# ---- block 1 ----
block_1/m2.png
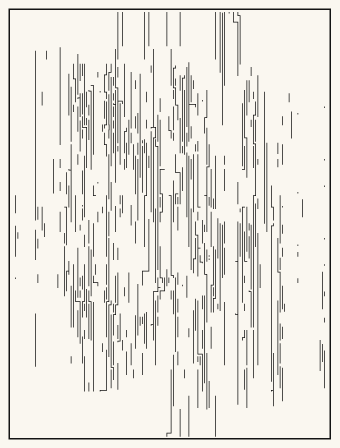

==> config.mk <==
export PLATFORM = sky130hd
export DESIGN_NAME = formula_sweep_ctrl
export DESIGN_NICKNAME = d
export VERILOG_FILES = /design/src/rtl/formula_sweep_ctrl.sv
export SDC_FILE = /design/constraint.sdc
export NUM_CORES = 1
export LEC_CHECK = 0
export CAP_MARGIN = 0
export CORE_ASPECT_RATIO = 1.4
export CORE_MARGIN = 5
export CORE_UTILIZATION = 50
export CTS_CLUSTER_SIZE = 8
export DETAILED_ROUTE_END_ITERATION = 10
export GPL_TIMING_DRIVEN = 0
export PLACE_DENSITY = 0.78
export SETUP_SLACK_MARGIN = 0.02
export SYNTH_ARGS = -nofsm -noshare
export SYNTH_HDL_FRONTEND = slang
export SYNTH_SLANG_ARGS = --single-unit
export TNS_END_PERCENT = 10
==> constraint.sdc <==
create_clock -name clk -period 4.65 [get_ports clk]
set_clock_uncertainty 0.05 [all_clocks]
set_input_delay 0.465 -clock clk [delete_from_list [all_inputs] [get_ports clk]]
set_output_delay 0.465 -clock clk [all_outputs]
set_load 0.01 [all_outputs]
==> src/rtl/formula_sweep_ctrl.sv <==
`default_nettype none
// ============================================================================
// Module   : formula_sweep_ctrl
// Purpose  : Walks every universal-input assignment through a shared formula
//            evaluator, counts failures and latches the first counterexample.
// Revision : 1.0  initial release
// ============================================================================
module formula_sweep_ctrl #(
    parameter int N_I          = 9,
    parameter int N_X          = 4,
    parameter int EVAL_LAT     = 1,
    parameter int STOP_ON_FAIL = 0
) (
    input  logic             clk,
    input  logic             rst_n,
    input  logic             start,
    input  logic             abort,
    output logic [N_I-1:0]   i_vec,
    input  logic             eval_out,
    input  logic [N_X-1:0]   x_vec,
    output logic             busy,
    output logic             done,
    output logic             pass,
    output logic             aborted,
    output logic [N_I:0]     fail_count,
    output logic             cex_valid,
    output logic [N_I-1:0]   cex_i,
    output logic [N_X-1:0]   cex_x
);

    typedef enum logic [1:0] {
        S_IDLE   = 2'd0,
        S_SETTLE = 2'd1,
        S_SAMPLE = 2'd2,
        S_FINISH = 2'd3
    } state_t;

    localparam logic [3:0]     c_lat      = 4'(EVAL_LAT);
    localparam logic [N_I-1:0] c_all_ones = '1;
    localparam logic [N_I-1:0] c_i_one    = N_I'(1);
    localparam logic [N_I:0]   c_fc_one   = (N_I+1)'(1);

    state_t            r_state;
    state_t            w_state_nxt;
    state_t            w_first;
    logic [3:0]        r_settle_cnt;
    logic [N_I-1:0]    r_i_vec;
    logic              r_pass;
    logic              r_aborted;
    logic [N_I:0]      r_fail_count;
    logic              r_cex_valid;
    logic [N_I-1:0]    r_cex_i;
    logic [N_X-1:0]    r_cex_x;

    logic              w_sample;
    logic              w_fail;
    logic              w_stop;

    // With no settle latency each assignment is a single SAMPLE cycle.
    assign w_first  = (EVAL_LAT == 0) ? S_SAMPLE : S_SETTLE;
    assign w_sample = (r_state == S_SAMPLE) && !abort;
    assign w_fail   = w_sample && !eval_out;
    assign w_stop   = (r_i_vec == c_all_ones) || ((STOP_ON_FAIL != 0) && w_fail);

    always_comb begin
        w_state_nxt = r_state;
        case (r_state)
            S_IDLE:   if (start) w_state_nxt = w_first;
            S_SETTLE: begin
                if (abort)                   w_state_nxt = S_FINISH;
                else if (r_settle_cnt <= 4'd1) w_state_nxt = S_SAMPLE;
            end
            S_SAMPLE: begin
                if (abort || w_stop) w_state_nxt = S_FINISH;
                else                 w_state_nxt = w_first;
            end
            S_FINISH: w_state_nxt = S_IDLE;
            default:  w_state_nxt = S_IDLE;
        endcase
    end

    always_ff @(posedge clk or negedge rst_n) begin
        if (!rst_n) begin
            r_state <= S_IDLE;
        end else begin
            r_state <= w_state_nxt;
        end
    end

    always_ff @(posedge clk or negedge rst_n) begin
        if (!rst_n) begin
            r_settle_cnt <= '0;
            r_i_vec      <= '0;
            r_pass       <= 1'b0;
            r_aborted    <= 1'b0;
            r_fail_count <= '0;
            r_cex_valid  <= 1'b0;
            r_cex_i      <= '0;
            r_cex_x      <= '0;
        end else begin
            case (r_state)
                S_IDLE: begin
                    if (start) begin
                        r_i_vec      <= '0;
                        r_settle_cnt <= c_lat;
                        r_pass       <= 1'b0;
                        r_aborted    <= 1'b0;
                        r_fail_count <= '0;
                        r_cex_valid  <= 1'b0;
                        r_cex_i      <= '0;
                        r_cex_x      <= '0;
                    end
                end
                S_SETTLE: begin
                    if (abort) begin
                        r_aborted <= 1'b1;
                        r_pass    <= 1'b0;
                    end else begin
                        r_settle_cnt <= r_settle_cnt - 4'd1;
                    end
                end
                S_SAMPLE: begin
                    if (abort) begin
                        r_aborted <= 1'b1;
                        r_pass    <= 1'b0;
                    end else begin
                        if (w_fail) begin
                            r_fail_count <= r_fail_count + c_fc_one;
                            if (!r_cex_valid) begin
                                r_cex_valid <= 1'b1;
                                r_cex_i     <= r_i_vec;
                                r_cex_x     <= x_vec;
                            end
                        end
                        // Verdict is registered on entry to FINISH so it is valid alongside done.
                        if (w_stop) begin
                            r_pass <= (r_fail_count == '0) && !w_fail;
                        end else begin
                            r_i_vec      <= r_i_vec + c_i_one;
                            r_settle_cnt <= c_lat;
                        end
                    end
                end
                default: ;
            endcase
        end
    end

    assign i_vec      = r_i_vec;
    assign busy       = (r_state == S_SETTLE) || (r_state == S_SAMPLE);
    assign done       = (r_state == S_FINISH);
    assign pass       = r_pass;
    assign aborted    = r_aborted;
    assign fail_count = r_fail_count;
    assign cex_valid  = r_cex_valid;
    assign cex_i      = r_cex_i;
    assign cex_x      = r_cex_x;

endmodule
`default_nettype wire

# ---- block 2 ----
**config.mk**
```make
export PLATFORM = sky130hd
export DESIGN_NAME = mant_norm_round
export DESIGN_NICKNAME = d
export VERILOG_FILES = /design/src/rtl/mant_pkg.sv /design/src/rtl/mant_normalizer.sv /design/src/rtl/mant_norm_round.sv
export SDC_FILE = /design/constraint.sdc
export NUM_CORES = 1
export LEC_CHECK = 0
export CORE_MARGIN = 3
export CORE_UTILIZATION = 23
export CTS_BUF_LIST = sky130_fd_sc_hd__clkbuf_8 sky130_fd_sc_hd__clkbuf_16
export CTS_CLUSTER_DIAMETER = 100
export DETAILED_ROUTE_END_ITERATION = 7
export PLACE_DENSITY = 0.51
export SYNTH_ARGS = -nofsm -noshare
export SYNTH_HDL_FRONTEND = slang
export SYNTH_SLANG_ARGS = --single-unit
export TNS_END_PERCENT = 50
```
**constraint.sdc**
```tcl
create_clock -name clk -period 4.49 [get_ports clk]
set_input_delay 0.6735 -clock clk [delete_from_list [all_inputs] [get_ports clk]]
set_output_delay 0.6735 -clock clk [all_outputs]
set_load 0.01 [all_outputs]
```
**src/rtl/mant_pkg.sv**
```systemverilog
// Shared types and rounding helper for the mantissa
// normalize/round pipeline.
package mant_pkg;

  localparam int MANT_W = 11;
  localparam int EXP_W  = 5;
  localparam int PWIDTH = 2*MANT_W;
  localparam int XWIDTH = EXP_W+1;

  typedef struct packed {
    logic [MANT_W-1:0] m;
    logic              g;
    logic              s;
    logic [XWIDTH-1:0] e;
    logic              zero;
  } norm_t;

  typedef struct packed {
    logic [MANT_W-1:0] mant;
    logic [XWIDTH-1:0] exp;
    logic              zero;
    logic              ovf;
    logic              inexact;
  } res_t;

  // Round-to-nearest-even; a carry-out renormalizes to 1.0
  function automatic res_t rne_round(input norm_t n);
    logic          up;
    logic [MANT_W:0] r;
    res_t          o;
    up = n.g & (n.s | n.m[0]);
    r  = {1'b0, n.m} + {{MANT_W{1'b0}}, up};
    o.zero = n.zero;
    if (r[MANT_W]) begin
      o.mant = {1'b1, {(MANT_W-1){1'b0}}};
      o.exp  = n.e + XWIDTH'(1);
    end else begin
      o.mant = r[MANT_W-1:0];
      o.exp  = n.e;
    end
    o.inexact = (n.g | n.s) & ~n.zero;
    o.ovf     = (o.exp >= XWIDTH'((1 << EXP_W) - 1))
              & ~n.zero;
    return o;
  endfunction

endpackage

```
**src/rtl/mant_normalizer.sv**
```systemverilog
// Combinational stage 1: align the 2.x product to 1.x
// and extract guard/sticky.
module mant_normalizer
  import mant_pkg::*;
(
  input  logic [PWIDTH-1:0] prod,
  input  logic [XWIDTH-1:0] exp_sum,
  output norm_t             norm
);

  always_comb begin
    norm = '0;
    if (prod == '0) begin
      norm.zero = 1'b1;
    end else if (prod[PWIDTH-1]) begin
      norm.m = prod[PWIDTH-1:MANT_W];
      norm.g = prod[MANT_W-1];
      norm.s = |prod[MANT_W-2:0];
      norm.e = exp_sum + XWIDTH'(1);
    end else begin
      norm.m = prod[PWIDTH-2:MANT_W-1];
      norm.g = prod[MANT_W-2];
      norm.s = |prod[MANT_W-3:0];
      norm.e = exp_sum;
    end
  end

endmodule

```
**src/rtl/mant_norm_round.sv**
```systemverilog
// Two-stage elastic pipeline: normalize, then round
// to nearest even and adjust the exponent.
module mant_norm_round
  import mant_pkg::*;
#(
  parameter int DWIDTH = MANT_W,
  parameter int EWIDTH = EXP_W
) (
  input  logic                clk,
  input  logic                rst_n,
  input  logic                in_valid,
  output logic                in_ready,
  input  logic [2*DWIDTH-1:0] prod_i,
  input  logic [EWIDTH:0]     exp_i,
  output logic                out_valid,
  input  logic                out_ready,
  output logic [DWIDTH-1:0]   mant_o,
  output logic [EWIDTH:0]     exp_o,
  output logic                zero_o,
  output logic                ovf_o,
  output logic                inexact_o
);

  norm_t norm;
  norm_t s1;
  res_t  s2;
  logic  s1_valid;
  logic  s2_valid;
  logic  s1_adv;
  logic  s2_adv;

  mant_normalizer u_norm (
    .prod    (prod_i),
    .exp_sum (exp_i),
    .norm    (norm)
  );

  assign s2_adv   = out_ready | ~s2_valid;
  assign s1_adv   = s2_adv | ~s1_valid;
  assign in_ready = s1_adv;

  always_ff @(posedge clk) begin
    if (!rst_n) begin
      s1_valid <= 1'b0;
      s2_valid <= 1'b0;
      s1       <= '0;
      s2       <= '0;
    end else begin
      if (s1_adv) begin
        s1_valid <= in_valid;
        if (in_valid) s1 <= norm;
      end
      if (s2_adv) begin
        s2_valid <= s1_valid;
        if (s1_valid) s2 <= rne_round(s1);
      end
    end
  end

  assign out_valid = s2_valid;
  assign mant_o    = s2.mant;
  assign exp_o     = s2.exp;
  assign zero_o    = s2.zero;
  assign ovf_o     = s2.ovf;
  assign inexact_o = s2.inexact;

endmodule

```
# ---- block 3 ----
<file path="config.mk">
export PLATFORM = sky130hd
export DESIGN_NAME = seq_mult_ctrl
export DESIGN_NICKNAME = d
export VERILOG_FILES = /design/src/rtl/seq_mult_ctrl.sv
export SDC_FILE = /design/constraint.sdc
export NUM_CORES = 1
export LEC_CHECK = 0
export CAP_MARGIN = 5
export CORE_MARGIN = 1.5
export CORE_UTILIZATION = 42
export DETAILED_ROUTE_END_ITERATION = 6
export GPL_TIMING_DRIVEN = 1
export PLACE_DENSITY = 0.66
export SLEW_MARGIN = 0
export SYNTH_ARGS = -nofsm -noshare
export SYNTH_HDL_FRONTEND = slang
export SYNTH_SLANG_ARGS = --single-unit
</file>
<file path="constraint.sdc">
create_clock -name clk -period 2.2 [get_ports clk]
set_input_delay 0.22 -clock clk [delete_from_list [all_inputs] [get_ports clk]]
set_output_delay 0.22 -clock clk [all_outputs]
set_load 0.005 [all_outputs]
</file>
<file path="src/rtl/seq_mult_ctrl.sv">
// Sequential 8x8 unsigned shift-and-add multiplier.
// One multiplier bit is consumed per CALC cycle. The 17-bit {C,ACC,Q} chain
// shifts right each step, so after eight steps the product sits in {ACC,Q}.
module seq_mult_ctrl (
  input  logic        clk,
  input  logic        reset,
  input  logic        start,
  input  logic [7:0]  multiplicand,
  input  logic [7:0]  multiplier,
  output logic        busy,
  output logic        done,
  output logic [15:0] product
);

  typedef enum logic [1:0] {
    IDLE = 2'd0,
    CALC = 2'd1,
    DONE = 2'd2
  } state_t;

  state_t      state_q, state_d;
  logic [7:0]  a_q, a_d;
  logic [7:0]  acc_q, acc_d;
  logic [7:0]  q_q, q_d;
  logic        c_q, c_d;
  logic [2:0]  cnt_q, cnt_d;
  logic [15:0] product_q, product_d;
  logic [16:0] step;

  // One add-and-shift step. The result is the new {C,ACC,Q}.
  // C is always 0 when a step begins, because the previous shift moved a 0
  // into it. Including C in the addend therefore leaves the sum unchanged.
  function automatic logic [16:0] add_shift(input logic [7:0] a,
                                            input logic       c,
                                            input logic [7:0] acc,
                                            input logic [7:0] q);
    logic [7:0] partial;
    logic [8:0] sum;
    partial = a & {8{q[0]}};
    sum     = {c, acc} + {1'b0, partial};
    return {1'b0, sum, q[7:1]};
  endfunction

  assign step = add_shift(a_q, c_q, acc_q, q_q);

  // State register: reset forces IDLE ahead of any transition.
  always_ff @(posedge clk) begin
    if (reset) begin
      state_q <= IDLE;
    end else begin
      state_q <= state_d;
    end
  end

  // Datapath registers: reset clears the operands, the partial result and the product.
  always_ff @(posedge clk) begin
    if (reset) begin
      a_q       <= '0;
      acc_q     <= '0;
      q_q       <= '0;
      c_q       <= 1'b0;
      cnt_q     <= '0;
      product_q <= '0;
    end else begin
      a_q       <= a_d;
      acc_q     <= acc_d;
      q_q       <= q_d;
      c_q       <= c_d;
      cnt_q     <= cnt_d;
      product_q <= product_d;
    end
  end

  // Next-state logic. start is ignored outside IDLE, so requests do not queue.
  always_comb begin
    state_d = state_q;
    case (state_q)
      IDLE:    if (start) state_d = CALC;
      CALC:    if (cnt_q == 3'd7) state_d = DONE;
      DONE:    state_d = IDLE;
      default: state_d = IDLE;
    endcase
  end

  // Datapath next values: capture on accept, one shift-add per CALC cycle.
  // The product loads from the final step as the FSM enters DONE.
  always_comb begin
    a_d       = a_q;
    acc_d     = acc_q;
    q_d       = q_q;
    c_d       = c_q;
    cnt_d     = cnt_q;
    product_d = product_q;
    case (state_q)
      IDLE: begin
        if (start) begin
          a_d   = multiplicand;
          q_d   = multiplier;
          acc_d = '0;
          c_d   = 1'b0;
          cnt_d = '0;
        end
      end
      CALC: begin
        {c_d, acc_d, q_d} = step;
        cnt_d             = cnt_q + 3'd1;
        if (cnt_q == 3'd7) begin
          product_d = step[15:0];
        end
      end
      default: ;
    endcase
  end

  // Outputs: status decoded from the state register, product taken straight from its flop.
  always_comb begin
    busy    = (state_q == CALC);
    done    = (state_q == DONE);
    product = product_q;
  end

endmodule
</file>
block_3/clock_nets.png
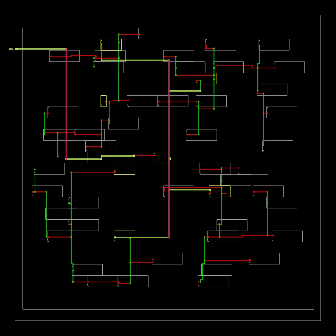
clkbuf count: 7
post-route clock skew: 3.273 ps

block_3/m2.png
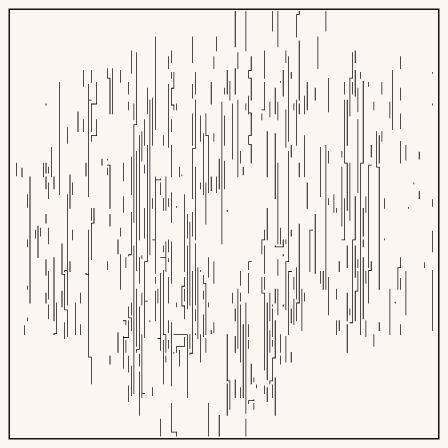
share of all routed wire	45%
nets with wire on the layer	254
wire length on this layer	2040 µm

==> results.toml, block 3 <==
# synthesis and place-and-route metrics
[finish]
comb_cells = 190
post-route-util = 0.5467
seq_share = 0.3443
lay_top_count = "nand2_1"

[global_routing]
grt_max_degree = 32
grt_util_met2 = 0.2793

[sta]
finalHoldViolations = 0

[synth]
mux_share = 0
synthSimpleGateAreaFrac = 0.2582
syn_nets = 285

[clocking]
clock_latency_ps = 300

[flow_run]
maxCapViolCount = 0

[drt]
ant_nets = 0
route.met3.wl_um = 256
met1Wirelength_mm = 2.198

[run_status]
status = "complete, no violations"

[worst_setup_path]
crit_type = "register to register"

[min_path]
worstHoldPathType = "register to register"
block 3: synth_stat cells (2+ instances only):
cell | count | area share
nor2_1 | 16 | 0.028
clkbuf_1 | 6 | 0.011
nand2_2 | 2 | 0.0059
a311oi_1 | 8 | 0.033
xor2_1 | 2 | 0.0083
and2_1 | 10 | 0.030
nand3_1 | 10 | 0.024
dfxtp_1 | 45 | 0.43
a31oi_1 | 3 | 0.0089
o221ai_1 | 2 | 0.0083
a311o_1 | 2 | 0.0095
nand2_1 | 65 | 0.12
nor4b_1 | 5 | 0.021
ha_1 | 10 | 0.059
nor3_1 | 2 | 0.0047
xnor2_1 | 2 | 0.0083
buf_2 | 9 | 0.021
a21oi_1 | 30 | 0.071
block 3: tightest hold or removal path: cells and delay by family (launching register included):
family           cells  cell delay [ps]
AND-OR/OR-AND        1               50
AND/OR/NAND/NOR      1               50
flip-flops           1              310
block 3: power groups by stage:
stage	clock network [W]	logic, W	registers (W)
global placement	0	0.000172	0.000885
CTS	0.000530	0.000175	0.000866
floorplan	0	0.000110	0.000878
finish	0.000513	0.000173	0.000866
detailed placement	0	0.000174	0.000885
global route	0.000555	0.000196	0.000869
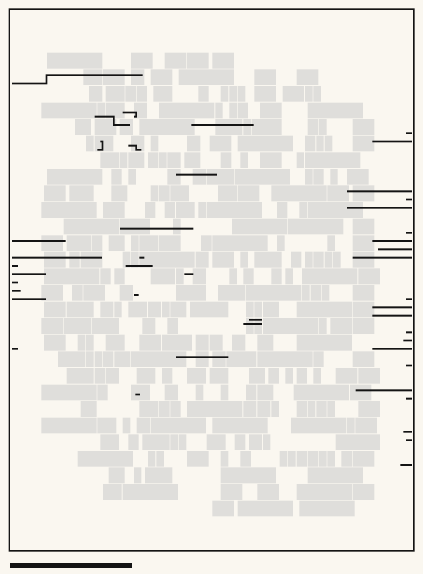
block_1/m3.png
The bar under the picture is 20 µm long.
main direction	horizontal
longest straight run	15.6 µm
wire length on this layer	206 µm
nets with wire on the layer	39

Notes on block_1/m2.png above:
longest straight run	37.7 µm
nets with wire on the layer	245
wire length on this layer	2500 µm
main direction	vertical

==> results.toml, block 1 <==
# synthesis and place-and-route metrics
[global_routing]
grt_pass1_vias = 1833

[finish]
comb_area_mm2 = 0.001101
buf_share = 0.1826
fillers = 350
seq_cell_count = 41

[min_path]
worstHoldStart = "cex_x[1]"

[run_status]
status = "complete, no violations"

[place]
io_buffer_count = 45
hpwlAfterDp_mm = 3.644

[pwr]
p_leak_nw = 1.219
worst_ir_drop_vdd_uv = 413.4
total_power_w = 0.001418
internal-power_w = 0.0008378

[synth]
synthAdderAreaFrac = 0.06246
yosys_area_mm2 = 0.002203
ys_seq_frac = 0.4656
synth.most_common_cell = "nand2_1"

[worst_setup_path]
r2r_start = "i_vec[2]"

[clocking]
clkTransAtPathRegs_ps = 80
root_buffer = "clkbuf_8"

[drt]
avgViaCountPerCell = 5.393
drcViolationCount = 0

[floorplan]
nWellTaps = 60

[sta]
worst_slew_pin_slew_ps = 496.4
block 1: layout by cell type, fill, tap and decap left out, types with 2 or more instances in the layout:
master / n
clkdlybuf4s50_1: 44
ha_1: 11
nand3b_1: 2
clkbuf_8: 5
a21o_1: 2
or3_1: 3
a32o_1: 2
nor2_1: 9
xor2_1: 4
a22o_1: 5
nand4b_1: 4
dfrtp_1: 41
and3_1: 6
nor3_1: 3
mux2_2: 3
nand4_1: 5
nor2b_1: 3
or4_1: 3
o22a_1: 2
nor4_1: 2
nand2b_1: 3
mux2i_1: 4
buf_2: 2
clkinv_2: 2
nand2_1: 43
nand3_1: 6
o21ai_0: 20
a21oi_1: 7
clkbuf_1: 8
o21ai_1: 4
inv_1: 9
o31ai_1: 4
block 1: kinds of logic (layout without fill, tap and decap cells):
group	after synthesis	in the layout
and+or+nand+nor	101	101
adders and majority gates	11	11
xor gates and xnor gates	4	4
buffers and inverters	19	74
muxes	7	7
DFF	41	41
AOI/OAI and AO/OA	51	51
block 1: registers in the layout, summed over array words and instances (netlist names):
signal and flops:
fail_count 10, cex_i 9, i_vec 9, cex_x 4, r_settle_cnt 4, r_state 2, aborted 1, cex_valid 1
pass 1
block_2/clock_nets.png
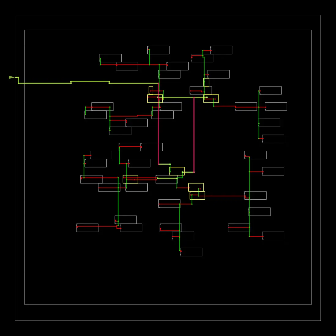
post-route clock skew: 6.726 ps
CTS Buf Count: 5
Sink Count: 42

block_2/m3.png
The bar under the picture is 20 µm long.
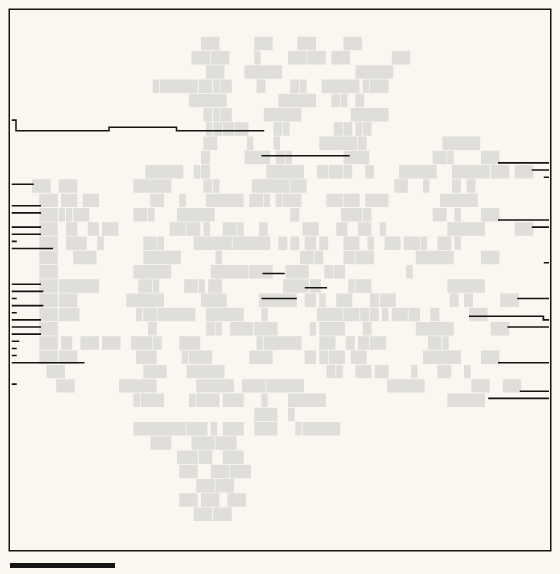
wire length on this layer	247 µm
longest straight run	17.7 µm
nets with wire on the layer	34
main direction	horizontal

==> results.toml, block 2 <==
# synthesis and place-and-route metrics
[synth]
synth.yosys.warnings = 0
yosys_area_mm2 = 0.002161
syn_nets = 275
common_cells = "dfxtp_1 (42), nor2_1 (36), a21oi_1 (16), nand2_1 (16), nand3_1 (15)"

[pwr]
power_switching_w = 0.0002148
p_clk_frac = 0.306
powerSeq_w = 0.000418

[drt]
avgViaCountPerCell = 4.737

[run_status]
status = "complete, no violations"

[place]
io_buffer_count = 53

[worst_setup_path]
slowest_stage = "clkdlybuf4s50_1"
reg2regPathDepth = 7
cp_top_family = "buffers and inverters"

[sta]
worst_slew_pin_slew_ps = 769.4

[finish]
fin_nets = 326

[clocking]
root_buffer = "clkbuf_8"
==> block 2: kinds of logic (layout without fill, tap and decap cells) <==
group | after synthesis | after routing | share of synthesized area
mux | 12 | 12 | 0.06253
buf+inv | 13 | 65 | 0.02663
compound gates | 53 | 53 | 0.1905
simple gates | 98 | 98 | 0.2391
flops | 42 | 42 | 0.3891
xor+xnor | 17 | 17 | 0.06890
fa+ha+maj | 4 | 4 | 0.02316
==> block 2: layout make-up <==
| type | instances | area share |
|---|---|---|
| multi-input cells | 184 | 0.4379 |
| flip-flops and latches | 42 | 0.2917 |
| repair buffers | 55 | 0.1892 |
| well taps | 108 | 0.04688 |
| clock buffers | 6 | 0.02865 |
| clock inverters | 2 | 0.003038 |
| inverters | 2 | 0.002604 |
==> block 2: per-stage QoR <==
| stage | total power (W) | utilization |
|---|---|---|
| after floorplan | 0.0004981 | - |
| final | 0.0008081 | 0.3227 |
| after CTS | 0.0008174 | 0.3227 |
| after global placement | 0.0005693 | 0.3125 |
| after global routing | 0.0008530 | 0.3227 |
| after detailed placement | 0.0005712 | 0.3125 |
==> block 2: worst min-delay path: stages, from the launching register on <==
cell	delay [ps]
dfxtp_1	310
nand2_1	50
a21oi_1	50

==> layout pictures side by side <==
Selected gate families.
image #1
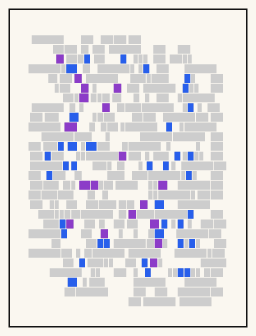
image #2
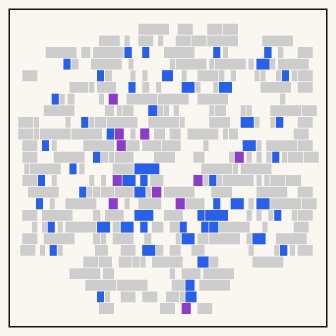
image #3
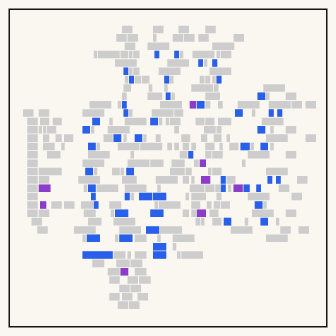
image #1 -> block 1
image #3 -> block 2
image #2 -> block 3


# ---- block 4 ----
block_4/clock_nets.png
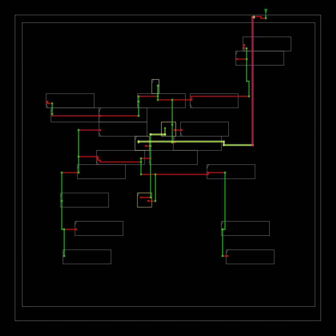

`config.mk`:
```
export PLATFORM = sky130hd
export DESIGN_NAME = shift_reg_n
export DESIGN_NICKNAME = d
export VERILOG_FILES = /design/src/rtl/shift_reg_n.sv
export SDC_FILE = /design/constraint.sdc
export NUM_CORES = 1
export LEC_CHECK = 0
export CAP_MARGIN = 0
export CORE_MARGIN = 1
export CORE_UTILIZATION = 35
export CTS_CLUSTER_SIZE = 10
export DETAILED_ROUTE_END_ITERATION = 7
export PLACE_DENSITY = 0.71
export SYNTH_ARGS = -nofsm -noshare
export SYNTH_HDL_FRONTEND = slang
export SYNTH_SLANG_ARGS = --single-unit
```
`constraint.sdc`:
```
create_clock -name CK -period 2.1 [get_ports CK]
set_clock_uncertainty 0.15 [all_clocks]
set_input_delay 0.42 -clock CK [delete_from_list [all_inputs] [get_ports CK]]
set_output_delay 0.42 -clock CK [all_outputs]
set_load 0.02 [all_outputs]
```
`src/rtl/shift_reg_n.sv`:
```
// Parametrised DEPTH x WIDTH register chain: hold, shift up/down, parallel load, saturating fill count.
// Optional macro SHIFT_REG_N_ROTATE_EN adds port ROT for rotate-up/down in the shift modes.
module shift_reg_n #(
  parameter int unsigned WIDTH = 4,
  parameter int unsigned DEPTH = 4,
  parameter int unsigned CW    = 3
) (
  input  logic                   CK,
  input  logic                   RST,
  input  logic                   EN,
  input  logic                   CLR,
  input  logic [1:0]             MODE,
  input  logic [WIDTH-1:0]       SIN,
`ifdef SHIFT_REG_N_ROTATE_EN
  input  logic                   ROT,
`endif
  input  logic [DEPTH*WIDTH-1:0] PIN,
  output logic [DEPTH*WIDTH-1:0] POUT,
  output logic [WIDTH-1:0]       SOUT_UP,
  output logic [WIDTH-1:0]       SOUT_DN,
  output logic [CW-1:0]          COUNT,
  output logic                   FULL
);

  localparam int unsigned TW = DEPTH * WIDTH;
  localparam logic [CW-1:0] DEPTH_C = CW'(DEPTH);

  localparam logic [1:0] MODE_HOLD = 2'b00;
  localparam logic [1:0] MODE_UP   = 2'b01;
  localparam logic [1:0] MODE_DN   = 2'b10;
  localparam logic [1:0] MODE_LOAD = 2'b11;

  logic [TW-1:0] data_q, data_d;
  logic [CW-1:0] count_q, count_d;
  logic          rot;
  logic [CW-1:0] count_inc;

`ifdef SHIFT_REG_N_ROTATE_EN
  assign rot = ROT;
`else
  assign rot = 1'b0;
`endif

  assign count_inc = (count_q == DEPTH_C) ? count_q : count_q + CW'(1);

  // Next state: CLR beats EN, EN low holds, otherwise MODE selects the operation.
  always_comb begin
    data_d  = data_q;
    count_d = count_q;
    if (CLR) begin
      data_d  = '0;
      count_d = '0;
    end else if (EN) begin
      case (MODE)
        MODE_HOLD: begin
          data_d  = data_q;
          count_d = count_q;
        end
        MODE_UP: begin
          data_d  = {data_q[TW-WIDTH-1:0], (rot ? data_q[TW-1 -: WIDTH] : SIN)};
          count_d = rot ? count_q : count_inc;
        end
        MODE_DN: begin
          data_d  = {(rot ? data_q[WIDTH-1:0] : SIN), data_q[TW-1:WIDTH]};
          count_d = rot ? count_q : count_inc;
        end
        MODE_LOAD: begin
          data_d  = PIN;
          count_d = DEPTH_C;
        end
        default: begin
          data_d  = data_q;
          count_d = count_q;
        end
      endcase
    end
  end

  always_ff @(posedge CK or posedge RST) begin
    if (RST) begin
      data_q  <= '0;
      count_q <= '0;
    end else begin
      data_q  <= data_d;
      count_q <= count_d;
    end
  end

  // Outputs are straight decodes of the state registers.
  assign POUT    = data_q;
  assign SOUT_UP = data_q[TW-1 -: WIDTH];
  assign SOUT_DN = data_q[WIDTH-1:0];
  assign COUNT   = count_q;
  assign FULL    = (count_q == DEPTH_C);

endmodule

```
# ---- block 5 ----
<file path="config.mk">
export PLATFORM = sky130hd
export DESIGN_NAME = lcd_bus_rx
export DESIGN_NICKNAME = d
export VERILOG_FILES = /design/src/rtl/lcd_bus_rx.sv
export SDC_FILE = /design/constraint.sdc
export NUM_CORES = 1
export LEC_CHECK = 0
export CORE_MARGIN = 10
export CORE_UTILIZATION = 50
export CTS_CLUSTER_DIAMETER = 120
export DETAILED_ROUTE_END_ITERATION = 6
export PLACE_DENSITY = 0.71
export SLEW_MARGIN = 20
export SYNTH_ARGS = -nofsm -noshare
export SYNTH_HDL_FRONTEND = slang
export SYNTH_SLANG_ARGS = --single-unit
</file>
<file path="constraint.sdc">
create_clock -name i_clk -period 3.7 [get_ports i_clk]
set_clock_uncertainty 0.15 [all_clocks]
set_input_delay 0.37 -clock i_clk [delete_from_list [all_inputs] [get_ports i_clk]]
set_output_delay 0.37 -clock i_clk [all_outputs]
set_load 0.01 [all_outputs]
</file>
<file path="src/rtl/lcd_bus_rx.sv">
`timescale 1ns/1ps
// lcd_bus_rx: receive end of the 8-bit write-only LCD bus. It oversamples wr/dc/data,
// decodes CASET/RASET/RAMWR/SWRESET and emits addressed RGB565 pixel writes.
module lcd_bus_rx #(
  parameter int H_RES = 48,
  parameter int V_RES = 640,
  parameter int X_W   = 6,
  parameter int Y_W   = 10
) (
  input  logic           i_clk,
  input  logic           i_rst,
  input  logic [7:0]     i_lcd_data,
  input  logic           i_lcd_wr,
  input  logic           i_lcd_dc,
  input  logic           i_lcd_rst,
  output logic           o_cmd_valid,
  output logic [7:0]     o_cmd,
  output logic           o_px_valid,
  output logic [15:0]    o_px_data,
  output logic [X_W-1:0] o_px_x,
  output logic [Y_W-1:0] o_px_y,
  output logic           o_err
);

  localparam logic [X_W-1:0] X_MAX = X_W'(H_RES - 1);
  localparam logic [Y_W-1:0] Y_MAX = Y_W'(V_RES - 1);
  localparam logic [15:0]    H_LIM = 16'(H_RES);
  localparam logic [15:0]    V_LIM = 16'(V_RES);

  typedef enum logic [2:0] {IDLE, CASET, RASET, RAMWR, SKIP} state_t;

  logic       wr_s1, wr_s2, wr_s3, dc_s1, dc_s2, prst_s1, prst_s2;
  logic [7:0] data_s1, data_s2;
  logic [1:0] fill;
  logic       strobe, soft_rst;

  // fill gates the strobe until wr_s2/wr_s3 both hold post-reset pin samples.
  always_ff @(posedge i_clk) begin
    if (i_rst) begin
      wr_s1   <= 1'b0;
      wr_s2   <= 1'b0;
      wr_s3   <= 1'b0;
      dc_s1   <= 1'b0;
      dc_s2   <= 1'b0;
      data_s1 <= 8'h00;
      data_s2 <= 8'h00;
      prst_s1 <= 1'b1;
      prst_s2 <= 1'b1;
      fill    <= 2'd0;
    end else begin
      // NOTE: non-blocking assignments let every flop sample the pre-edge value,
      // which is what makes these chains behave as shift registers.
      wr_s1   <= i_lcd_wr;
      wr_s2   <= wr_s1;
      wr_s3   <= wr_s2;
      dc_s1   <= i_lcd_dc;
      dc_s2   <= dc_s1;
      data_s1 <= i_lcd_data;
      data_s2 <= data_s1;
      prst_s1 <= i_lcd_rst;
      prst_s2 <= prst_s1;
      if (fill != 2'd3) fill <= fill + 2'd1;
    end
  end

  assign strobe   = (fill == 2'd3) && wr_s2 && !wr_s3;
  assign soft_rst = i_rst || !prst_s2;

  logic       cap_stb, cap_dc;
  logic [7:0] cap_byte;

  always_ff @(posedge i_clk) begin
    if (soft_rst) begin
      cap_stb  <= 1'b0;
      cap_dc   <= 1'b0;
      cap_byte <= 8'h00;
    end else begin
      cap_stb <= strobe;
      if (strobe) begin
        cap_dc   <= dc_s2;
        cap_byte <= data_s2;
      end
    end
  end

  state_t         state, state_n;
  logic [1:0]     pcnt, pcnt_n;
  logic [7:0]     par0, par1, par2, par0_n, par1_n, par2_n;
  logic [X_W-1:0] xs, xe, x, xs_n, xe_n, x_n;
  logic [Y_W-1:0] ys, ye, y, ys_n, ye_n, y_n;
  logic           lo, lo_n;
  logic [7:0]     hi, hi_n;
  logic           cmd_valid_n, px_valid_n, err_n;
  logic [7:0]     cmd_n;
  logic [15:0]    px_data_n;
  logic [X_W-1:0] px_x_n;
  logic [Y_W-1:0] px_y_n;
  logic [15:0]    s_val, e_val;

  assign s_val = {par0, par1};
  assign e_val = {par2, cap_byte};

  always_ff @(posedge i_clk) begin
    if (soft_rst) begin
      state       <= IDLE;
      pcnt        <= 2'd0;
      par0        <= 8'h00;
      par1        <= 8'h00;
      par2        <= 8'h00;
      xs          <= '0;
      xe          <= X_MAX;
      ys          <= '0;
      ye          <= Y_MAX;
      x           <= '0;
      y           <= '0;
      lo          <= 1'b0;
      hi          <= 8'h00;
      o_cmd_valid <= 1'b0;
      o_cmd       <= 8'h00;
      o_px_valid  <= 1'b0;
      o_px_data   <= 16'h0000;
      o_px_x      <= '0;
      o_px_y      <= '0;
      o_err       <= 1'b0;
    end else begin
      state       <= state_n;
      pcnt        <= pcnt_n;
      par0        <= par0_n;
      par1        <= par1_n;
      par2        <= par2_n;
      xs          <= xs_n;
      xe          <= xe_n;
      ys          <= ys_n;
      ye          <= ye_n;
      x           <= x_n;
      y           <= y_n;
      lo          <= lo_n;
      hi          <= hi_n;
      o_cmd_valid <= cmd_valid_n;
      o_cmd       <= cmd_n;
      o_px_valid  <= px_valid_n;
      o_px_data   <= px_data_n;
      o_px_x      <= px_x_n;
      o_px_y      <= px_y_n;
      o_err       <= err_n;
    end
  end

  always_comb begin
    // NOTE: every signal gets a default before any branch; a path that leaves one
    // unassigned would infer a latch.
    state_n     = state;
    pcnt_n      = pcnt;
    par0_n      = par0;
    par1_n      = par1;
    par2_n      = par2;
    xs_n        = xs;
    xe_n        = xe;
    ys_n        = ys;
    ye_n        = ye;
    x_n         = x;
    y_n         = y;
    lo_n        = lo;
    hi_n        = hi;
    cmd_valid_n = 1'b0;
    cmd_n       = o_cmd;
    px_valid_n  = 1'b0;
    px_data_n   = o_px_data;
    px_x_n      = o_px_x;
    px_y_n      = o_px_y;
    err_n       = 1'b0;

    if (cap_stb) begin
      if (!cap_dc) begin
        // A command aborts whatever was in progress, including a pending hi byte.
        cmd_valid_n = 1'b1;
        cmd_n       = cap_byte;
        pcnt_n      = 2'd0;
        lo_n        = 1'b0;
        case (cap_byte)
          8'h2A: state_n = CASET;
          8'h2B: state_n = RASET;
          8'h2C: begin
            state_n = RAMWR;
            x_n     = xs;
            y_n     = ys;
          end
          8'h01: begin
            state_n = IDLE;
            xs_n    = '0;
            xe_n    = X_MAX;
            ys_n    = '0;
            ye_n    = Y_MAX;
          end
          default: state_n = SKIP;
        endcase
      end else begin
        case (state)
          CASET, RASET: begin
            if (pcnt != 2'd3) begin
              case (pcnt)
                2'd0:    par0_n = cap_byte;
                2'd1:    par1_n = cap_byte;
                default: par2_n = cap_byte;
              endcase
              pcnt_n = pcnt + 2'd1;
            end else begin
              state_n = SKIP;
              pcnt_n  = 2'd0;
              if (state == CASET) begin
                if (s_val <= e_val && e_val < H_LIM) begin
                  xs_n = s_val[X_W-1:0];
                  xe_n = e_val[X_W-1:0];
                end else begin
                  err_n = 1'b1;
                end
              end else begin
                if (s_val <= e_val && e_val < V_LIM) begin
                  ys_n = s_val[Y_W-1:0];
                  ye_n = e_val[Y_W-1:0];
                end else begin
                  err_n = 1'b1;
                end
              end
            end
          end
          RAMWR: begin
            if (!lo) begin
              hi_n = cap_byte;
              lo_n = 1'b1;
            end else begin
              lo_n       = 1'b0;
              px_valid_n = 1'b1;
              px_data_n  = {hi, cap_byte};
              px_x_n     = x;
              px_y_n     = y;
              if (x == xe) begin
                x_n = xs;
                y_n = (y == ye) ? ys : y + 1'b1;
              end else begin
                x_n = x + 1'b1;
              end
            end
          end
          default: ;
        endcase
      end
    end
  end

endmodule

</file>
# ---- block 6 ----
--- config.mk ---
export PLATFORM = sky130hd
export DESIGN_NAME = mii_rx_deframer
export DESIGN_NICKNAME = d
export VERILOG_FILES = /design/src/rtl/eth_pkg.sv /design/src/rtl/crc32_d8.sv /design/src/rtl/mii_rx_deframer.sv
export SDC_FILE = /design/constraint.sdc
export NUM_CORES = 1
export LEC_CHECK = 0
export ABC_AREA = 1
export CAP_MARGIN = 10
export CORE_MARGIN = 3
export CORE_UTILIZATION = 32
export DETAILED_ROUTE_END_ITERATION = 10
export GPL_TIMING_DRIVEN = 0
export PLACE_DENSITY = 0.52
export SETUP_SLACK_MARGIN = 0.2
export SKIP_LAST_GASP = 1
export SYNTH_ARGS = -nofsm -noshare
export SYNTH_HDL_FRONTEND = slang
export SYNTH_SLANG_ARGS = --single-unit
--- constraint.sdc ---
create_clock -name clk -period 2 [get_ports clk]
set_clock_uncertainty 0.2 [all_clocks]
set_input_delay 0.4 -clock clk [delete_from_list [all_inputs] [get_ports clk]]
set_output_delay 0.4 -clock clk [all_outputs]
set_load 0.02 [all_outputs]
--- src/rtl/eth_pkg.sv ---
// Ethernet receive/transmit shared definitions: CRC-32 constants, MII nibble
// markers, deframer states and a byte-wise reflected CRC-32 update.
package eth_pkg;

  localparam logic [31:0] CRC32_POLY    = 32'hEDB88320;
  localparam logic [31:0] CRC32_INIT    = 32'hFFFFFFFF;
  localparam logic [31:0] CRC32_RESIDUE = 32'hDEBB20E3;

  localparam logic [3:0] PREAMBLE_NIB = 4'h5;
  localparam logic [3:0] SFD_NIB      = 4'hD;

  typedef enum logic [2:0] {
    ST_WAIT_IDLE,
    ST_IDLE,
    ST_PREAMBLE,
    ST_DATA,
    ST_DROP
  } rx_state_e;

  function automatic logic [31:0] crc32_byte(input logic [31:0] crc,
                                             input logic [7:0]  data);
    logic [31:0] c;
    c = crc ^ {24'h0, data};
    for (int unsigned i = 0; i < 8; i++) begin
      c = c[0] ? ((c >> 1) ^ CRC32_POLY) : (c >> 1);
    end
    return c;
  endfunction

endpackage

--- src/rtl/crc32_d8.sv ---
// Byte-wide CRC-32 accumulator with synchronous clear and update enable.
module crc32_d8
  import eth_pkg::*;
(
  input  logic        clk,
  input  logic        resetn,
  input  logic        clr,
  input  logic        en,
  input  logic [7:0]  data,
  output logic [31:0] crc
);

  always_ff @(posedge clk) begin
    if (!resetn || clr) begin
      crc <= CRC32_INIT;
    end else if (en) begin
      crc <= crc32_byte(crc, data);
    end
  end

endmodule

--- src/rtl/mii_rx_deframer.sv ---
// MII receive deframer: strips preamble/SFD, packs nibbles into bytes, checks
// FCS and streams each frame out with an end-of-frame bad flag and statistics.
module mii_rx_deframer
  import eth_pkg::*;
#(
  parameter int unsigned MAX_LEN = 1518,
  parameter int unsigned MIN_LEN = 64
) (
  input  logic        clk,
  input  logic        resetn,
  input  logic [3:0]  mii_phy_rx_data,
  input  logic        mii_phy_dv,
  input  logic        mii_phy_rx_er,
  output logic [7:0]  m_axis_tdata,
  output logic        m_axis_tvalid,
  output logic        m_axis_tlast,
  output logic        m_axis_tuser,
  output logic [15:0] stat_good,
  output logic [15:0] stat_bad
);

  localparam int unsigned LEN_W = $clog2(MAX_LEN + 2);

  rx_state_e        state, state_n;
  logic             phase, phase_n;
  logic [3:0]       lo_nib, lo_nib_n;
  logic [7:0]       hold, hold_n;
  logic             hold_v, hold_v_n;
  logic [LEN_W-1:0] len, len_n;
  logic             err, err_n;
  logic [7:0]       tdata_n;
  logic             tvalid_n, tlast_n, tuser_n;
  logic [15:0]      good_n, bad_n;
  logic             crc_clr, crc_en;
  logic [31:0]      crc;
  logic [7:0]       rx_byte;
  logic             frame_bad;

  function automatic logic [15:0] sat_inc(input logic [15:0] v);
    return (v == '1) ? v : v + 16'd1;
  endfunction

  assign rx_byte   = {mii_phy_rx_data, lo_nib};
  assign frame_bad = err || phase || (crc != CRC32_RESIDUE) ||
                     (len < LEN_W'(MIN_LEN));

  crc32_d8 u_crc (
    .clk    (clk),
    .resetn (resetn),
    .clr    (crc_clr),
    .en     (crc_en),
    .data   (rx_byte),
    .crc    (crc)
  );

  always_comb begin
    state_n  = state;
    phase_n  = phase;
    lo_nib_n = lo_nib;
    hold_n   = hold;
    hold_v_n = hold_v;
    len_n    = len;
    err_n    = err;
    tdata_n  = m_axis_tdata;
    tvalid_n = 1'b0;
    tlast_n  = 1'b0;
    tuser_n  = 1'b0;
    good_n   = stat_good;
    bad_n    = stat_bad;
    crc_clr  = 1'b0;
    crc_en   = 1'b0;
    unique case (state)
      ST_WAIT_IDLE: if (!mii_phy_dv) state_n = ST_IDLE;
      ST_IDLE: begin
        if (mii_phy_dv) begin
          state_n = (mii_phy_rx_data == PREAMBLE_NIB) ? ST_PREAMBLE : ST_WAIT_IDLE;
        end
      end
      ST_PREAMBLE: begin
        if (!mii_phy_dv) begin
          state_n = ST_IDLE;
        end else if (mii_phy_rx_er) begin
          state_n = ST_WAIT_IDLE;
        end else if (mii_phy_rx_data == SFD_NIB) begin
          state_n  = ST_DATA;
          crc_clr  = 1'b1;
          phase_n  = 1'b0;
          hold_v_n = 1'b0;
          len_n    = '0;
          err_n    = 1'b0;
        end else if (mii_phy_rx_data != PREAMBLE_NIB) begin
          state_n = ST_WAIT_IDLE;
        end
      end
      ST_DATA: begin
        if (!mii_phy_dv) begin
          state_n  = ST_IDLE;
          hold_v_n = 1'b0;
          if (hold_v) begin
            tvalid_n = 1'b1;
            tdata_n  = hold;
            tlast_n  = 1'b1;
            tuser_n  = frame_bad;
            if (frame_bad) bad_n = sat_inc(stat_bad);
            else           good_n = sat_inc(stat_good);
          end else begin
            bad_n = sat_inc(stat_bad);
          end
        end else begin
          if (mii_phy_rx_er) err_n = 1'b1;
          if (!phase) begin
            lo_nib_n = mii_phy_rx_data;
            phase_n  = 1'b1;
          end else if (len == LEN_W'(MAX_LEN)) begin
            // Oversize: close the frame on the held byte, discard the rest.
            state_n  = ST_DROP;
            phase_n  = 1'b0;
            hold_v_n = 1'b0;
            tvalid_n = 1'b1;
            tdata_n  = hold;
            tlast_n  = 1'b1;
            tuser_n  = 1'b1;
            bad_n    = sat_inc(stat_bad);
          end else begin
            phase_n  = 1'b0;
            crc_en   = 1'b1;
            len_n    = len + LEN_W'(1);
            hold_n   = rx_byte;
            hold_v_n = 1'b1;
            if (hold_v) begin
              tvalid_n = 1'b1;
              tdata_n  = hold;
            end
          end
        end
      end
      ST_DROP: if (!mii_phy_dv) state_n = ST_IDLE;
      default: state_n = ST_WAIT_IDLE;
    endcase
  end

  always_ff @(posedge clk) begin
    if (!resetn) begin
      state         <= ST_WAIT_IDLE;
      phase         <= 1'b0;
      lo_nib        <= '0;
      hold          <= '0;
      hold_v        <= 1'b0;
      len           <= '0;
      err           <= 1'b0;
      m_axis_tdata  <= '0;
      m_axis_tvalid <= 1'b0;
      m_axis_tlast  <= 1'b0;
      m_axis_tuser  <= 1'b0;
      stat_good     <= '0;
      stat_bad      <= '0;
    end else begin
      state         <= state_n;
      phase         <= phase_n;
      lo_nib        <= lo_nib_n;
      hold          <= hold_n;
      hold_v        <= hold_v_n;
      len           <= len_n;
      err           <= err_n;
      m_axis_tdata  <= tdata_n;
      m_axis_tvalid <= tvalid_n;
      m_axis_tlast  <= tlast_n;
      m_axis_tuser  <= tuser_n;
      stat_good     <= good_n;
      stat_bad      <= bad_n;
    end
  end

endmodule

# ---- block 7 ----
### src/rtl/param_universal_shift_reg.sv
// param_universal_shift_reg: universal shift register (hold/load/shift/rotate/ASR) with an N-step burst engine
module param_universal_shift_reg #(
  parameter int WIDTH = 8,
  parameter int CW    = $clog2(WIDTH + 1)
) (
  input  logic             clk,
  input  logic             rst,
  input  logic             en,
  input  logic [2:0]       mode,
  input  logic             shift_r,
  input  logic             shift_l,
  input  logic [WIDTH-1:0] d,
  input  logic             start,
  input  logic [CW-1:0]    amt,
  output logic [WIDTH-1:0] q,
  output logic             ser_out_r,
  output logic             ser_out_l,
  output logic             busy,
  output logic             done
);
  localparam logic [2:0] M_SHR = 3'b001, M_SHL = 3'b010, M_LOAD = 3'b011,
                         M_ROR = 3'b100, M_ROL = 3'b101, M_ASR = 3'b110;
  logic [WIDTH-1:0] q_q, q_d;
  logic [CW-1:0]    cnt_q, cnt_d;
  logic [2:0]       mode_q, mode_d;
  logic             busy_q, busy_d, done_q, done_d;
  logic             shift_mode;
  function automatic logic [WIDTH-1:0] step_f(input logic [2:0] m, input logic [WIDTH-1:0] v,
                                              input logic sr, input logic sl, input logic [WIDTH-1:0] ld);
    return m == M_SHR  ? {sr, v[WIDTH-1:1]} :
           m == M_SHL  ? {v[WIDTH-2:0], sl} :
           m == M_ROR  ? {v[0], v[WIDTH-1:1]} :
           m == M_ROL  ? {v[WIDTH-2:0], v[WIDTH-1]} :
           m == M_ASR  ? {v[WIDTH-1], v[WIDTH-1:1]} :
           m == M_LOAD ? ld : v;
  endfunction
  assign shift_mode = mode inside {M_SHR, M_SHL, M_ROR, M_ROL, M_ASR};
  always_comb begin
    q_d    = q_q;
    cnt_d  = cnt_q;
    mode_d = mode_q;
    busy_d = busy_q;
    done_d = 1'b0;
    if (busy_q) begin
      q_d   = step_f(mode_q, q_q, shift_r, shift_l, d);
      cnt_d = cnt_q - 1'b1;
      if (cnt_q == CW'(1)) begin
        busy_d = 1'b0;
        done_d = 1'b1;
      end
    end else if (start && shift_mode) begin
      mode_d = mode;
      cnt_d  = amt;
      busy_d = amt != '0;
      done_d = amt == '0;
    end else if (en) begin
      q_d = step_f(mode, q_q, shift_r, shift_l, d);
    end
  end
  always_ff @(posedge clk or posedge rst) begin
    if (rst) begin
      q_q    <= '0;
      cnt_q  <= '0;
      mode_q <= '0;
      busy_q <= 1'b0;
      done_q <= 1'b0;
    end else begin
      q_q    <= q_d;
      cnt_q  <= cnt_d;
      mode_q <= mode_d;
      busy_q <= busy_d;
      done_q <= done_d;
    end
  end
  assign q         = q_q;
  assign ser_out_r = q_q[0];
  assign ser_out_l = q_q[WIDTH-1];
  assign busy      = busy_q;
  assign done      = done_q;
endmodule

### config.mk
export PLATFORM = sky130hd
export DESIGN_NAME = param_universal_shift_reg
export DESIGN_NICKNAME = d
export VERILOG_FILES = /design/src/rtl/param_universal_shift_reg.sv
export SDC_FILE = /design/constraint.sdc
export NUM_CORES = 1
export LEC_CHECK = 0
export CORE_MARGIN = 2
export CORE_UTILIZATION = 48
export DETAILED_ROUTE_END_ITERATION = 16
export PLACE_DENSITY = 0.76
export SYNTH_ARGS = -nofsm -noshare
export SYNTH_HDL_FRONTEND = slang
export SYNTH_SLANG_ARGS = --single-unit
### constraint.sdc
create_clock -name clk -period 1.5 [get_ports clk]
set_clock_uncertainty 0.1 [all_clocks]
set_input_delay 0.3 -clock clk [delete_from_list [all_inputs] [get_ports clk]]
set_output_delay 0.3 -clock clk [all_outputs]
set_load 0.01 [all_outputs]
# ---- block 8 ----
--- config.mk ---
export PLATFORM = sky130hd
export DESIGN_NAME = proc_load_unit
export DESIGN_NICKNAME = d
export VERILOG_FILES = /design/src/rtl/proc_load_unit.sv
export SDC_FILE = /design/constraint.sdc
export NUM_CORES = 1
export LEC_CHECK = 0
export CELL_PAD_IN_SITES_DETAIL_PLACEMENT = 0
export CELL_PAD_IN_SITES_GLOBAL_PLACEMENT = 2
export CORE_AREA = 2 2 144 146
export DETAILED_ROUTE_END_ITERATION = 8
export DIE_AREA = 0 0 146 148
export PLACE_DENSITY_LB_ADDON = 0.12
export SLEW_MARGIN = 0
export SYNTH_ARGS = -nofsm -noshare
export SYNTH_HDL_FRONTEND = slang
export SYNTH_SLANG_ARGS = --single-unit
--- constraint.sdc ---
create_clock -name clk -period 3.9 [get_ports clk]
set_clock_uncertainty 0.15 [all_clocks]
set_input_delay 0.78 -clock clk [delete_from_list [all_inputs] [get_ports clk]]
set_output_delay 0.78 -clock clk [all_outputs]
set_load 0.01 [all_outputs]
--- src/rtl/proc_load_unit.sv ---
// proc_load_unit: handshaked multi-cycle load unit for the TinyRV1 datapath.
// Computes ea = base + sext(imm), issues word-aligned reads and returns
// byte/half/word results with sign or zero extension. One load in flight.
// Optional feature macro: LOAD_UNIT_MISALIGN_EN (split word-crossing accesses
// into two reads; when undefined, crossing accesses return an error response).
module proc_load_unit #(
    parameter int ADDR_W   = 32,
    parameter int OFFSET_W = 12
) (
    input  logic                clk,
    input  logic                rst,
    input  logic                req_val,
    output logic                req_rdy,
    input  logic [ADDR_W-1:0]   req_addr,
    input  logic [OFFSET_W-1:0] req_imm,
    input  logic [1:0]          req_size,
    input  logic                req_sign,
    input  logic [4:0]          req_rd,
    output logic                mem_req_val,
    input  logic                mem_req_rdy,
    output logic [ADDR_W-1:0]   mem_req_addr,
    input  logic                mem_resp_val,
    input  logic [31:0]         mem_resp_data,
    output logic                resp_val,
    input  logic                resp_rdy,
    output logic [31:0]         resp_data,
    output logic [4:0]          resp_rd,
    output logic                resp_err
);

    typedef enum logic [2:0] {
        S_IDLE  = 3'd0,
        S_REQ0  = 3'd1,
        S_WAIT0 = 3'd2,
`ifdef LOAD_UNIT_MISALIGN_EN
        S_REQ1  = 3'd4,
        S_WAIT1 = 3'd5,
`endif
        S_RESP  = 3'd3
    } state_t;

    state_t state, state_d;
    logic   alive;          // low for the first cycle after reset release

    logic [ADDR_W-1:0] ea, ea_q, word_addr;
    logic [1:0]        size_q;
    logic              sign_q;
    logic [4:0]        rd_q;
    logic [31:0]       data_q;
    logic              err_q;
    logic [2:0]        nbytes;
    logic              cross_in;
    logic              accept, load0;
`ifdef LOAD_UNIT_MISALIGN_EN
    logic              cross_q;
    logic [31:0]       word0_q;
    logic              store_w0, load1;
`endif

    // Wrap-around of the effective address is silent (modulo 2^ADDR_W).
    assign ea        = req_addr + ADDR_W'($signed(req_imm));
    assign nbytes    = (req_size == 2'd0) ? 3'd1 : (req_size == 2'd1) ? 3'd2 : 3'd4;
    assign cross_in  = ({1'b0, ea[1:0]} + nbytes) > 3'd4;
    assign word_addr = {ea_q[ADDR_W-1:2], 2'b00};

    // Shift the {hi,lo} word pair down to the addressed byte, then extend.
    function automatic logic [31:0] extract(input logic [31:0] w1, input logic [31:0] w0,
                                            input logic [1:0] off, input logic [1:0] size,
                                            input logic sgn);
        logic [31:0] lo;
        lo = 32'({w1, w0} >> {off, 3'b000});
        case (size)
            2'd0:    extract = {{24{sgn & lo[7]}}, lo[7:0]};
            2'd1:    extract = {{16{sgn & lo[15]}}, lo[15:0]};
            default: extract = lo;
        endcase
    endfunction

    // State register; reset also holds off req_rdy for one cycle.
    always_ff @(posedge clk or negedge rst) begin
        if (!rst) begin
            state <= S_IDLE;
            alive <= 1'b0;
        end else begin
            state <= state_d;
            alive <= 1'b1;
        end
    end

    // Next-state and handshake outputs.
    always_comb begin
        state_d      = state;
        req_rdy      = 1'b0;
        mem_req_val  = 1'b0;
        mem_req_addr = '0;
        resp_val     = 1'b0;
        accept       = 1'b0;
        load0        = 1'b0;
`ifdef LOAD_UNIT_MISALIGN_EN
        store_w0     = 1'b0;
        load1        = 1'b0;
`endif
        case (state)
            S_IDLE: begin
                req_rdy = alive;
                if (req_val && alive) begin
                    accept = 1'b1;
`ifdef LOAD_UNIT_MISALIGN_EN
                    state_d = S_REQ0;
`else
                    state_d = cross_in ? S_RESP : S_REQ0;
`endif
                end
            end
            S_REQ0: begin
                mem_req_val  = 1'b1;
                mem_req_addr = word_addr;
                if (mem_req_rdy) state_d = S_WAIT0;
            end
            S_WAIT0: begin
                if (mem_resp_val) begin
`ifdef LOAD_UNIT_MISALIGN_EN
                    if (cross_q) begin
                        store_w0 = 1'b1;
                        state_d  = S_REQ1;
                    end else begin
                        load0   = 1'b1;
                        state_d = S_RESP;
                    end
`else
                    load0   = 1'b1;
                    state_d = S_RESP;
`endif
                end
            end
`ifdef LOAD_UNIT_MISALIGN_EN
            S_REQ1: begin
                mem_req_val  = 1'b1;
                mem_req_addr = word_addr + ADDR_W'(4);
                if (mem_req_rdy) state_d = S_WAIT1;
            end
            S_WAIT1: begin
                if (mem_resp_val) begin
                    load1   = 1'b1;
                    state_d = S_RESP;
                end
            end
`endif
            S_RESP: begin
                resp_val = 1'b1;
                if (resp_rdy) state_d = S_IDLE;
            end
            default: state_d = S_IDLE;
        endcase
    end

    // Request capture and result formation.
    always_ff @(posedge clk or negedge rst) begin
        if (!rst) begin
            ea_q    <= '0;
            size_q  <= '0;
            sign_q  <= 1'b0;
            rd_q    <= '0;
            data_q  <= '0;
            err_q   <= 1'b0;
`ifdef LOAD_UNIT_MISALIGN_EN
            cross_q <= 1'b0;
            word0_q <= '0;
`endif
        end else begin
            if (accept) begin
                ea_q    <= ea;
                size_q  <= req_size;
                sign_q  <= req_sign;
                rd_q    <= req_rd;
                data_q  <= '0;
`ifdef LOAD_UNIT_MISALIGN_EN
                cross_q <= cross_in;
                err_q   <= 1'b0;
`else
                err_q   <= cross_in;
`endif
            end
            if (load0) data_q <= extract(32'h0, mem_resp_data, ea_q[1:0], size_q, sign_q);
`ifdef LOAD_UNIT_MISALIGN_EN
            if (store_w0) word0_q <= mem_resp_data;
            if (load1)    data_q  <= extract(mem_resp_data, word0_q, ea_q[1:0], size_q, sign_q);
`endif
        end
    end

    // Result outputs read as zero outside RESP.
    assign resp_data = resp_val ? data_q : '0;
    assign resp_rd   = resp_val ? rd_q   : '0;
    assign resp_err  = resp_val ? err_q  : 1'b0;

endmodule

block_8/m2.png
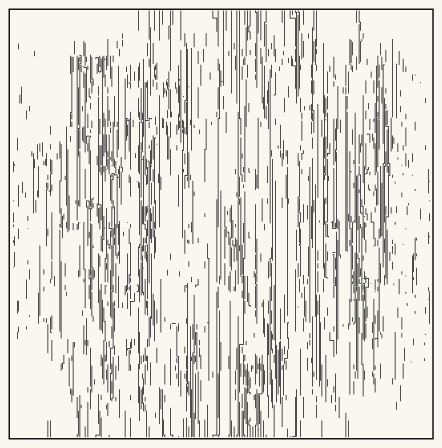
nets with wire on the layer	815
main direction	vertical
wire length on this layer	9390 µm

block_8/m4.png
Supply wires on this layer in grey.
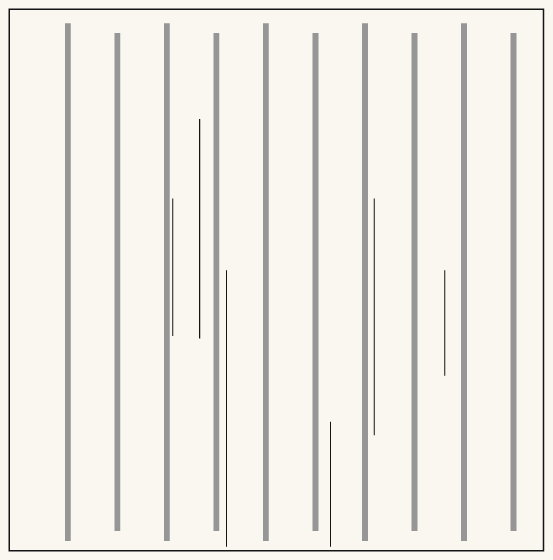
main direction	vertical
wire length on this layer	300 µm
longest straight run	75.5 µm
share of all routed wire	1.6%
nets with wire on the layer	5

==> results.toml, block 8 <==
# synthesis and place-and-route metrics
[global_routing]
use_met1 = 0.2263
gr-total-overflow = 0
grt_pass1_vias = 5599

[finish]
signal_buffers = 177
fin_nets = 979
n_antenna_cell = 0
area_dominant_class = "combinational gates"

[sta]
hold_slack_ps = 318.4
period_needed_ps = 3283
tns_ps = 0
worst_slack_ps = 616.7
slew_viol_final = 0
grt_setup_unrepaired = "false"

[place]
dp.cells = 1109

[clocking]
clockBufferDepth = 2
clkTransAtPathRegs_ps = 70
clock_sinks = 76

[run_status]
status = "complete, no violations"

[floorplan]
dieArea_mm2 = 0.02161
fp_util = 0.2942

[synth]
syn_area_per_cell_um2 = 8.304
ys_seq_frac = 0.3226
yosys_area_mm2 = 0.005896
ys_cells = 710
edf_count = 0

[worst_setup_path]
startpoint_type = "primary input"
worstPathMaxFanout = 4
critPathBufInv = 1

[min_path]
worstHoldPathType = "register to register"

[pwr]
p_leak_nw = 3.471

[drt]
drcViolationCount = 0
block 8: path summary, 6_finish.rpt:
| kind | startpoint | end | cells after the start | slack [ps] |
|---|---|---|---|---|
| max | req_addr[0] | ea_q[30] | 10 | 620 |
| min | rd_q[0] | rd_q[0] | 2 | 320 |
| max reg2reg | state[0] | data_q[21] | 5 | 1570 |
| min reg2reg | rd_q[0] | rd_q[0] | 2 | 320 |
| max in group asynchronous | rst | data_q[16] | 1 | 2460 |
| min in group asynchronous | rst | data_q[11] | 1 | 430 |
block 8: cell families (layout without fill, tap and decap cells):
kind of cell | count (synthesis) | in the layout | share of synthesized area
simple gates | 284 | 284 | 0.2381
compound gates | 195 | 195 | 0.2252
flops | 76 | 76 | 0.3226
buf+inv | 63 | 207 | 0.04457
fa+ha+maj | 39 | 39 | 0.08531
mux | 27 | 27 | 0.04733
xor+xnor | 24 | 24 | 0.03565
other cells | 2 | 3 | 0.001274
block 8: power by group:
part           switching, W  total, W  internal [W]
sequential         0.000222   0.00135       0.00112
combinational       0.00109   0.00206      0.000969
clock              0.000373  0.000958      0.000585
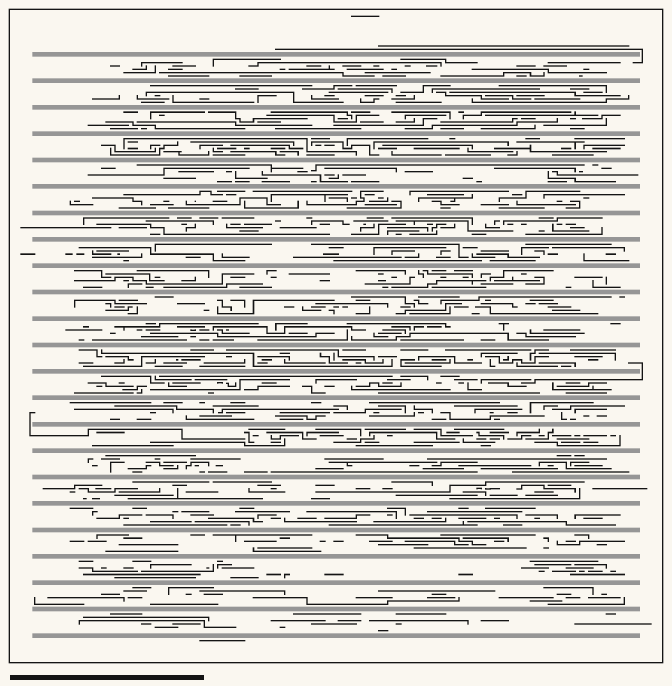
block_7/m1.png
The bar under the picture is 20 µm long. Supply wires on this layer in grey.
share of all routed wire	38%
longest straight run	37.7 µm
main direction	horizontal

block_7/m4.png
Supply wires on this layer in grey.
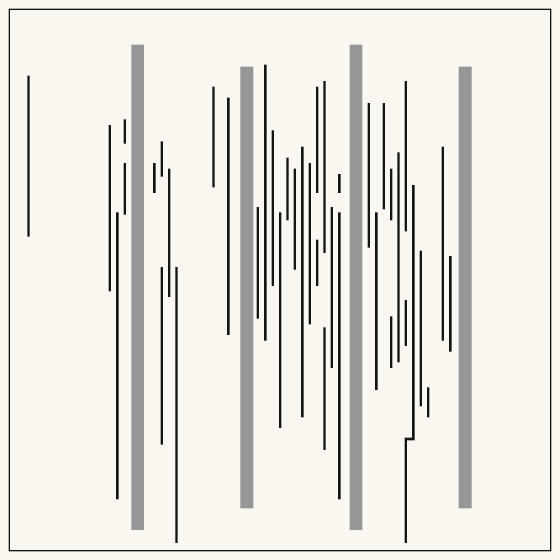
share of all routed wire	7.7%
wire length on this layer	699 µm

==> results.toml, block 7 <==
# synthesis and place-and-route metrics
[global_routing]
global_route.usage.total = 0.3655
grt_max_degree = 18

[run_status]
violations = "setup timing"
status = "finished, violations left"

[finish]
nClkBuffers = 3
design_area_mm2 = 0.003234
comb_cells = 167
final-clk-cell-share = 0.01509
final_cells = 367
seq_cell_count = 17
fillers = 178

[clocking]
clkTransAtPathRegs_ps = 80
cts_tree = "built"
root_buffer = "clkbuf_8"
cts_hold_buffers = 0

[place]
place.gp.congestion = 0.8900
dp.cells = 335
place_area_mm2 = 0.002676

[worst_setup_path]
cp-end-kind = "register"
critPathBufInv = 1
cp.depth = 5

[synth]
yosys_area_mm2 = 0.001913
top_area_cell = "dfrtp_1"
netlist.area_leader.share = 0.2224
common_cells = "dfrtp_1 (17), buf_2 (11), inv_1 (11), mux2_2 (11), nor2_1 (11)"
syn_nets = 243
post_synth_instance_area_mm2 = 0.001913
synthSimpleGateAreaFrac = 0.1805
synthAdderAreaFrac = 0.01308

[sta]
worst_slack_ps = -214.0
setup-violations-final = 9

[pwr]
power_switching_w = 0.003272
powerSeq_w = 0.00100
power_leader = "combinational logic"
p_leak_nw = 1.432

[floorplan]
ios = 33

[drt]
avgViaCountPerCell = 7.016
via_count = 2575
-- block 7: routing by layer --
layer	up-vias	global-route usage	routed length [µm]
li1	1038	-	-
met4	0	0.2015	699
met1	1238	0.4406	3456
met5	-	0	0
met3	84	0.09000	935
met2	215	0.5965	3966
-- block 7: worst max path at each step --
stage	end	startpoint	slack, ps
floorplan	q[7]	q[6]	-110
global placement	q[3]	mode[2]	-590
detailed placement	cnt_q[3]	mode[2]	-620
CTS	q[3]	mode_q[2]	-140
global route	q[6]	mode_q[1]	-240
finish	q[6]	mode_q[0]	-210
-- block 7: worst register-to-register path, stage by stage, from the launching register on --
cell     delay, ps
dfrtp_2        470
buf_4          170
o31a_1         180
o21ai_2        100
and2_4         220
o41ai_4        340
-- block 7: per-stage QoR --
| step | setup TNS, ps | power [W] | util |
|---|---|---|---|
| global route | -1646 | 0.007295 | 0.8640 |
| finish | -1378 | 0.007070 | 0.8640 |
| detailed placement | -9489 | 0.004939 | 0.7149 |
| CTS | -706.0 | 0.006233 | 0.8289 |
| floorplan | -381.2 | 0.003471 | - |
| global placement | -9101 | 0.004875 | 0.7149 |
-- block 7: flip-flops by register name (all words and copies together), names as in the netlist --
register  cells
busy          1
cnt_q         4
done          1
q             8
mode_q        3
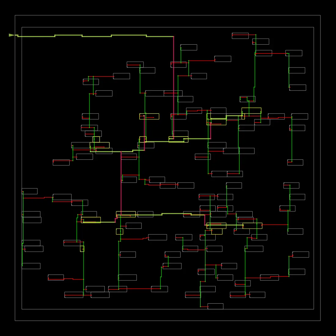
block_6/clock_nets.png
Clock group: 0.00174 W
CTS Buf Count: 9
flip-flops: 104

block_6/m3.png
The bar under the picture is 50 µm long.
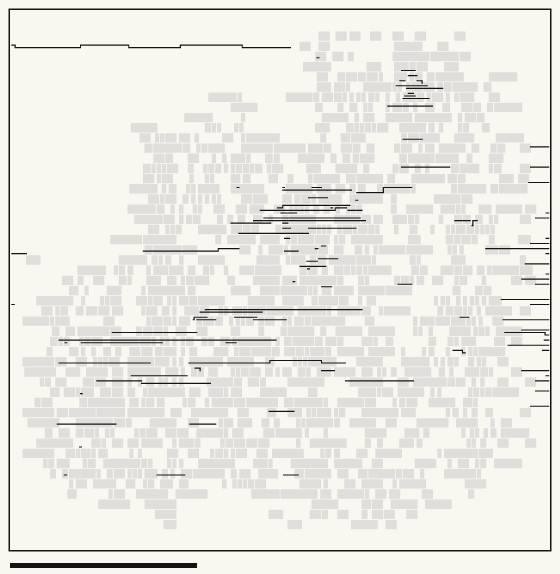
main direction	horizontal
share of all routed wire	4.4%

==> results.toml, block 6 <==
# synthesis and place-and-route metrics
[run_status]
status = "finished, violations left"
violations = "setup timing"

[finish]
design_area_mm2 = 0.009333
drive_above_1_share = 0.3946

[floorplan]
core_area_mm2 = 0.01839

[worst_setup_path]
cp_top_family = "simple AND/OR/NAND/NOR gates"
worst_path_most_repeated_cell = "inv_4"
r2r_start = "len[0]"

[global_routing]
gr-total-overflow = 0
grt_antenna_before_repair = 0

[flow_run]
warnings = 30

[pwr]
p_comb_frac = 0.148

[sta]
worst_slack_ps = -20.17
slew_headroom = 0.6639
setup-violations-final = 15

[clocking]
postCtsSetupRepairBufs = 52

[drt]
top_layer = "met4"
block 6: synth_stat cells (all sizes together):
| master | instances |
|---|---|
| dfxtp | 104 |
| o21ai | 56 |
| nor3b | 1 |
| o211ai | 8 |
| nor3 | 20 |
| nand3 | 41 |
| nor2 | 104 |
| a211oi | 1 |
| a21oi | 90 |
| ha | 4 |
| nand3b | 3 |
| xor2 | 52 |
| inv | 100 |
| a31oi | 2 |
| o31ai | 2 |
| clkbuf | 11 |
| nand4 | 42 |
| clkinv | 1 |
| buf | 15 |
| or2 | 2 |
| xnor2 | 23 |
| a211o | 1 |
| nand2 | 198 |
block 6: placed cells by master, fill, tap and decap left out, types with 15 or more instances in the layout:
cell           count
dfxtp_2           30
nor2_1            72
dfxtp_1           55
a21oi_2           43
nand2_2           41
a21oi_1           45
nor2_4            15
o21ai_1           28
nand4_1           41
nor2_2            17
nand2_4           18
dfxtp_4           19
inv_2             25
nand3_1           28
buf_4             48
xor2_1            48
nand2_1          139
dlygate4sd2_1     38
inv_1             70
buf_6             19
block 6: per-layer routing:
metal  global-route usage  up-vias
met5                    0        -
met4              0.05891        0
met3              0.02612       31
met2               0.3243      160
met1               0.2692     3088
li1                     -     3181
block_4/gates.png
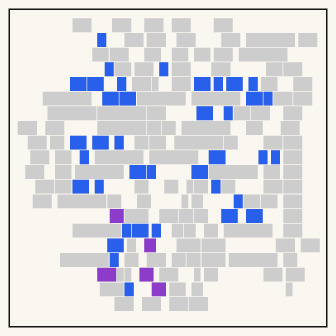
colour	family	cells
blue	aoi and oai cells	38
purple	and/or cells	5

block_4/m2.png
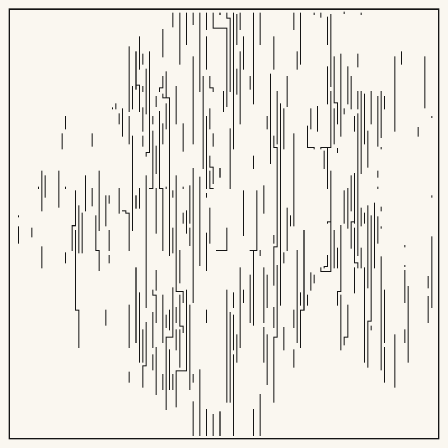
wire length on this layer	1430 µm
longest straight run	27.5 µm
main direction	vertical
share of all routed wire	48%
nets with wire on the layer	172

About block_4/clock_nets.png:
Latency at later pin: 290 ps
CTS Buf Count: 3

==> results.toml, block 4 <==
# synthesis and place-and-route metrics
[finish]
design_area_mm2 = 0.001758
final_cells = 211

[flow_run]
warnings = 29

[synth]
mux_share = 0
syn_area_per_cell_um2 = 10.19

[global_routing]
grt_antenna_before_repair = 0
grt_util_met2 = 0.3021

[floorplan]
ios = 54
die-height_um = 58.60

[drt]
via_count = 1103
avgViaCountPerCell = 5.227
drcViolationCount = 0
wl_per_cell_um = 14.03

[pwr]
p_leak_nw = 0.7384

[clocking]
h-tree-depth = 1
cts_tree = "built"

[run_status]
status = "complete, no violations"

[worst_setup_path]
slowest_delay_ps = 530
==> block 4: report_power, final <==
part	total [W]	switching [W]	internal [W]
combinational	0.000258	0.000117	0.000140
sequential	0.000400	0.0000180	0.000382
clock	0.000180	0.000107	0.0000737
total	0.000838	0.000242	0.000596
==> block 4: sequential cells by signal, indices dropped and copies added (netlist names) <==
signal	flops
COUNT	3
POUT	16
==> block 4: cell usage in the layout (no fill, tap or decap), drive strengths merged <==
cell,netlist,layout
clkdlybuf4s50,0,52
dfrtp,19,19
a21oi,19,19
a22o,16,16
o2bb2ai,16,16
buf,14,16
inv,5,5
ha,5,5
clkbuf,2,4
nand2b,2,2
o21ai,2,2
nor2,2,2
nor2b,1,1
and3,1,1
or4,1,1
or4b,1,1
nor3,1,1
or2,1,1
a311oi,1,1
and2,1,1
dlygate4sd2,0,1
==> block 4: area by class of cell <==
class | instances | area [µm²] | area share
sequential | 19 | 475.5 | 0.2705
timing repair buffer | 69 | 649.4 | 0.3694
clock buffer | 4 | 26.28 | 0.01495
tap | 44 | 55.05 | 0.03132
inverter | 5 | 18.77 | 0.01068
multi-input combinational | 70 | 533.0 | 0.3032
block_5/m1.png
The bar under the picture is 50 µm long. Supply wires on this layer in grey.
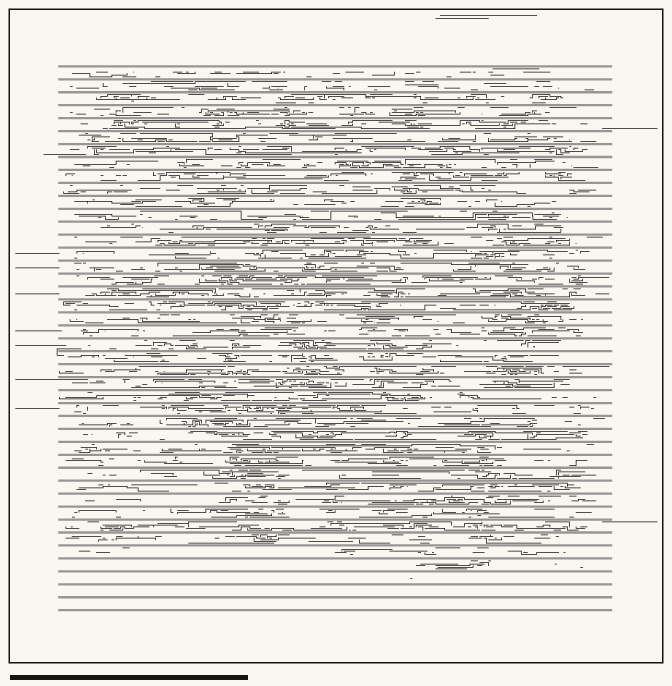
wire length on this layer	7660 µm
share of all routed wire	45%

==> results.toml, block 5 <==
# synthesis and place-and-route metrics
[min_path]
worstHoldStart = "prst_s1"

[drt]
top_layer = "met4"
wl_per_cell_um = 16.63
met2WireLength_mm = 8.210

[finish]
final-clk-cell-share = 0.07456
nClkBuffers = 19
drive_above_1_share = 0.08080
inverters = 22
fin_nets = 876
n_antenna_cell = 0
final_cells = 1030
comb_share = 0.4023
buf_share = 0.08526
fillers = 1161
area_dominant_class = "combinational gates"
comb_cells = 563

[synth]
synthArstFlopShare = 0
ff_type = "dfxtp_1"
syn_nets = 835

[worst_setup_path]
r2r_start = "cap_byte[5]"
cp_top_family = "simple AND/OR/NAND/NOR gates"
slowest_delay_ps = 740

[global_routing]
global_route.usage.total = 0.1876
grt_pass1_wl_mm = 27.85

[clocking]
cts_hold_buffers = 0
clock_latency_ps = 420
clkTransAtPathRegs_ps = 60
cts_tree = "built"

[floorplan]
die_w_um = 137.0
dieArea_mm2 = 0.01876

[sta]
period_needed_ps = 3402
hold_slack_ps = 267.5
fmax_ghz = 0.2939

[pwr]
p_leak_nw = 3.173

[run_status]
status = "complete, no violations"

[flow_run]
maxCapViolCount = 0

[place]
dp.cells = 998
==> block 5: Yosys cell counts, types with 2 or more instances <==
library cell	n	area share
nand4_1	7	0.0064
a2bb2oi_1	5	0.0064
or2_2	3	0.0027
a21oi_1	83	0.061
and3_1	8	0.0073
and2_1	2	0.0018
ha_1	22	0.040
o41ai_1	2	0.0026
nand2_1	155	0.085
nor2_1	70	0.038
o22ai_1	2	0.0018
clkbuf_1	41	0.023
o21ai_0	21	0.015
o31ai_1	3	0.0033
dfxtp_1	164	0.48
mux2i_1	49	0.072
a211oi_1	3	0.0033
a22o_2	5	0.0073
o21a_1	2	0.0022
xnor2_1	13	0.017
nand2b_1	3	0.0027
nor2b_1	24	0.022
buf_1	5	0.0027
buf_2	4	0.0029
xor2_1	5	0.0064
nor4_1	8	0.0073
a21o_1	2	0.0022
o211ai_1	2	0.0022
a22oi_1	4	0.0044
nor3_1	9	0.0066
inv_1	22	0.012
nor3b_1	3	0.0033
a31oi_1	4	0.0037
a22o_1	2	0.0026
nand3_1	30	0.022
==> block 5: power breakdown <==
part	switching [W]	internal, W
clock	0.000700	0.00109
combinational	0.0000580	0.0000362
sequential	0.00000602	0.00178

# ---- block 9 ----
block_9/m4.png
Supply wires on this layer in grey.
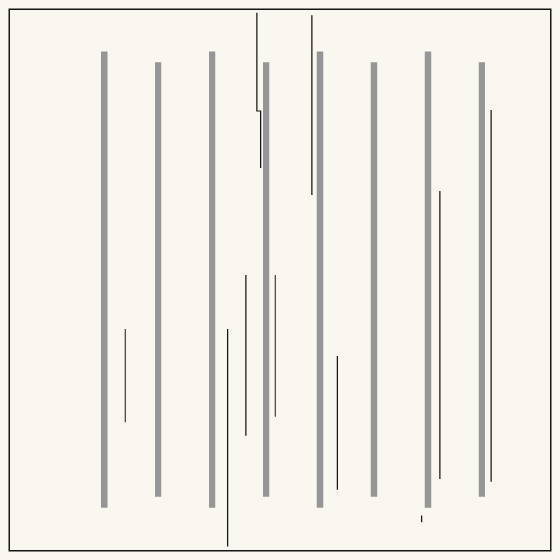

[src/rtl/mem_stage.sv]
// MEM pipeline stage: EX/MEM register, two-state data-memory handshake FSM and WB output steering.
// Optional request timeout with a sticky error flag is enabled by defining MEM_STAGE_TIMEOUT_EN.
module mem_stage (
  input  logic        clk,
  input  logic        rst,
  input  logic        valid_in,
  input  logic        flush_in,
  input  logic        memRead_in,
  input  logic        memWrite_in,
  input  logic        regWrite_in,
  input  logic [1:0]  memtoReg_in,
  input  logic [31:0] ALUResult_in,
  input  logic [31:0] writeData_in,
  input  logic [4:0]  writeReg_in,
  input  logic [31:0] PC_in,
  output logic        stall_out,
  output logic        dmem_req,
  output logic        dmem_we,
  output logic [31:0] dmem_addr,
  output logic [31:0] dmem_wdata,
  input  logic        dmem_ready,
  input  logic [31:0] dmem_rdata,
  output logic [1:0]  memtoReg_out,
  output logic        regWrite_out,
  output logic [31:0] ALUResult_out,
  output logic [31:0] readData_out,
  output logic [31:0] PC_out,
  output logic [4:0]  writeReg_out,
  output logic        dmem_err_out
);

  typedef enum logic {IDLE, REQ} state_t;

  state_t      state;
  logic        r_valid;
  logic        r_mem_read;
  logic        r_mem_write;
  logic        r_reg_write;
  logic [1:0]  r_memto_reg;
  logic [31:0] r_alu;
  logic [31:0] r_wdata;
  logic [4:0]  r_wreg;
  logic [31:0] r_pc;

  logic in_req;
  logic wait_mem;
  logic timeout_abort;
  logic load_en;
  logic load_valid;
  logic next_is_mem;

  assign in_req      = (state == REQ);
  assign wait_mem    = in_req && !dmem_ready;
  assign stall_out   = wait_mem && !timeout_abort;
  assign load_en     = !stall_out;
  assign load_valid  = valid_in && !flush_in;
  assign next_is_mem = load_valid && (memRead_in || memWrite_in);

`ifdef MEM_STAGE_TIMEOUT_EN
  logic [3:0] tmo_cnt;
  logic       err_q;

  assign timeout_abort = wait_mem && (tmo_cnt == 4'd15);
  assign dmem_err_out  = err_q;

  // Counter restarts whenever R reloads (which covers every REQ entry) and counts unanswered cycles.
  always_ff @(posedge clk or posedge rst) begin
    if (rst) begin
      tmo_cnt <= 4'd0;
      err_q   <= 1'b0;
    end else begin
      if (load_en)
        tmo_cnt <= 4'd0;
      else
        tmo_cnt <= tmo_cnt + 4'd1;
      if (timeout_abort)
        err_q <= 1'b1;
    end
  end
`else
  assign timeout_abort = 1'b0;
  assign dmem_err_out  = 1'b0;
`endif

  // Flushed or invalid inputs load as a bubble; data fields still follow the inputs.
  always_ff @(posedge clk or posedge rst) begin
    if (rst) begin
      r_valid     <= 1'b0;
      r_mem_read  <= 1'b0;
      r_mem_write <= 1'b0;
      r_reg_write <= 1'b0;
      r_memto_reg <= 2'd0;
      r_alu       <= 32'd0;
      r_wdata     <= 32'd0;
      r_wreg      <= 5'd0;
      r_pc        <= 32'd0;
    end else if (load_en) begin
      r_valid     <= load_valid;
      r_mem_read  <= load_valid && memRead_in;
      r_mem_write <= load_valid && memWrite_in;
      r_reg_write <= load_valid && regWrite_in;
      r_memto_reg <= load_valid ? memtoReg_in : 2'd0;
      r_alu       <= ALUResult_in;
      r_wdata     <= writeData_in;
      r_wreg      <= writeReg_in;
      r_pc        <= PC_in;
    end
  end

  always_ff @(posedge clk or posedge rst) begin
    if (rst)
      state <= IDLE;
    else if (load_en)
      state <= next_is_mem ? REQ : IDLE;
  end

  assign dmem_req   = in_req;
  assign dmem_we    = in_req && r_mem_write;
  assign dmem_addr  = in_req ? r_alu : 32'd0;
  assign dmem_wdata = in_req ? r_wdata : 32'd0;

  // While memory has not answered, WB sees a bubble; the abort cycle is a bubble too.
  assign regWrite_out  = !wait_mem && r_valid && r_reg_write;
  assign memtoReg_out  = wait_mem ? 2'd0 : r_memto_reg;
  assign readData_out  = (in_req && dmem_ready && r_mem_read) ? dmem_rdata : 32'd0;
  assign ALUResult_out = r_alu;
  assign writeReg_out  = r_wreg;
  assign PC_out        = r_pc;

endmodule

[config.mk]
export PLATFORM = sky130hd
export DESIGN_NAME = mem_stage
export DESIGN_NICKNAME = d
export VERILOG_FILES = /design/src/rtl/mem_stage.sv
export SDC_FILE = /design/constraint.sdc
export NUM_CORES = 1
export LEC_CHECK = 0
export CAP_MARGIN = 20
export CORE_MARGIN = 10
export CORE_UTILIZATION = 36
export CTS_BUF_LIST = sky130_fd_sc_hd__clkbuf_16
export DETAILED_ROUTE_END_ITERATION = 6
export PLACE_DENSITY = 0.8
export SYNTH_ARGS = -nofsm -noshare
export SYNTH_HDL_FRONTEND = slang
export SYNTH_SLANG_ARGS = --single-unit
export TNS_END_PERCENT = 30
[constraint.sdc]
create_clock -name clk -period 4.7 [get_ports clk]
set_clock_uncertainty 0.1 [all_clocks]
set_input_delay 0.94 -clock clk [delete_from_list [all_inputs] [get_ports clk]]
set_output_delay 0.94 -clock clk [all_outputs]
set_load 0.01 [all_outputs]
# ---- block 10 ----
--- src/rtl/buf_drive_char_seq.sv ---
// Drive-strength characterization sequencer: steps through masked buffer variants,
// launches a 1010.. pattern, and counts capture mismatches for each cell.
module buf_drive_char_seq #(
  parameter int NUM_CELLS     = 6,
  parameter int SEL_W         = 3,
  parameter int SETTLE_CYCLES = 4,
  parameter int PATTERN_LEN   = 16,
  parameter int CAPTURE_LAT   = 2,
  parameter int CNT_W         = 8
) (
  input  logic                 clk,
  input  logic                 rst_n,
  input  logic                 start,
  input  logic                 abort,
  input  logic [NUM_CELLS-1:0] cell_mask,
  output logic [NUM_CELLS-1:0] sel_onehot,
  output logic                 launch_d,
  input  logic                 capture_q,
  output logic                 busy,
  output logic                 done,
  output logic                 res_valid,
  input  logic                 res_ready,
  output logic [SEL_W-1:0]     res_cell,
  output logic [CNT_W-1:0]     res_errs
);

  localparam int MAX_A = (SETTLE_CYCLES > PATTERN_LEN) ? SETTLE_CYCLES : PATTERN_LEN;
  localparam int MAXC  = (MAX_A > CAPTURE_LAT) ? MAX_A : CAPTURE_LAT;
  localparam int CW    = $clog2(MAXC + 1);

  typedef enum logic [2:0] {
    S_IDLE, S_SETTLE, S_RUN, S_DRAIN, S_REPORT
  } state_t;

  state_t                 state_q, state_d;
  logic [CW-1:0]          cnt_q, cnt_d;
  logic [SEL_W-1:0]       cell_q, cell_d;
  logic [NUM_CELLS-1:0]   mask_q, mask_d;
  logic [CNT_W-1:0]       err_q, err_d;
  logic                   done_q, done_d;
  logic [CAPTURE_LAT-1:0] pv_q, pv_d;
  logic [CAPTURE_LAT-1:0] pb_q, pb_d;

  logic                   first_found, nxt_found;
  logic [SEL_W-1:0]       first_idx, nxt_idx;
  logic                   run_v, run_b, mismatch;

  // Lowest set bit of the incoming mask, and next set latched bit above the current cell.
  always_comb begin
    first_found = 1'b0;
    first_idx   = '0;
    nxt_found   = 1'b0;
    nxt_idx     = '0;
    for (int unsigned i = 0; i < NUM_CELLS; i++) begin
      if (!first_found && cell_mask[i]) begin
        first_found = 1'b1;
        first_idx   = SEL_W'(i);
      end
      if (!nxt_found && mask_q[i] && (i > 32'(cell_q))) begin
        nxt_found = 1'b1;
        nxt_idx   = SEL_W'(i);
      end
    end
  end

  // Launched bits travel down a valid/bit delay line so each lands on its own capture cycle.
  assign run_v    = (state_q == S_RUN);
  assign run_b    = run_v & ~cnt_q[0];
  assign mismatch = pv_q[CAPTURE_LAT-1] && (pb_q[CAPTURE_LAT-1] != capture_q);

  always_ff @(posedge clk or negedge rst_n) begin
    if (!rst_n) begin
      state_q <= S_IDLE;
      cnt_q   <= '0;
      cell_q  <= '0;
      mask_q  <= '0;
      err_q   <= '0;
      done_q  <= 1'b0;
      pv_q    <= '0;
      pb_q    <= '0;
    end else begin
      state_q <= state_d;
      cnt_q   <= cnt_d;
      cell_q  <= cell_d;
      mask_q  <= mask_d;
      err_q   <= err_d;
      done_q  <= done_d;
      pv_q    <= pv_d;
      pb_q    <= pb_d;
    end
  end

  always_comb begin
    state_d = state_q;
    cnt_d   = cnt_q + CW'(1);
    cell_d  = cell_q;
    mask_d  = mask_q;
    done_d  = 1'b0;
    err_d   = (mismatch && (err_q != '1)) ? err_q + CNT_W'(1) : err_q;
    pv_d    = (pv_q << 1) | CAPTURE_LAT'(run_v);
    pb_d    = (pb_q << 1) | CAPTURE_LAT'(run_b);

    case (state_q)
      S_IDLE: begin
        cnt_d = '0;
        if (start) begin
          if (first_found) begin
            state_d = S_SETTLE;
            mask_d  = cell_mask;
            cell_d  = first_idx;
            err_d   = '0;
          end else begin
            done_d = 1'b1;
          end
        end
      end
      S_SETTLE: begin
        if (cnt_q == CW'(SETTLE_CYCLES - 1)) begin
          state_d = S_RUN;
          cnt_d   = '0;
        end
      end
      S_RUN: begin
        if (cnt_q == CW'(PATTERN_LEN - 1)) begin
          state_d = S_DRAIN;
          cnt_d   = '0;
        end
      end
      S_DRAIN: begin
        if (cnt_q == CW'(CAPTURE_LAT - 1)) begin
          state_d = S_REPORT;
          cnt_d   = '0;
        end
      end
      S_REPORT: begin
        cnt_d = '0;
        if (res_ready) begin
          if (nxt_found) begin
            state_d = S_SETTLE;
            cell_d  = nxt_idx;
            err_d   = '0;
          end else begin
            state_d = S_IDLE;
            mask_d  = '0;
            cell_d  = '0;
            done_d  = 1'b1;
          end
        end
      end
      default: state_d = S_IDLE;
    endcase

    if (abort && (state_q != S_IDLE)) begin
      state_d = S_IDLE;
      cnt_d   = '0;
      cell_d  = '0;
      mask_d  = '0;
      err_d   = '0;
      done_d  = 1'b0;
      pv_d    = '0;
      pb_d    = '0;
    end
  end

  always_comb begin
    sel_onehot = '0;
    launch_d   = 1'b0;
    res_valid  = 1'b0;
    res_cell   = '0;
    res_errs   = '0;
    busy       = (state_q != S_IDLE);
    done       = done_q;
    case (state_q)
      S_SETTLE, S_DRAIN: sel_onehot = NUM_CELLS'(1) << cell_q;
      S_RUN: begin
        sel_onehot = NUM_CELLS'(1) << cell_q;
        launch_d   = ~cnt_q[0];
      end
      S_REPORT: begin
        res_valid = 1'b1;
        res_cell  = cell_q;
        res_errs  = err_q;
      end
      default: ;
    endcase
  end

endmodule
--- config.mk ---
export PLATFORM = sky130hd
export DESIGN_NAME = buf_drive_char_seq
export DESIGN_NICKNAME = d
export VERILOG_FILES = /design/src/rtl/buf_drive_char_seq.sv
export SDC_FILE = /design/constraint.sdc
export NUM_CORES = 1
export LEC_CHECK = 0
export CELL_PAD_IN_SITES_DETAIL_PLACEMENT = 0
export CELL_PAD_IN_SITES_GLOBAL_PLACEMENT = 1
export CORE_ASPECT_RATIO = 1.25
export CORE_MARGIN = 2
export CORE_UTILIZATION = 29
export CTS_CLUSTER_DIAMETER = 200
export DETAILED_ROUTE_END_ITERATION = 10
export DONT_BUFFER_PORTS = 1
export GPL_ROUTABILITY_DRIVEN = 0
export PLACE_DENSITY = 0.62
export SYNTH_ARGS = -nofsm -noshare
export SYNTH_HDL_FRONTEND = slang
export SYNTH_SLANG_ARGS = --single-unit
--- constraint.sdc ---
create_clock -name clk -period 1.7 [get_ports clk]
set_clock_uncertainty 0.05 [all_clocks]
set_input_delay 0.34 -clock clk [delete_from_list [all_inputs] [get_ports clk]]
set_output_delay 0.34 -clock clk [all_outputs]
set_load 0.03 [all_outputs]
# ---- block 11 ----
--- src/rtl/simple_processor_pkg.sv ---
// Shared types and constants for simple_processor and its memory-side blocks,
// including the imem/dmem arbiter states and its default tuning constants.
package simple_processor_pkg;

    localparam int ADDR_WIDTH = 16;
    localparam int DATA_WIDTH = 16;

    localparam int ARB_MAX_DMEM_BURST = 4;
    localparam int ARB_TIMEOUT_CYCLES = 16;

    typedef enum logic [1:0] {
        IDLE  = 2'd0,
        IBUSY = 2'd1,
        DBUSY = 2'd2,
        RESP  = 2'd3
    } arb_state_t;

    typedef enum logic {
        OWN_I = 1'b0,
        OWN_D = 1'b1
    } arb_owner_t;

endpackage

--- src/rtl/mem_arbiter.sv ---
// Shares one single-port memory between instruction fetch and data ports:
// dmem priority with a starvation guard for imem, and a per-transaction timeout.
module mem_arbiter #(
    parameter int ADDR_WIDTH     = simple_processor_pkg::ADDR_WIDTH,
    parameter int DATA_WIDTH     = simple_processor_pkg::DATA_WIDTH,
    parameter int MAX_DMEM_BURST = simple_processor_pkg::ARB_MAX_DMEM_BURST,
    parameter int TIMEOUT_CYCLES = simple_processor_pkg::ARB_TIMEOUT_CYCLES
) (
    input  logic                  clk_i,
    input  logic                  arst_i,
    input  logic                  imem_req_i,
    input  logic [ADDR_WIDTH-1:0] imem_addr_i,
    output logic [DATA_WIDTH-1:0] imem_rdata_o,
    output logic                  imem_ack_o,
    input  logic                  dmem_req_i,
    input  logic                  dmem_we_i,
    input  logic [ADDR_WIDTH-1:0] dmem_addr_i,
    input  logic [DATA_WIDTH-1:0] dmem_wdata_i,
    output logic [DATA_WIDTH-1:0] dmem_rdata_o,
    output logic                  dmem_ack_o,
    output logic                  mem_req_o,
    output logic                  mem_we_o,
    output logic [ADDR_WIDTH-1:0] mem_addr_o,
    output logic [DATA_WIDTH-1:0] mem_wdata_o,
    input  logic [DATA_WIDTH-1:0] mem_rdata_i,
    input  logic                  mem_ack_i,
    output logic                  err_o,
    output logic                  busy_o
);
    import simple_processor_pkg::arb_state_t;
    import simple_processor_pkg::arb_owner_t;
    import simple_processor_pkg::IDLE;
    import simple_processor_pkg::IBUSY;
    import simple_processor_pkg::DBUSY;
    import simple_processor_pkg::RESP;
    import simple_processor_pkg::OWN_I;
    import simple_processor_pkg::OWN_D;

    localparam int BW = $clog2(MAX_DMEM_BURST + 1);
    localparam int TW = (TIMEOUT_CYCLES > 1) ? $clog2(TIMEOUT_CYCLES) : 1;

    arb_state_t    state;
    arb_owner_t    owner;
    logic [BW-1:0] burst_cnt;
    logic [TW-1:0] tmo_cnt;
    logic          grant_d;
    logic          grant_i;
    logic          busy;
    logic          tmo_hit;
    logic          done;

    always_comb begin
        grant_d = 1'b0;
        grant_i = 1'b0;
        if (state == IDLE) begin
            grant_d = dmem_req_i && !((burst_cnt == BW'(MAX_DMEM_BURST)) && imem_req_i);
            grant_i = !grant_d && imem_req_i;
        end
    end

    assign busy    = (state == IBUSY) || (state == DBUSY);
    // A memory ack in the timeout cycle takes precedence over the timeout.
    assign tmo_hit = (TIMEOUT_CYCLES != 0) && busy && !mem_ack_i &&
                     (tmo_cnt == TW'(TIMEOUT_CYCLES - 1));
    assign done    = busy && (mem_ack_i || tmo_hit);

    // Counts dmem grants taken while imem was waiting.
    always_ff @(posedge clk_i or posedge arst_i) begin
        if (arst_i) begin
            burst_cnt <= '0;
        end else if (grant_i) begin
            burst_cnt <= '0;
        end else if (grant_d) begin
            if (!imem_req_i)
                burst_cnt <= '0;
            else if (burst_cnt != BW'(MAX_DMEM_BURST))
                burst_cnt <= burst_cnt + 1'b1;
        end
    end

    always_ff @(posedge clk_i or posedge arst_i) begin
        if (arst_i)
            tmo_cnt <= '0;
        else if (grant_d || grant_i)
            tmo_cnt <= '0;
        else if (busy && !mem_ack_i)
            tmo_cnt <= tmo_cnt + 1'b1;
    end

    always_ff @(posedge clk_i or posedge arst_i) begin
        if (arst_i) begin
            state        <= IDLE;
            owner        <= OWN_I;
            mem_req_o    <= 1'b0;
            mem_we_o     <= 1'b0;
            mem_addr_o   <= '0;
            mem_wdata_o  <= '0;
            imem_rdata_o <= '0;
            imem_ack_o   <= 1'b0;
            dmem_rdata_o <= '0;
            dmem_ack_o   <= 1'b0;
            err_o        <= 1'b0;
            busy_o       <= 1'b0;
        end else begin
            case (state)
                IDLE: begin
                    if (grant_d) begin
                        state       <= DBUSY;
                        owner       <= OWN_D;
                        mem_req_o   <= 1'b1;
                        mem_we_o    <= dmem_we_i;
                        mem_addr_o  <= dmem_addr_i;
                        mem_wdata_o <= dmem_wdata_i;
                        busy_o      <= 1'b1;
                    end else if (grant_i) begin
                        state       <= IBUSY;
                        owner       <= OWN_I;
                        mem_req_o   <= 1'b1;
                        mem_we_o    <= 1'b0;
                        mem_addr_o  <= imem_addr_i;
                        mem_wdata_o <= '0;
                        busy_o      <= 1'b1;
                    end
                end
                IBUSY, DBUSY: begin
                    if (done) begin
                        state     <= RESP;
                        mem_req_o <= 1'b0;
                        mem_we_o  <= 1'b0;
                        busy_o    <= 1'b0;
                        err_o     <= !mem_ack_i;
                        if (owner == OWN_D) begin
                            dmem_ack_o   <= 1'b1;
                            dmem_rdata_o <= mem_ack_i ? mem_rdata_i : '0;
                        end else begin
                            imem_ack_o   <= 1'b1;
                            imem_rdata_o <= mem_ack_i ? mem_rdata_i : '0;
                        end
                    end
                end
                RESP: begin
                    state      <= IDLE;
                    imem_ack_o <= 1'b0;
                    dmem_ack_o <= 1'b0;
                    err_o      <= 1'b0;
                end
                default: state <= IDLE;
            endcase
        end
    end

endmodule
--- config.mk ---
export PLATFORM = sky130hd
export DESIGN_NAME = mem_arbiter
export DESIGN_NICKNAME = d
export VERILOG_FILES = /design/src/rtl/simple_processor_pkg.sv /design/src/rtl/mem_arbiter.sv
export SDC_FILE = /design/constraint.sdc
export NUM_CORES = 1
export LEC_CHECK = 0
export CAP_MARGIN = 15
export CELL_PAD_IN_SITES_DETAIL_PLACEMENT = 0
export CELL_PAD_IN_SITES_GLOBAL_PLACEMENT = 1
export CORE_MARGIN = 1
export CORE_UTILIZATION = 34
export CTS_BUF_LIST = sky130_fd_sc_hd__clkbuf_4 sky130_fd_sc_hd__clkbuf_8
export CTS_CLUSTER_SIZE = 28
export DETAILED_ROUTE_END_ITERATION = 6
export PLACE_DENSITY = 0.88
export SLEW_MARGIN = 20
export SYNTH_ARGS = -nofsm -noshare
export SYNTH_HDL_FRONTEND = slang
export SYNTH_SLANG_ARGS = --single-unit
--- constraint.sdc ---
create_clock -name clk_i -period 3.4 [get_ports clk_i]
set_clock_uncertainty 0.1 [all_clocks]
set_input_delay 0.68 -clock clk_i [delete_from_list [all_inputs] [get_ports clk_i]]
set_output_delay 0.68 -clock clk_i [all_outputs]
set_load 0.005 [all_outputs]
# ---- block 12 ----
==> src/rtl/vend_pkg.sv <==
// Shared definitions for the coin-operated vending controller:
// coin codes, coin values in cents and the controller state encoding.
package vend_pkg;

    // Coin codes presented on the 2-bit coin input
    localparam logic [1:0] COIN_NONE    = 2'b00;
    localparam logic [1:0] COIN_NICKEL  = 2'b01;
    localparam logic [1:0] COIN_DIME    = 2'b10;
    localparam logic [1:0] COIN_QUARTER = 2'b11;

    // Coin values in cents; one change pulse returns NICKEL_CENTS
    localparam int unsigned NICKEL_CENTS  = 5;
    localparam int unsigned DIME_CENTS    = 10;
    localparam int unsigned QUARTER_CENTS = 25;

    // Width needed to hold the largest single coin value
    localparam int unsigned COIN_VAL_W = 5;

    typedef enum logic [1:0] {
        ST_ACCUM  = 2'd0,
        ST_VEND   = 2'd1,
        ST_CHANGE = 2'd2,
        ST_REFUND = 2'd3
    } state_e;

endpackage

==> src/rtl/coin_value_decode.sv <==
// Combinational decode of a 2-bit coin code into its value in cents.
module coin_value_decode
    import vend_pkg::*;
(
    input  logic [1:0]            code_i,
    output logic [COIN_VAL_W-1:0] cents_o
);

    // Map each coin code to its cent value; no coin decodes to zero
    always_comb begin
        cents_o = '0;
        case (code_i)
            COIN_NICKEL:  cents_o = COIN_VAL_W'(NICKEL_CENTS);
            COIN_DIME:    cents_o = COIN_VAL_W'(DIME_CENTS);
            COIN_QUARTER: cents_o = COIN_VAL_W'(QUARTER_CENTS);
            default:      cents_o = '0;
        endcase
    end

endmodule

==> src/rtl/vend_change_fsm.sv <==
// Coin-operated vending controller: accumulates nickel/dime/quarter credit,
// pulses vend once credit reaches PRICE, then pays back any overpayment one
// nickel per cycle. Cancel in ACCUM refunds held credit as nickels.
// Configuration macro VEND_CHANGE_EN: when defined, overpayment is returned
// through the CHANGE state; when undefined, VEND clears credit (overpayment
// forfeited) and CHANGE is never entered. Refund is always available.
// Parameter rule: PRICE multiple of 5, 5..255, and 2**CREDIT_W > PRICE+20.
module vend_change_fsm
    import vend_pkg::*;
#(
    parameter int unsigned PRICE    = 15,
    parameter int unsigned CREDIT_W = 6
) (
    input  logic                clock,
    input  logic                reset,
    input  logic [1:0]          coin,
    input  logic                cancel,
    output logic                ready,
    output logic                vend,
    output logic                change_nickel,
    output logic                coin_reject,
    output logic [CREDIT_W-1:0] credit
);

    localparam logic [CREDIT_W-1:0] PRICE_C  = CREDIT_W'(PRICE);
    localparam logic [CREDIT_W-1:0] NICKEL_C = CREDIT_W'(NICKEL_CENTS);

    state_e                state_q, state_d;
    logic [CREDIT_W-1:0]   credit_q, credit_d;
    logic                  ready_q, vend_q, change_q, reject_q;
    logic                  ready_d, vend_d, change_d, reject_d;
    logic [COIN_VAL_W-1:0] coin_cents;
    logic [CREDIT_W-1:0]   credit_sum;

    coin_value_decode u_decode (
        .code_i  (coin),
        .cents_o (coin_cents)
    );

    assign credit_sum = credit_q + CREDIT_W'(coin_cents);

    // Next state, next credit and next registered output values
    always_comb begin
        state_d  = state_q;
        credit_d = credit_q;
        // A coin is taken only in ACCUM without cancel; anything else bounces
        reject_d = (coin != COIN_NONE) && !((state_q == ST_ACCUM) && !cancel);
        case (state_q)
            ST_ACCUM: begin
                if (cancel) begin
                    if (credit_q != '0) state_d = ST_REFUND;
                end else if (coin != COIN_NONE) begin
                    credit_d = credit_sum;
                    if (credit_sum >= PRICE_C) state_d = ST_VEND;
                end
            end
            ST_VEND: begin
`ifdef VEND_CHANGE_EN
                credit_d = credit_q - PRICE_C;
                state_d  = (credit_q == PRICE_C) ? ST_ACCUM : ST_CHANGE;
`else
                credit_d = '0;
                state_d  = ST_ACCUM;
`endif
            end
`ifdef VEND_CHANGE_EN
            ST_CHANGE,
`endif
            ST_REFUND: begin
                credit_d = credit_q - NICKEL_C;
                if (credit_q == NICKEL_C) state_d = ST_ACCUM;
            end
            default: begin
                state_d  = ST_ACCUM;
                credit_d = '0;
            end
        endcase
        ready_d  = (state_d == ST_ACCUM);
        vend_d   = (state_d == ST_VEND);
        change_d = (state_d == ST_CHANGE) || (state_d == ST_REFUND);
    end

    // State, credit and output registers; reset returns to idle ACCUM
    always_ff @(posedge clock or negedge reset) begin
        if (!reset) begin
            state_q  <= ST_ACCUM;
            credit_q <= '0;
            ready_q  <= 1'b1;
            vend_q   <= 1'b0;
            change_q <= 1'b0;
            reject_q <= 1'b0;
        end else begin
            state_q  <= state_d;
            credit_q <= credit_d;
            ready_q  <= ready_d;
            vend_q   <= vend_d;
            change_q <= change_d;
            reject_q <= reject_d;
        end
    end

    assign ready         = ready_q;
    assign vend          = vend_q;
    assign change_nickel = change_q;
    assign coin_reject   = reject_q;
    assign credit        = credit_q;

endmodule
==> config.mk <==
export PLATFORM = sky130hd
export DESIGN_NAME = vend_change_fsm
export DESIGN_NICKNAME = d
export VERILOG_FILES = /design/src/rtl/vend_pkg.sv /design/src/rtl/coin_value_decode.sv /design/src/rtl/vend_change_fsm.sv
export SDC_FILE = /design/constraint.sdc
export NUM_CORES = 1
export LEC_CHECK = 0
export CAP_MARGIN = 20
export CORE_MARGIN = 2
export CORE_UTILIZATION = 59
export CTS_BUF_LIST = sky130_fd_sc_hd__clkbuf_4 sky130_fd_sc_hd__clkbuf_8
export DETAILED_ROUTE_END_ITERATION = 8
export PLACE_DENSITY_LB_ADDON = 0.08
export SLEW_MARGIN = 20
export SYNTH_ARGS = -nofsm -noshare
export SYNTH_HDL_FRONTEND = slang
export SYNTH_SLANG_ARGS = --single-unit
==> constraint.sdc <==
create_clock -name clock -period 5.74 [get_ports clock]
set_input_delay 1.435 -clock clock [delete_from_list [all_inputs] [get_ports clock]]
set_output_delay 1.435 -clock clock [all_outputs]
set_load 0.03 [all_outputs]
# ---- block 13 ----
## config.mk

```make
export PLATFORM = sky130hd
export DESIGN_NAME = tt_um_project
export DESIGN_NICKNAME = d
export VERILOG_FILES = /design/src/rtl/tt_project_pkg.sv /design/src/rtl/full_adder.sv /design/src/rtl/tt_um_project.sv
export SDC_FILE = /design/constraint.sdc
export NUM_CORES = 1
export LEC_CHECK = 0
export CORE_AREA = 2 2 39 41
export DETAILED_ROUTE_END_ITERATION = 8
export DIE_AREA = 0 0 41 43
export MAX_ROUTING_LAYER = met4
export PLACE_DENSITY = 0.8
export REMOVE_ABC_BUFFERS = 1
export SYNTH_ARGS = -nofsm -noshare
export SYNTH_HDL_FRONTEND = slang
export SYNTH_SLANG_ARGS = --single-unit
export TNS_END_PERCENT = 30
```

## constraint.sdc

```tcl
create_clock -name vclk -period 8.3
set_clock_uncertainty 0.05 [all_clocks]
set_input_delay 2.49 -clock vclk [all_inputs]
set_output_delay 2.49 -clock vclk [all_outputs]
set_load 0.01 [all_outputs]
```

## src/rtl/tt_project_pkg.sv

```systemverilog
// Shared constants for the 8-bit ripple-carry adder project.
// Imported by the adder top level.
package tt_project_pkg;

    localparam int DATA_W = 8;

    localparam logic [DATA_W-1:0] ZERO_W = '0;

endpackage

```

## src/rtl/full_adder.sv

```systemverilog
// Single-bit full adder cell.
// Chained by the top level to form the ripple-carry adder.
module full_adder (
    input  logic a,
    input  logic b,
    input  logic cin,
    output logic s,
    output logic cout
);

    // sum and carry of one bit position
    always_comb begin
        s    = a ^ b ^ cin;
        cout = (a & b) | (cin & (a ^ b));
    end

endmodule

```

## src/rtl/tt_um_project.sv

```systemverilog
// 8-bit combinational adder with carry-out status flops.
// The status flops are internal only and have no effect on the outputs.
module tt_um_project
    import tt_project_pkg::*;
(
    input  logic       clk,
    input  logic       rst_n,
    input  logic       ena,
    input  logic [7:0] ui_in,
    input  logic [7:0] uio_in,
    output logic [7:0] uo_out,
    output logic [7:0] uio_out,
    output logic [7:0] uio_oe
);

    logic [DATA_W:0]   carry;
    logic [DATA_W-1:0] sum;
    logic              c8;

    logic carry_sticky_d;
    logic carry_sticky_q;
    logic carry_last_d;
    logic carry_last_q;

    logic unused_ok;

    assign carry[0] = 1'b0;

    for (genvar i = 0; i < DATA_W; i++) begin : g_fa
        full_adder u_fa (
            .a    (ui_in[i]),
            .b    (uio_in[i]),
            .cin  (carry[i]),
            .s    (sum[i]),
            .cout (carry[i+1])
        );
    end

    assign c8      = carry[DATA_W];
    assign uo_out  = sum;
    assign uio_out = ZERO_W;
    assign uio_oe  = ZERO_W;

    // status flops drive no port; fold them with ena into a lint sink
    assign unused_ok = &{ena, carry_sticky_q, carry_last_q, 1'b0};

    // next state: sticky accumulates carry-out, last tracks it
    always_comb begin
        carry_sticky_d = carry_sticky_q | c8;
        carry_last_d   = c8;
    end

    // status registers, cleared asynchronously by reset
    always_ff @(posedge clk or negedge rst_n) begin
        if (!rst_n) begin
            carry_sticky_q <= 1'b0;
            carry_last_q   <= 1'b0;
        end else begin
            carry_sticky_q <= carry_sticky_d;
            carry_last_q   <= carry_last_d;
        end
    end

endmodule

```


==> gallery <==
The metal 2 layer.
shot_01.png
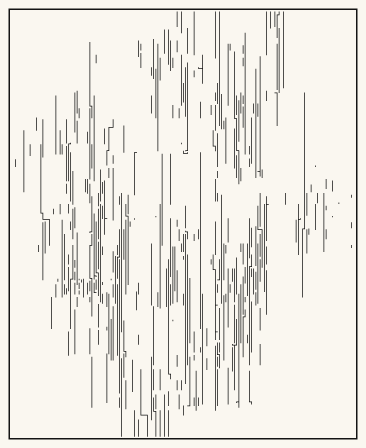
shot_02.png
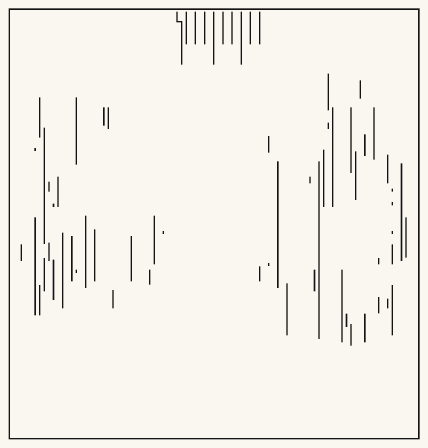
shot_03.png
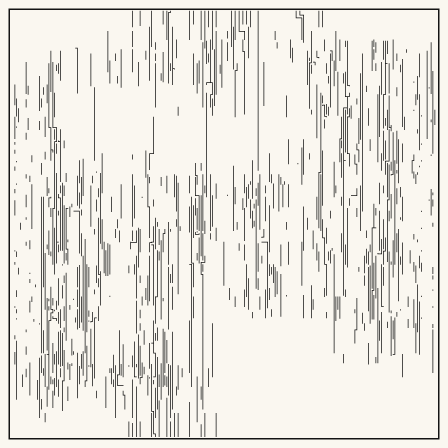
shot_04.png
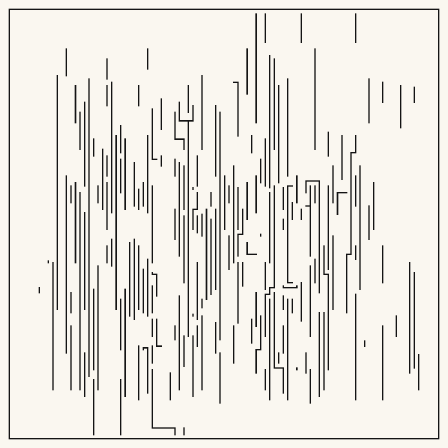
shot_05.png
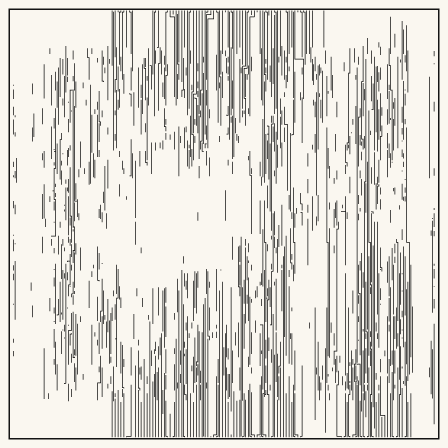
block 9: shot_05.png
block 12: shot_04.png
block 13: shot_02.png
block 10: shot_01.png
block 11: shot_03.png

Key to shot_01.png:
longest straight run	38.1 µm
wire length on this layer	2310 µm
nets with wire on the layer	217
share of all routed wire	51%

block_9/clock_nets.png
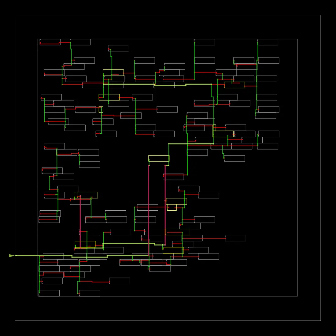
CTS Buf Count: 9
Clock group: 0.000732 W

block_9/m1.png
The bar under the picture is 50 µm long. Supply wires on this layer in grey.
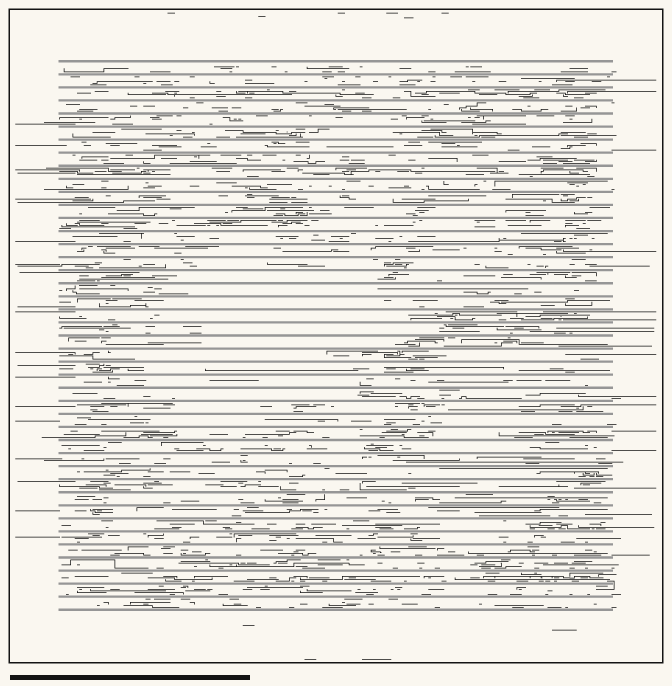
nets with wire on the layer	690
longest straight run	45.1 µm
main direction	horizontal
wire length on this layer	5720 µm
share of all routed wire	31%

About block_9/m4.png:
longest straight run	93.2 µm
wire length on this layer	438 µm

==> results.toml, block 9 <==
# synthesis and place-and-route metrics
[synth]
synthArstFlopShare = 1.000
synthAdderAreaFrac = 0
ys_seq_frac = 0.5599

[sta]
grt_setup_unrepaired = "false"
period_used_share = 0.8563
setup-violations-final = 0

[worst_setup_path]
cp.required_ps = 3660

[run_status]
status = "complete, no violations"

[pwr]
total_power_w = 0.002369
worst_ir_drop_vdd_uv = 191.6
internal-power_w = 0.001782

[clocking]
h-tree-depth = 3
cts_tree = "built"

[drt]
finalWirelength_mm = 18.46

[global_routing]
use_met3 = 0.1035
[block 9: path summary, 6_finish.rpt]
path	end	cells past startpoint	slack (ps)	start
worst max-delay path	readData_out[27]	4	680	dmem_ready
worst min-delay path	r_wdata[7]	1	400	r_wdata[7]
worst max register to register	r_wdata[23]	5	1790	dmem_req
worst min register to register	r_wdata[7]	1	400	r_wdata[7]
max in group asynchronous	dmem_req	3	2660	rst
min in group asynchronous	PC_out[21]	2	1000	rst
[block 9: area by class of cell]
cell class,count,area [µm²]
Antenna cell,1,2.502
Clock buffer,9,225.2
Clock inverter,5,53.80
Fill cell,1065,4898
Inverter,2,17.52
Multi-Input combinational cell,218,1906
Sequential cell,108,2704
Tap cell,176,220.2
Timing Repair Buffer,317,3163
[block 9: routing by layer]
metal	share of wire	wire, µm
met3	0.13	2390
met2	0.54	9883
met4	0.024	437
met5	0.0015	27
met1	0.31	5716
[block 9: worst max-delay path, cell delays in order]
cell	delay [ps]
clkdlybuf4s50_1	560
and3_1	680
and2_1	230
clkdlybuf4s50_1	560
block_10/gates.png
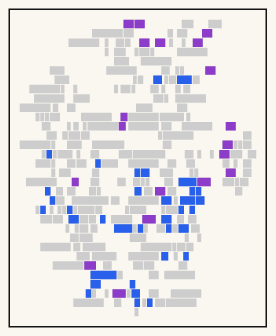
colour	family	cells
purple	and/or cells	19
blue	aoi and oai cells	35

==> results.toml, block 10 <==
# synthesis and place-and-route metrics
[finish]
post-route-util = 0.3979
fin_nets = 266

[min_path]
worstHoldStart = "abort"
hold_end = "state_q[2]"

[drt]
drt-pass1-iter-count = 4
finalWirelength_mm = 4.556

[sta]
worst_slack_ps = -129.8
worst_slew_pin_slew_ps = 437.5
setup-violations-final = 20
fmax_ghz = 0.5465

[clocking]
clkTransAtPathRegs_ps = 70
cts_resized = 22
root_buffer = "clkbuf_8"

[worst_setup_path]
reg2regPathDepth = 6
slowest_delay_ps = 390
endpoint = "sel_onehot[0]"
critPathBufInv = 2
critPathLaunch = "cell_q[0]"

[pwr]
seqPwrFrac = 0.297
pg_comb_w = 0.00125
p_clk_frac = 0.262
clk-power_w = 0.000740
internal-power_w = 0.001834

[run_status]
violations = "setup timing"
status = "finished, violations left"

[place]
place_area_mm2 = 0.002203
hpwlAfterDp_mm = 3.400
io_buffer_count = 0

[floorplan]
die-height_um = 92.52
core_area_mm2 = 0.006126
dieArea_mm2 = 0.006922

[global_routing]
grt_util_met2 = 0.2448
grt_pass1_wl_mm = 7.672

[synth]
synth.most_common_cell = "nor2_1"
syn_area_per_cell_um2 = 8.657
synthSimpleGateAreaFrac = 0.2870
netlist.area_leader.share = 0.3992
syn_nets = 227
topCellsByArea = "dfrtp_1 (40%), nor2_1 (7.2%), and2_1 (4.5%)"
==> block 10: stage by stage <==
step           hold WS (ps)  setup slack (ps)  total power, W
2_1_floorplan        -5.591            -93.43        0.001490
3_5_place_dp         -4.759            -57.35        0.001954
4_1_cts               51.16            -150.2        0.002810
5_1_grt               46.56            -211.6        0.003018
3_3_place_gp         -4.959            -68.19        0.001953
6_report              61.82            -129.8        0.002826
==> block 10: cell type report <==
type                       count  area [µm²]  area share
tap                           85       106.4     0.04363
clock inverter                 1       30.03     0.01232
inverter                       9       33.78     0.01386
timing repair buffer          41       354.1      0.1453
sequential                    29       728.2      0.2988
clock buffer                   7       86.33     0.03542
multi-input combinational    163        1099      0.4507
==> block 10: sequential cells by signal, indices dropped and copies added, names as in the netlist <==
name / flops
err_q: 8
cnt_q: 5
mask_q: 5
cell_q: 3
state_q: 3
pb_q: 2
pv_q: 2
done: 1
==> block 10: cells in the final DEF, fill, tap and decap left out, types with 6 or more instances in the layout <==
cell and n:
dfrtp_1 27, xnor2_1 6, a21oi_1 8, inv_1 9
nand2_1 18, o21ai_0 8, and2_4 11, buf_4 33
nor2_1 33, nand2b_1 7, clkbuf_8 6
block_12/m1.png
The bar under the picture is 10 µm long. Supply wires on this layer in grey.
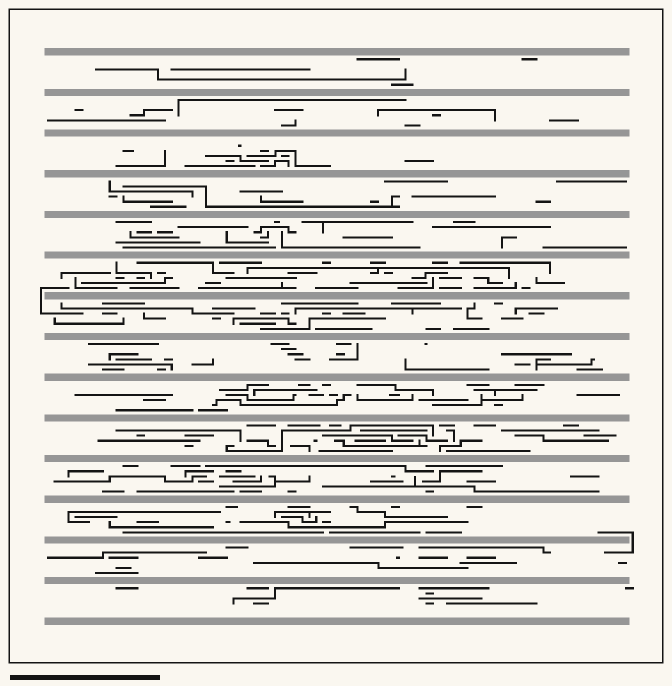
nets with wire on the layer	115
wire length on this layer	903 µm
main direction	horizontal

==> results.toml, block 12 <==
# synthesis and place-and-route metrics
[finish]
lay_top_count = "clkdlybuf4s50_1"
buf_share = 0.1258

[worst_setup_path]
crit_type = "primary input to register"
cp-end-kind = "register"
r2r_setup_slack_ps = 3350
cp_top_family = "AND-OR/OR-AND gates"
slowest_stage = "clkdlybuf4s50_1"
r2r_end = "ready"

[sta]
fmax_ghz = 0.2759
slew_viol_final = 0
finalHoldViolations = 0

[synth]
ys_types = 37
netlist.area_leader.share = 0.2977
edf_count = 0
synthAoiAreaFrac = 0.2733

[pwr]
seqPwrFrac = 0.257
power_leader = "combinational logic"

[floorplan]
fp_util = 0.6210

[clocking]
cts_tree = "built"
clockBufferDepth = 2

[drt]
drcViolationCount = 0
wl_per_cell_um = 15.33
drt_iter0_markers = 30

[flow_run]
maxCapViolCount = 0

[place]
hpwlAfterDp_mm = 1.645

[run_status]
status = "complete, no violations"

[min_path]
worstHoldPathType = "register to register"

[global_routing]
grt_max_degree = 13
grt_util_met2 = 0.4147
-- block 12: cells by family (layout without fill, tap and decap cells) --
group                      count (synthesis)  after routing
and+or+nand+nor                           25             25
AOI/OAI and AO/OA                         35             35
buffers and inverters                     14             30
xor gates and xnor gates                   5              5
adders and majority gates                 11             11
DFF                                       12             12
-- block 12: worst max path at each step --
stage / start / to / slack [ps] / cells after the start
after floorplan: coin[0] / ready / 2560 / 8
after global placement: coin[1] / ready / 1900 / 9
after detailed placement: coin[1] / ready / 1830 / 9
after CTS: coin[1] / ready / 2130 / 9
after global routing: coin[1] / ready / 1930 / 9
final: coin[1] / ready / 2120 / 9
-- block 12: metrics by stage --
stage	cells	area [µm²]	util	hold slack [ps]	total power [W]
6_report	134	1114	0.7479	631.0	0.0006431
5_1_grt	134	1114	0.7479	676.6	0.0006914
4_1_cts	134	1114	0.7479	628.5	0.0006445
3_5_place_dp	130	1077	0.7235	613.0	0.0005760
3_3_place_gp	130	1077	0.7235	609.2	0.0005610
2_1_floorplan	102	924.6	-	604.6	0.0004515
block_13/util_map.png
The bar under the picture is 10 µm long. The die is cut into 8 by 9 equal tiles; white is low, dark blue is high, 0 to 100% covered.
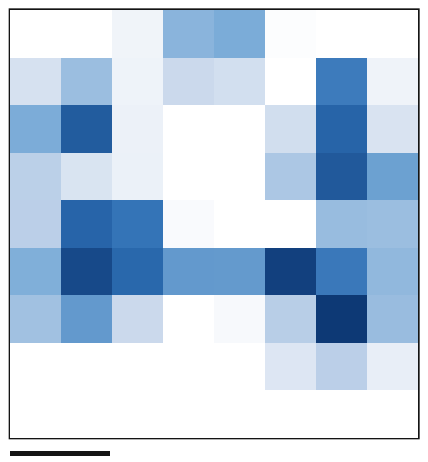
tiles over 75% full	11%
emptiest ninth of the die	bottom middle
mean over tiles	27%
fullest tile	97%
nearly empty tiles	36%

==> results.toml, block 13 <==
# synthesis and place-and-route metrics
[sta]
fmax_ghz = 0.1225
period_needed_ps = 8166
setup-violations-final = 0

[place]
place.gp.congestion = 0.5678
dp.cells = 64

[worst_setup_path]
startpoint_type = "primary input"
cp-end-kind = "output pin"
worst_path_most_repeated_cell = "fa_2"
crit_type = "primary input to output pin"

[drt]
ant_nets = 0
wl_per_cell_um = 7.891
drt-pass1-iter-count = 1

[finish]
fillers = 144
syn2layout_area_growth_pct = 43.38
final_cells = 64
inverters = 0
comb_share = 0.4692
seq_cell_count = 0
final-clk-cell-share = 0

[synth]
common_cells = "buf_4 (24), fa_1 (6), conb_1 (1), ha_1 (1), xor3_1 (1)"
top_area_cell = "buf_4"
syn_area_per_cell_um2 = 10.31
yosys_area_um2 = 340.3
synth.most_common_cell = "buf_4"
ys_seq_frac = 0
netlist.area_leader.share = 0.5294
ys_cells = 33

[flow_run]
maxCapViolCount = 0
warnings = 35

[floorplan]
die-height_um = 43
nWellTaps = 16
fp_util = 0.2459
dieArea_mm2 = 0.001763

[run_status]
status = "complete, no violations"

[pwr]
p_comb_frac = 1.000
worst_ir_drop_vdd_uv = 32.44
powerSeq_w = 0
swShare = 0.4010
power_switching_w = 0.00001458
powerDensity_mw_per_mm2 = 74.52

[min_path]
worstHoldStart = "uio_in[7]"
worstHoldPathType = "primary input to output pin"

[global_routing]
grt_max_degree = 2

[clocking]
cts_hold_buffers = 0
block 13: cells by family after synthesis:
logic type | Yosys count | share of synthesized area
buf+inv | 24 | 0.5294
fa+ha+maj | 7 | 0.3897
xor+xnor | 1 | 0.06984
other cells | 1 | 0.01102
block 13: layer usage:
metal | wire length (µm) | vias up | track usage
met2 | 247 | 30 | 0.1000
met3 | 152 | 0 | 0.02094
met4 | 0 | 0 | 0
met1 | 105 | 94 | 0.03883
li1 | - | 90 | -
met5 | 0 | - | -
block 13: layout by cell type, fill, tap and decap left out:
cell             count
fa_2                 5
fa_1                 1
ha_1                 1
conb_1              16
clkdlybuf4s50_1     22
clkdlybuf4s15_1      1
dlygate4sd2_1        1
xor3_1               1
block 13: what timing repair did:
action	in CTS	in global routing
pin swaps	0	0
gates resized	6	2
setup endpoints to repair	2	1
setup buffers	0	0
block 13: stage by stage:
stage	worst slack [ps]	setup TNS [ps]
global placement	-391.9	-693.3
CTS	15.49	0
finish	134.1	0
global route	21.69	0
detailed placement	-435.2	-766.1
floorplan	576.9	0
block 13: critical path: cells and delay by family:
family / cells / cell delay, ps
fa+ha+maj: 7 / 2310
buf+inv: 2 / 630
xor+xnor: 1 / 200
block_11/m4.png
Supply wires on this layer in grey.
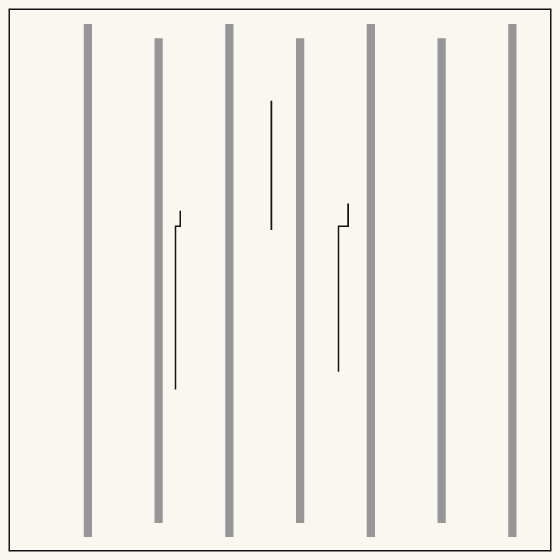
share of all routed wire	1.0%
nets with wire on the layer	2
wire length on this layer	93.2 µm
main direction	vertical
longest straight run	31.2 µm

block_11/m1.png
The bar under the picture is 20 µm long. Supply wires on this layer in grey.
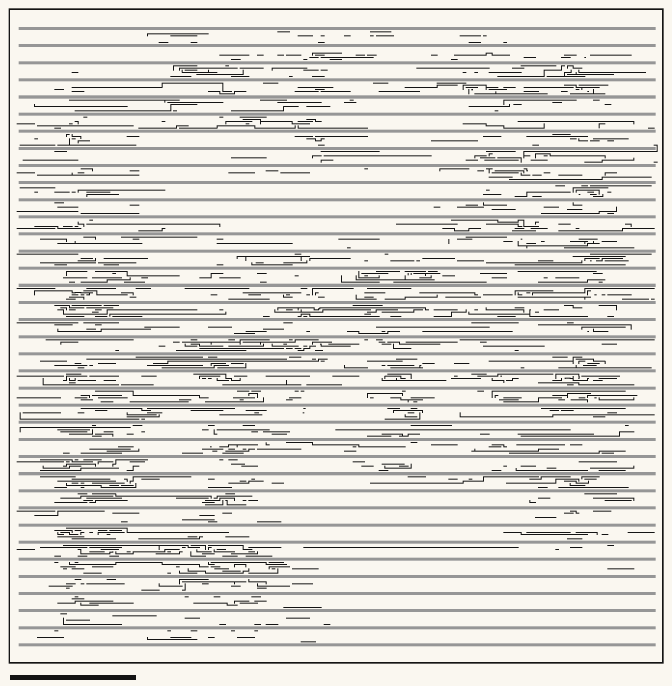
main direction	horizontal
nets with wire on the layer	417
longest straight run	37.3 µm
wire length on this layer	4040 µm

==> results.toml, block 11 <==
# synthesis and place-and-route metrics
[run_status]
status = "complete, no violations"

[synth]
ys_seq_frac = 0.5635
synth.yosys.warnings = 0

[floorplan]
dieArea_mm2 = 0.01073
die-height_um = 103.6

[worst_setup_path]
endpoint = "imem_rdata_o[6]"
cp-end-kind = "register"
cp.depth = 5
r2r_setup_slack_ps = 1040

[sta]
slew_viol_final = 0
tns_ps = 0
slew_headroom = 0.4306
grt_setup_unrepaired = "false"

[drt]
via_count = 2987
drt_iter0_markers = 115

[pwr]
worst_ir_drop_vdd_uv = 310.7

[min_path]
hold_end = "dmem_rdata_o[15]"

[finish]
drive_above_1_share = 0.07692

[clocking]
cts_resized = 0

[flow_run]
warnings = 28

[global_routing]
busiest_layer = "met2"
grt_antenna_before_repair = 0
[block 11: power groups by stage]
stage                     Combinational [W]  Clock [W]  Sequential, W
after floorplan                     0.00113          0        0.00163
after global placement              0.00211          0        0.00162
after detailed placement            0.00216          0        0.00163
after CTS                           0.00216   0.000734        0.00162
after global routing                0.00234   0.000764        0.00167
final                               0.00214   0.000710        0.00162
[block 11: cell families (layout without fill, tap and decap cells)]
logic type / Yosys count / in the layout
buf+inv: 39 / 174
flops: 79 / 79
fa+ha+maj: 5 / 5
simple gates: 51 / 51
mux: 1 / 1
compound gates: 117 / 117
xor+xnor: 2 / 2
[block 11: through the flow]
| stage | power, W | area [µm²] |
|---|---|---|
| CTS | 0.004518 | 5145 |
| global placement | 0.003732 | 4943 |
| floorplan | 0.002758 | 3508 |
| global route | 0.004771 | 5145 |
| detailed placement | 0.003789 | 4943 |
| finish | 0.004463 | 5145 |
[block 11: registers in the layout, indices dropped and copies added (netlist names), 2 cells and up]
register,cells
dmem_rdata_o,16
state,2
mem_wdata_o,16
tmo_cnt,4
burst_cnt,3
imem_rdata_o,16
mem_addr_o,16


==> layout pictures side by side <==
M3 wires.
(a)
The bar under the picture is 20 µm long.
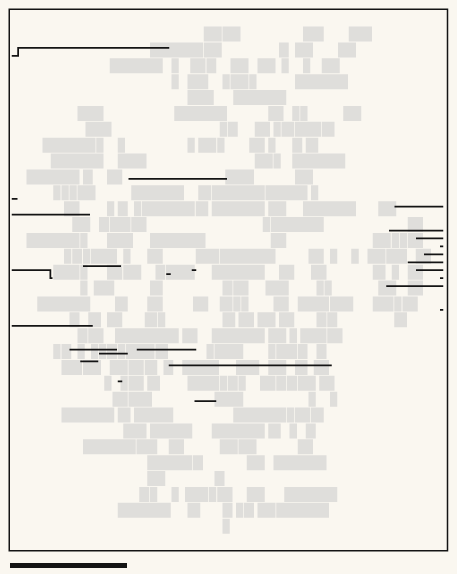
(b)
The bar under the picture is 50 µm long.
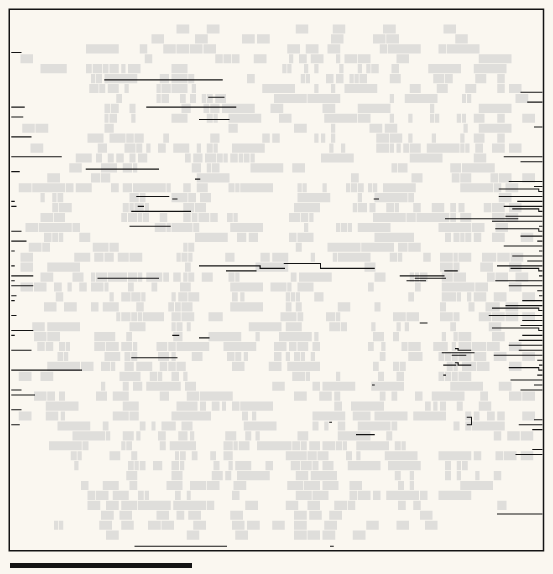
(c)
The bar under the picture is 10 µm long.
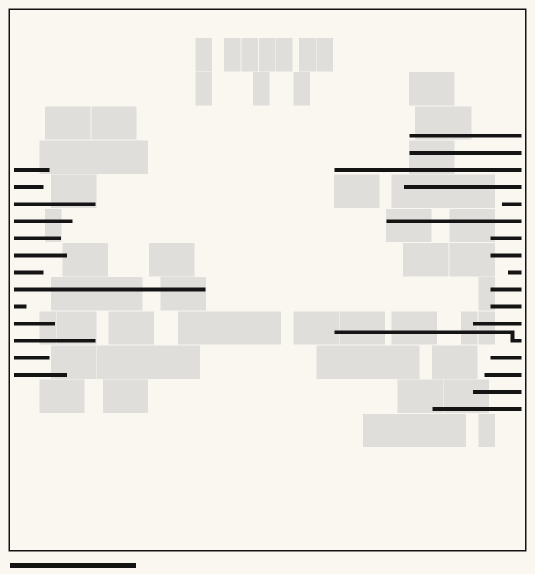
(d)
The bar under the picture is 20 µm long.
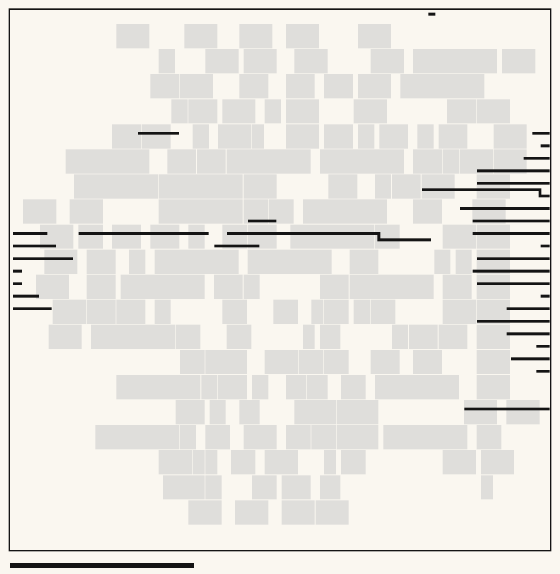
(e)
The bar under the picture is 20 µm long.
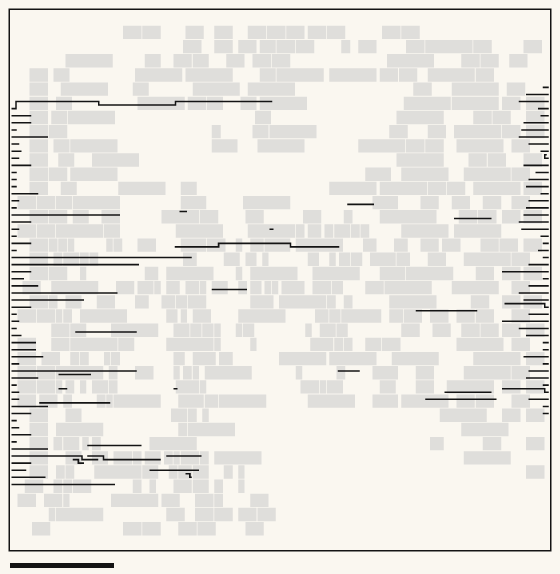
(f)
The bar under the picture is 20 µm long.
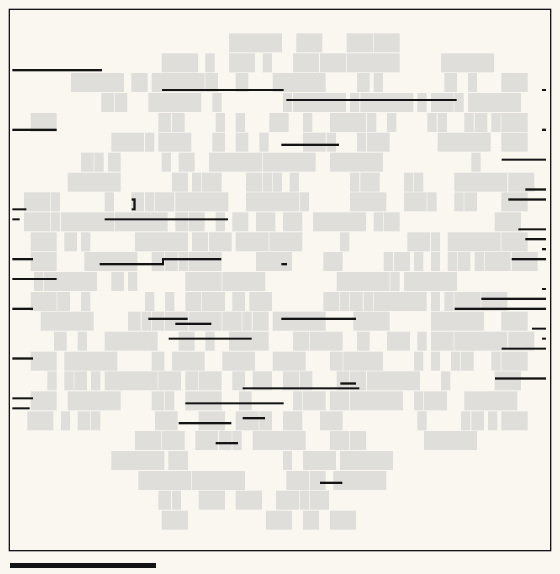
(b) -> block 8
(a) -> block 10
(f) -> block 3
(d) -> block 4
(e) -> block 11
(c) -> block 13


==> notes/layouts.md <==
Pictures saved along the way, in no particular order.

The metal 2 layer.
picture 1
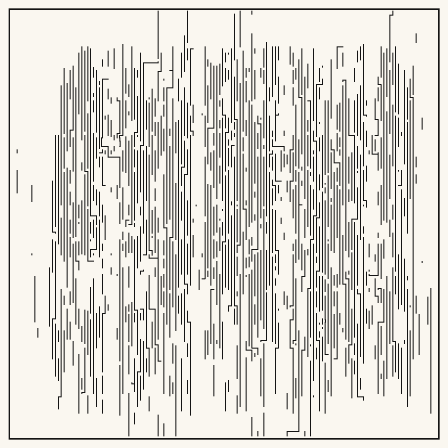
picture 2
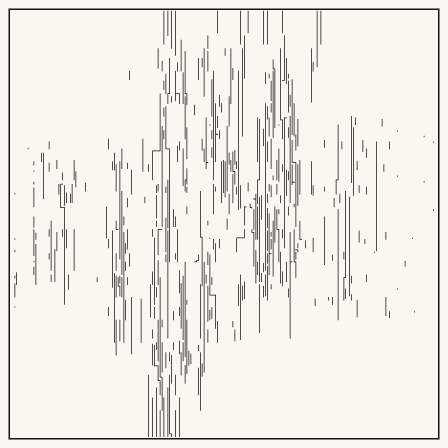
picture 3
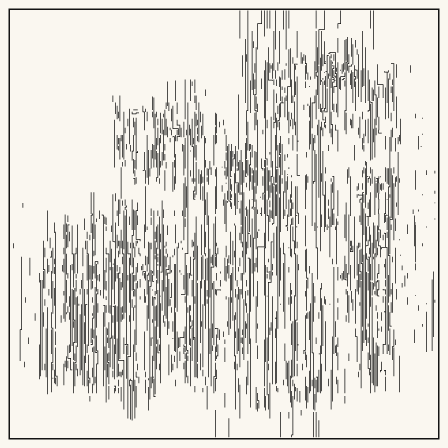
picture 4
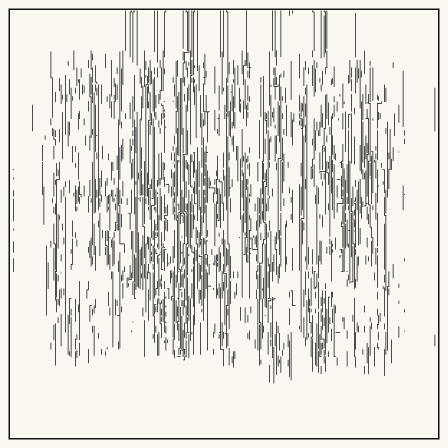
Picture 2 is block 2.
Picture 4 is block 5.
Picture 1 is block 7.
Picture 3 is block 6.

Power and IR drop assume default switching activity.
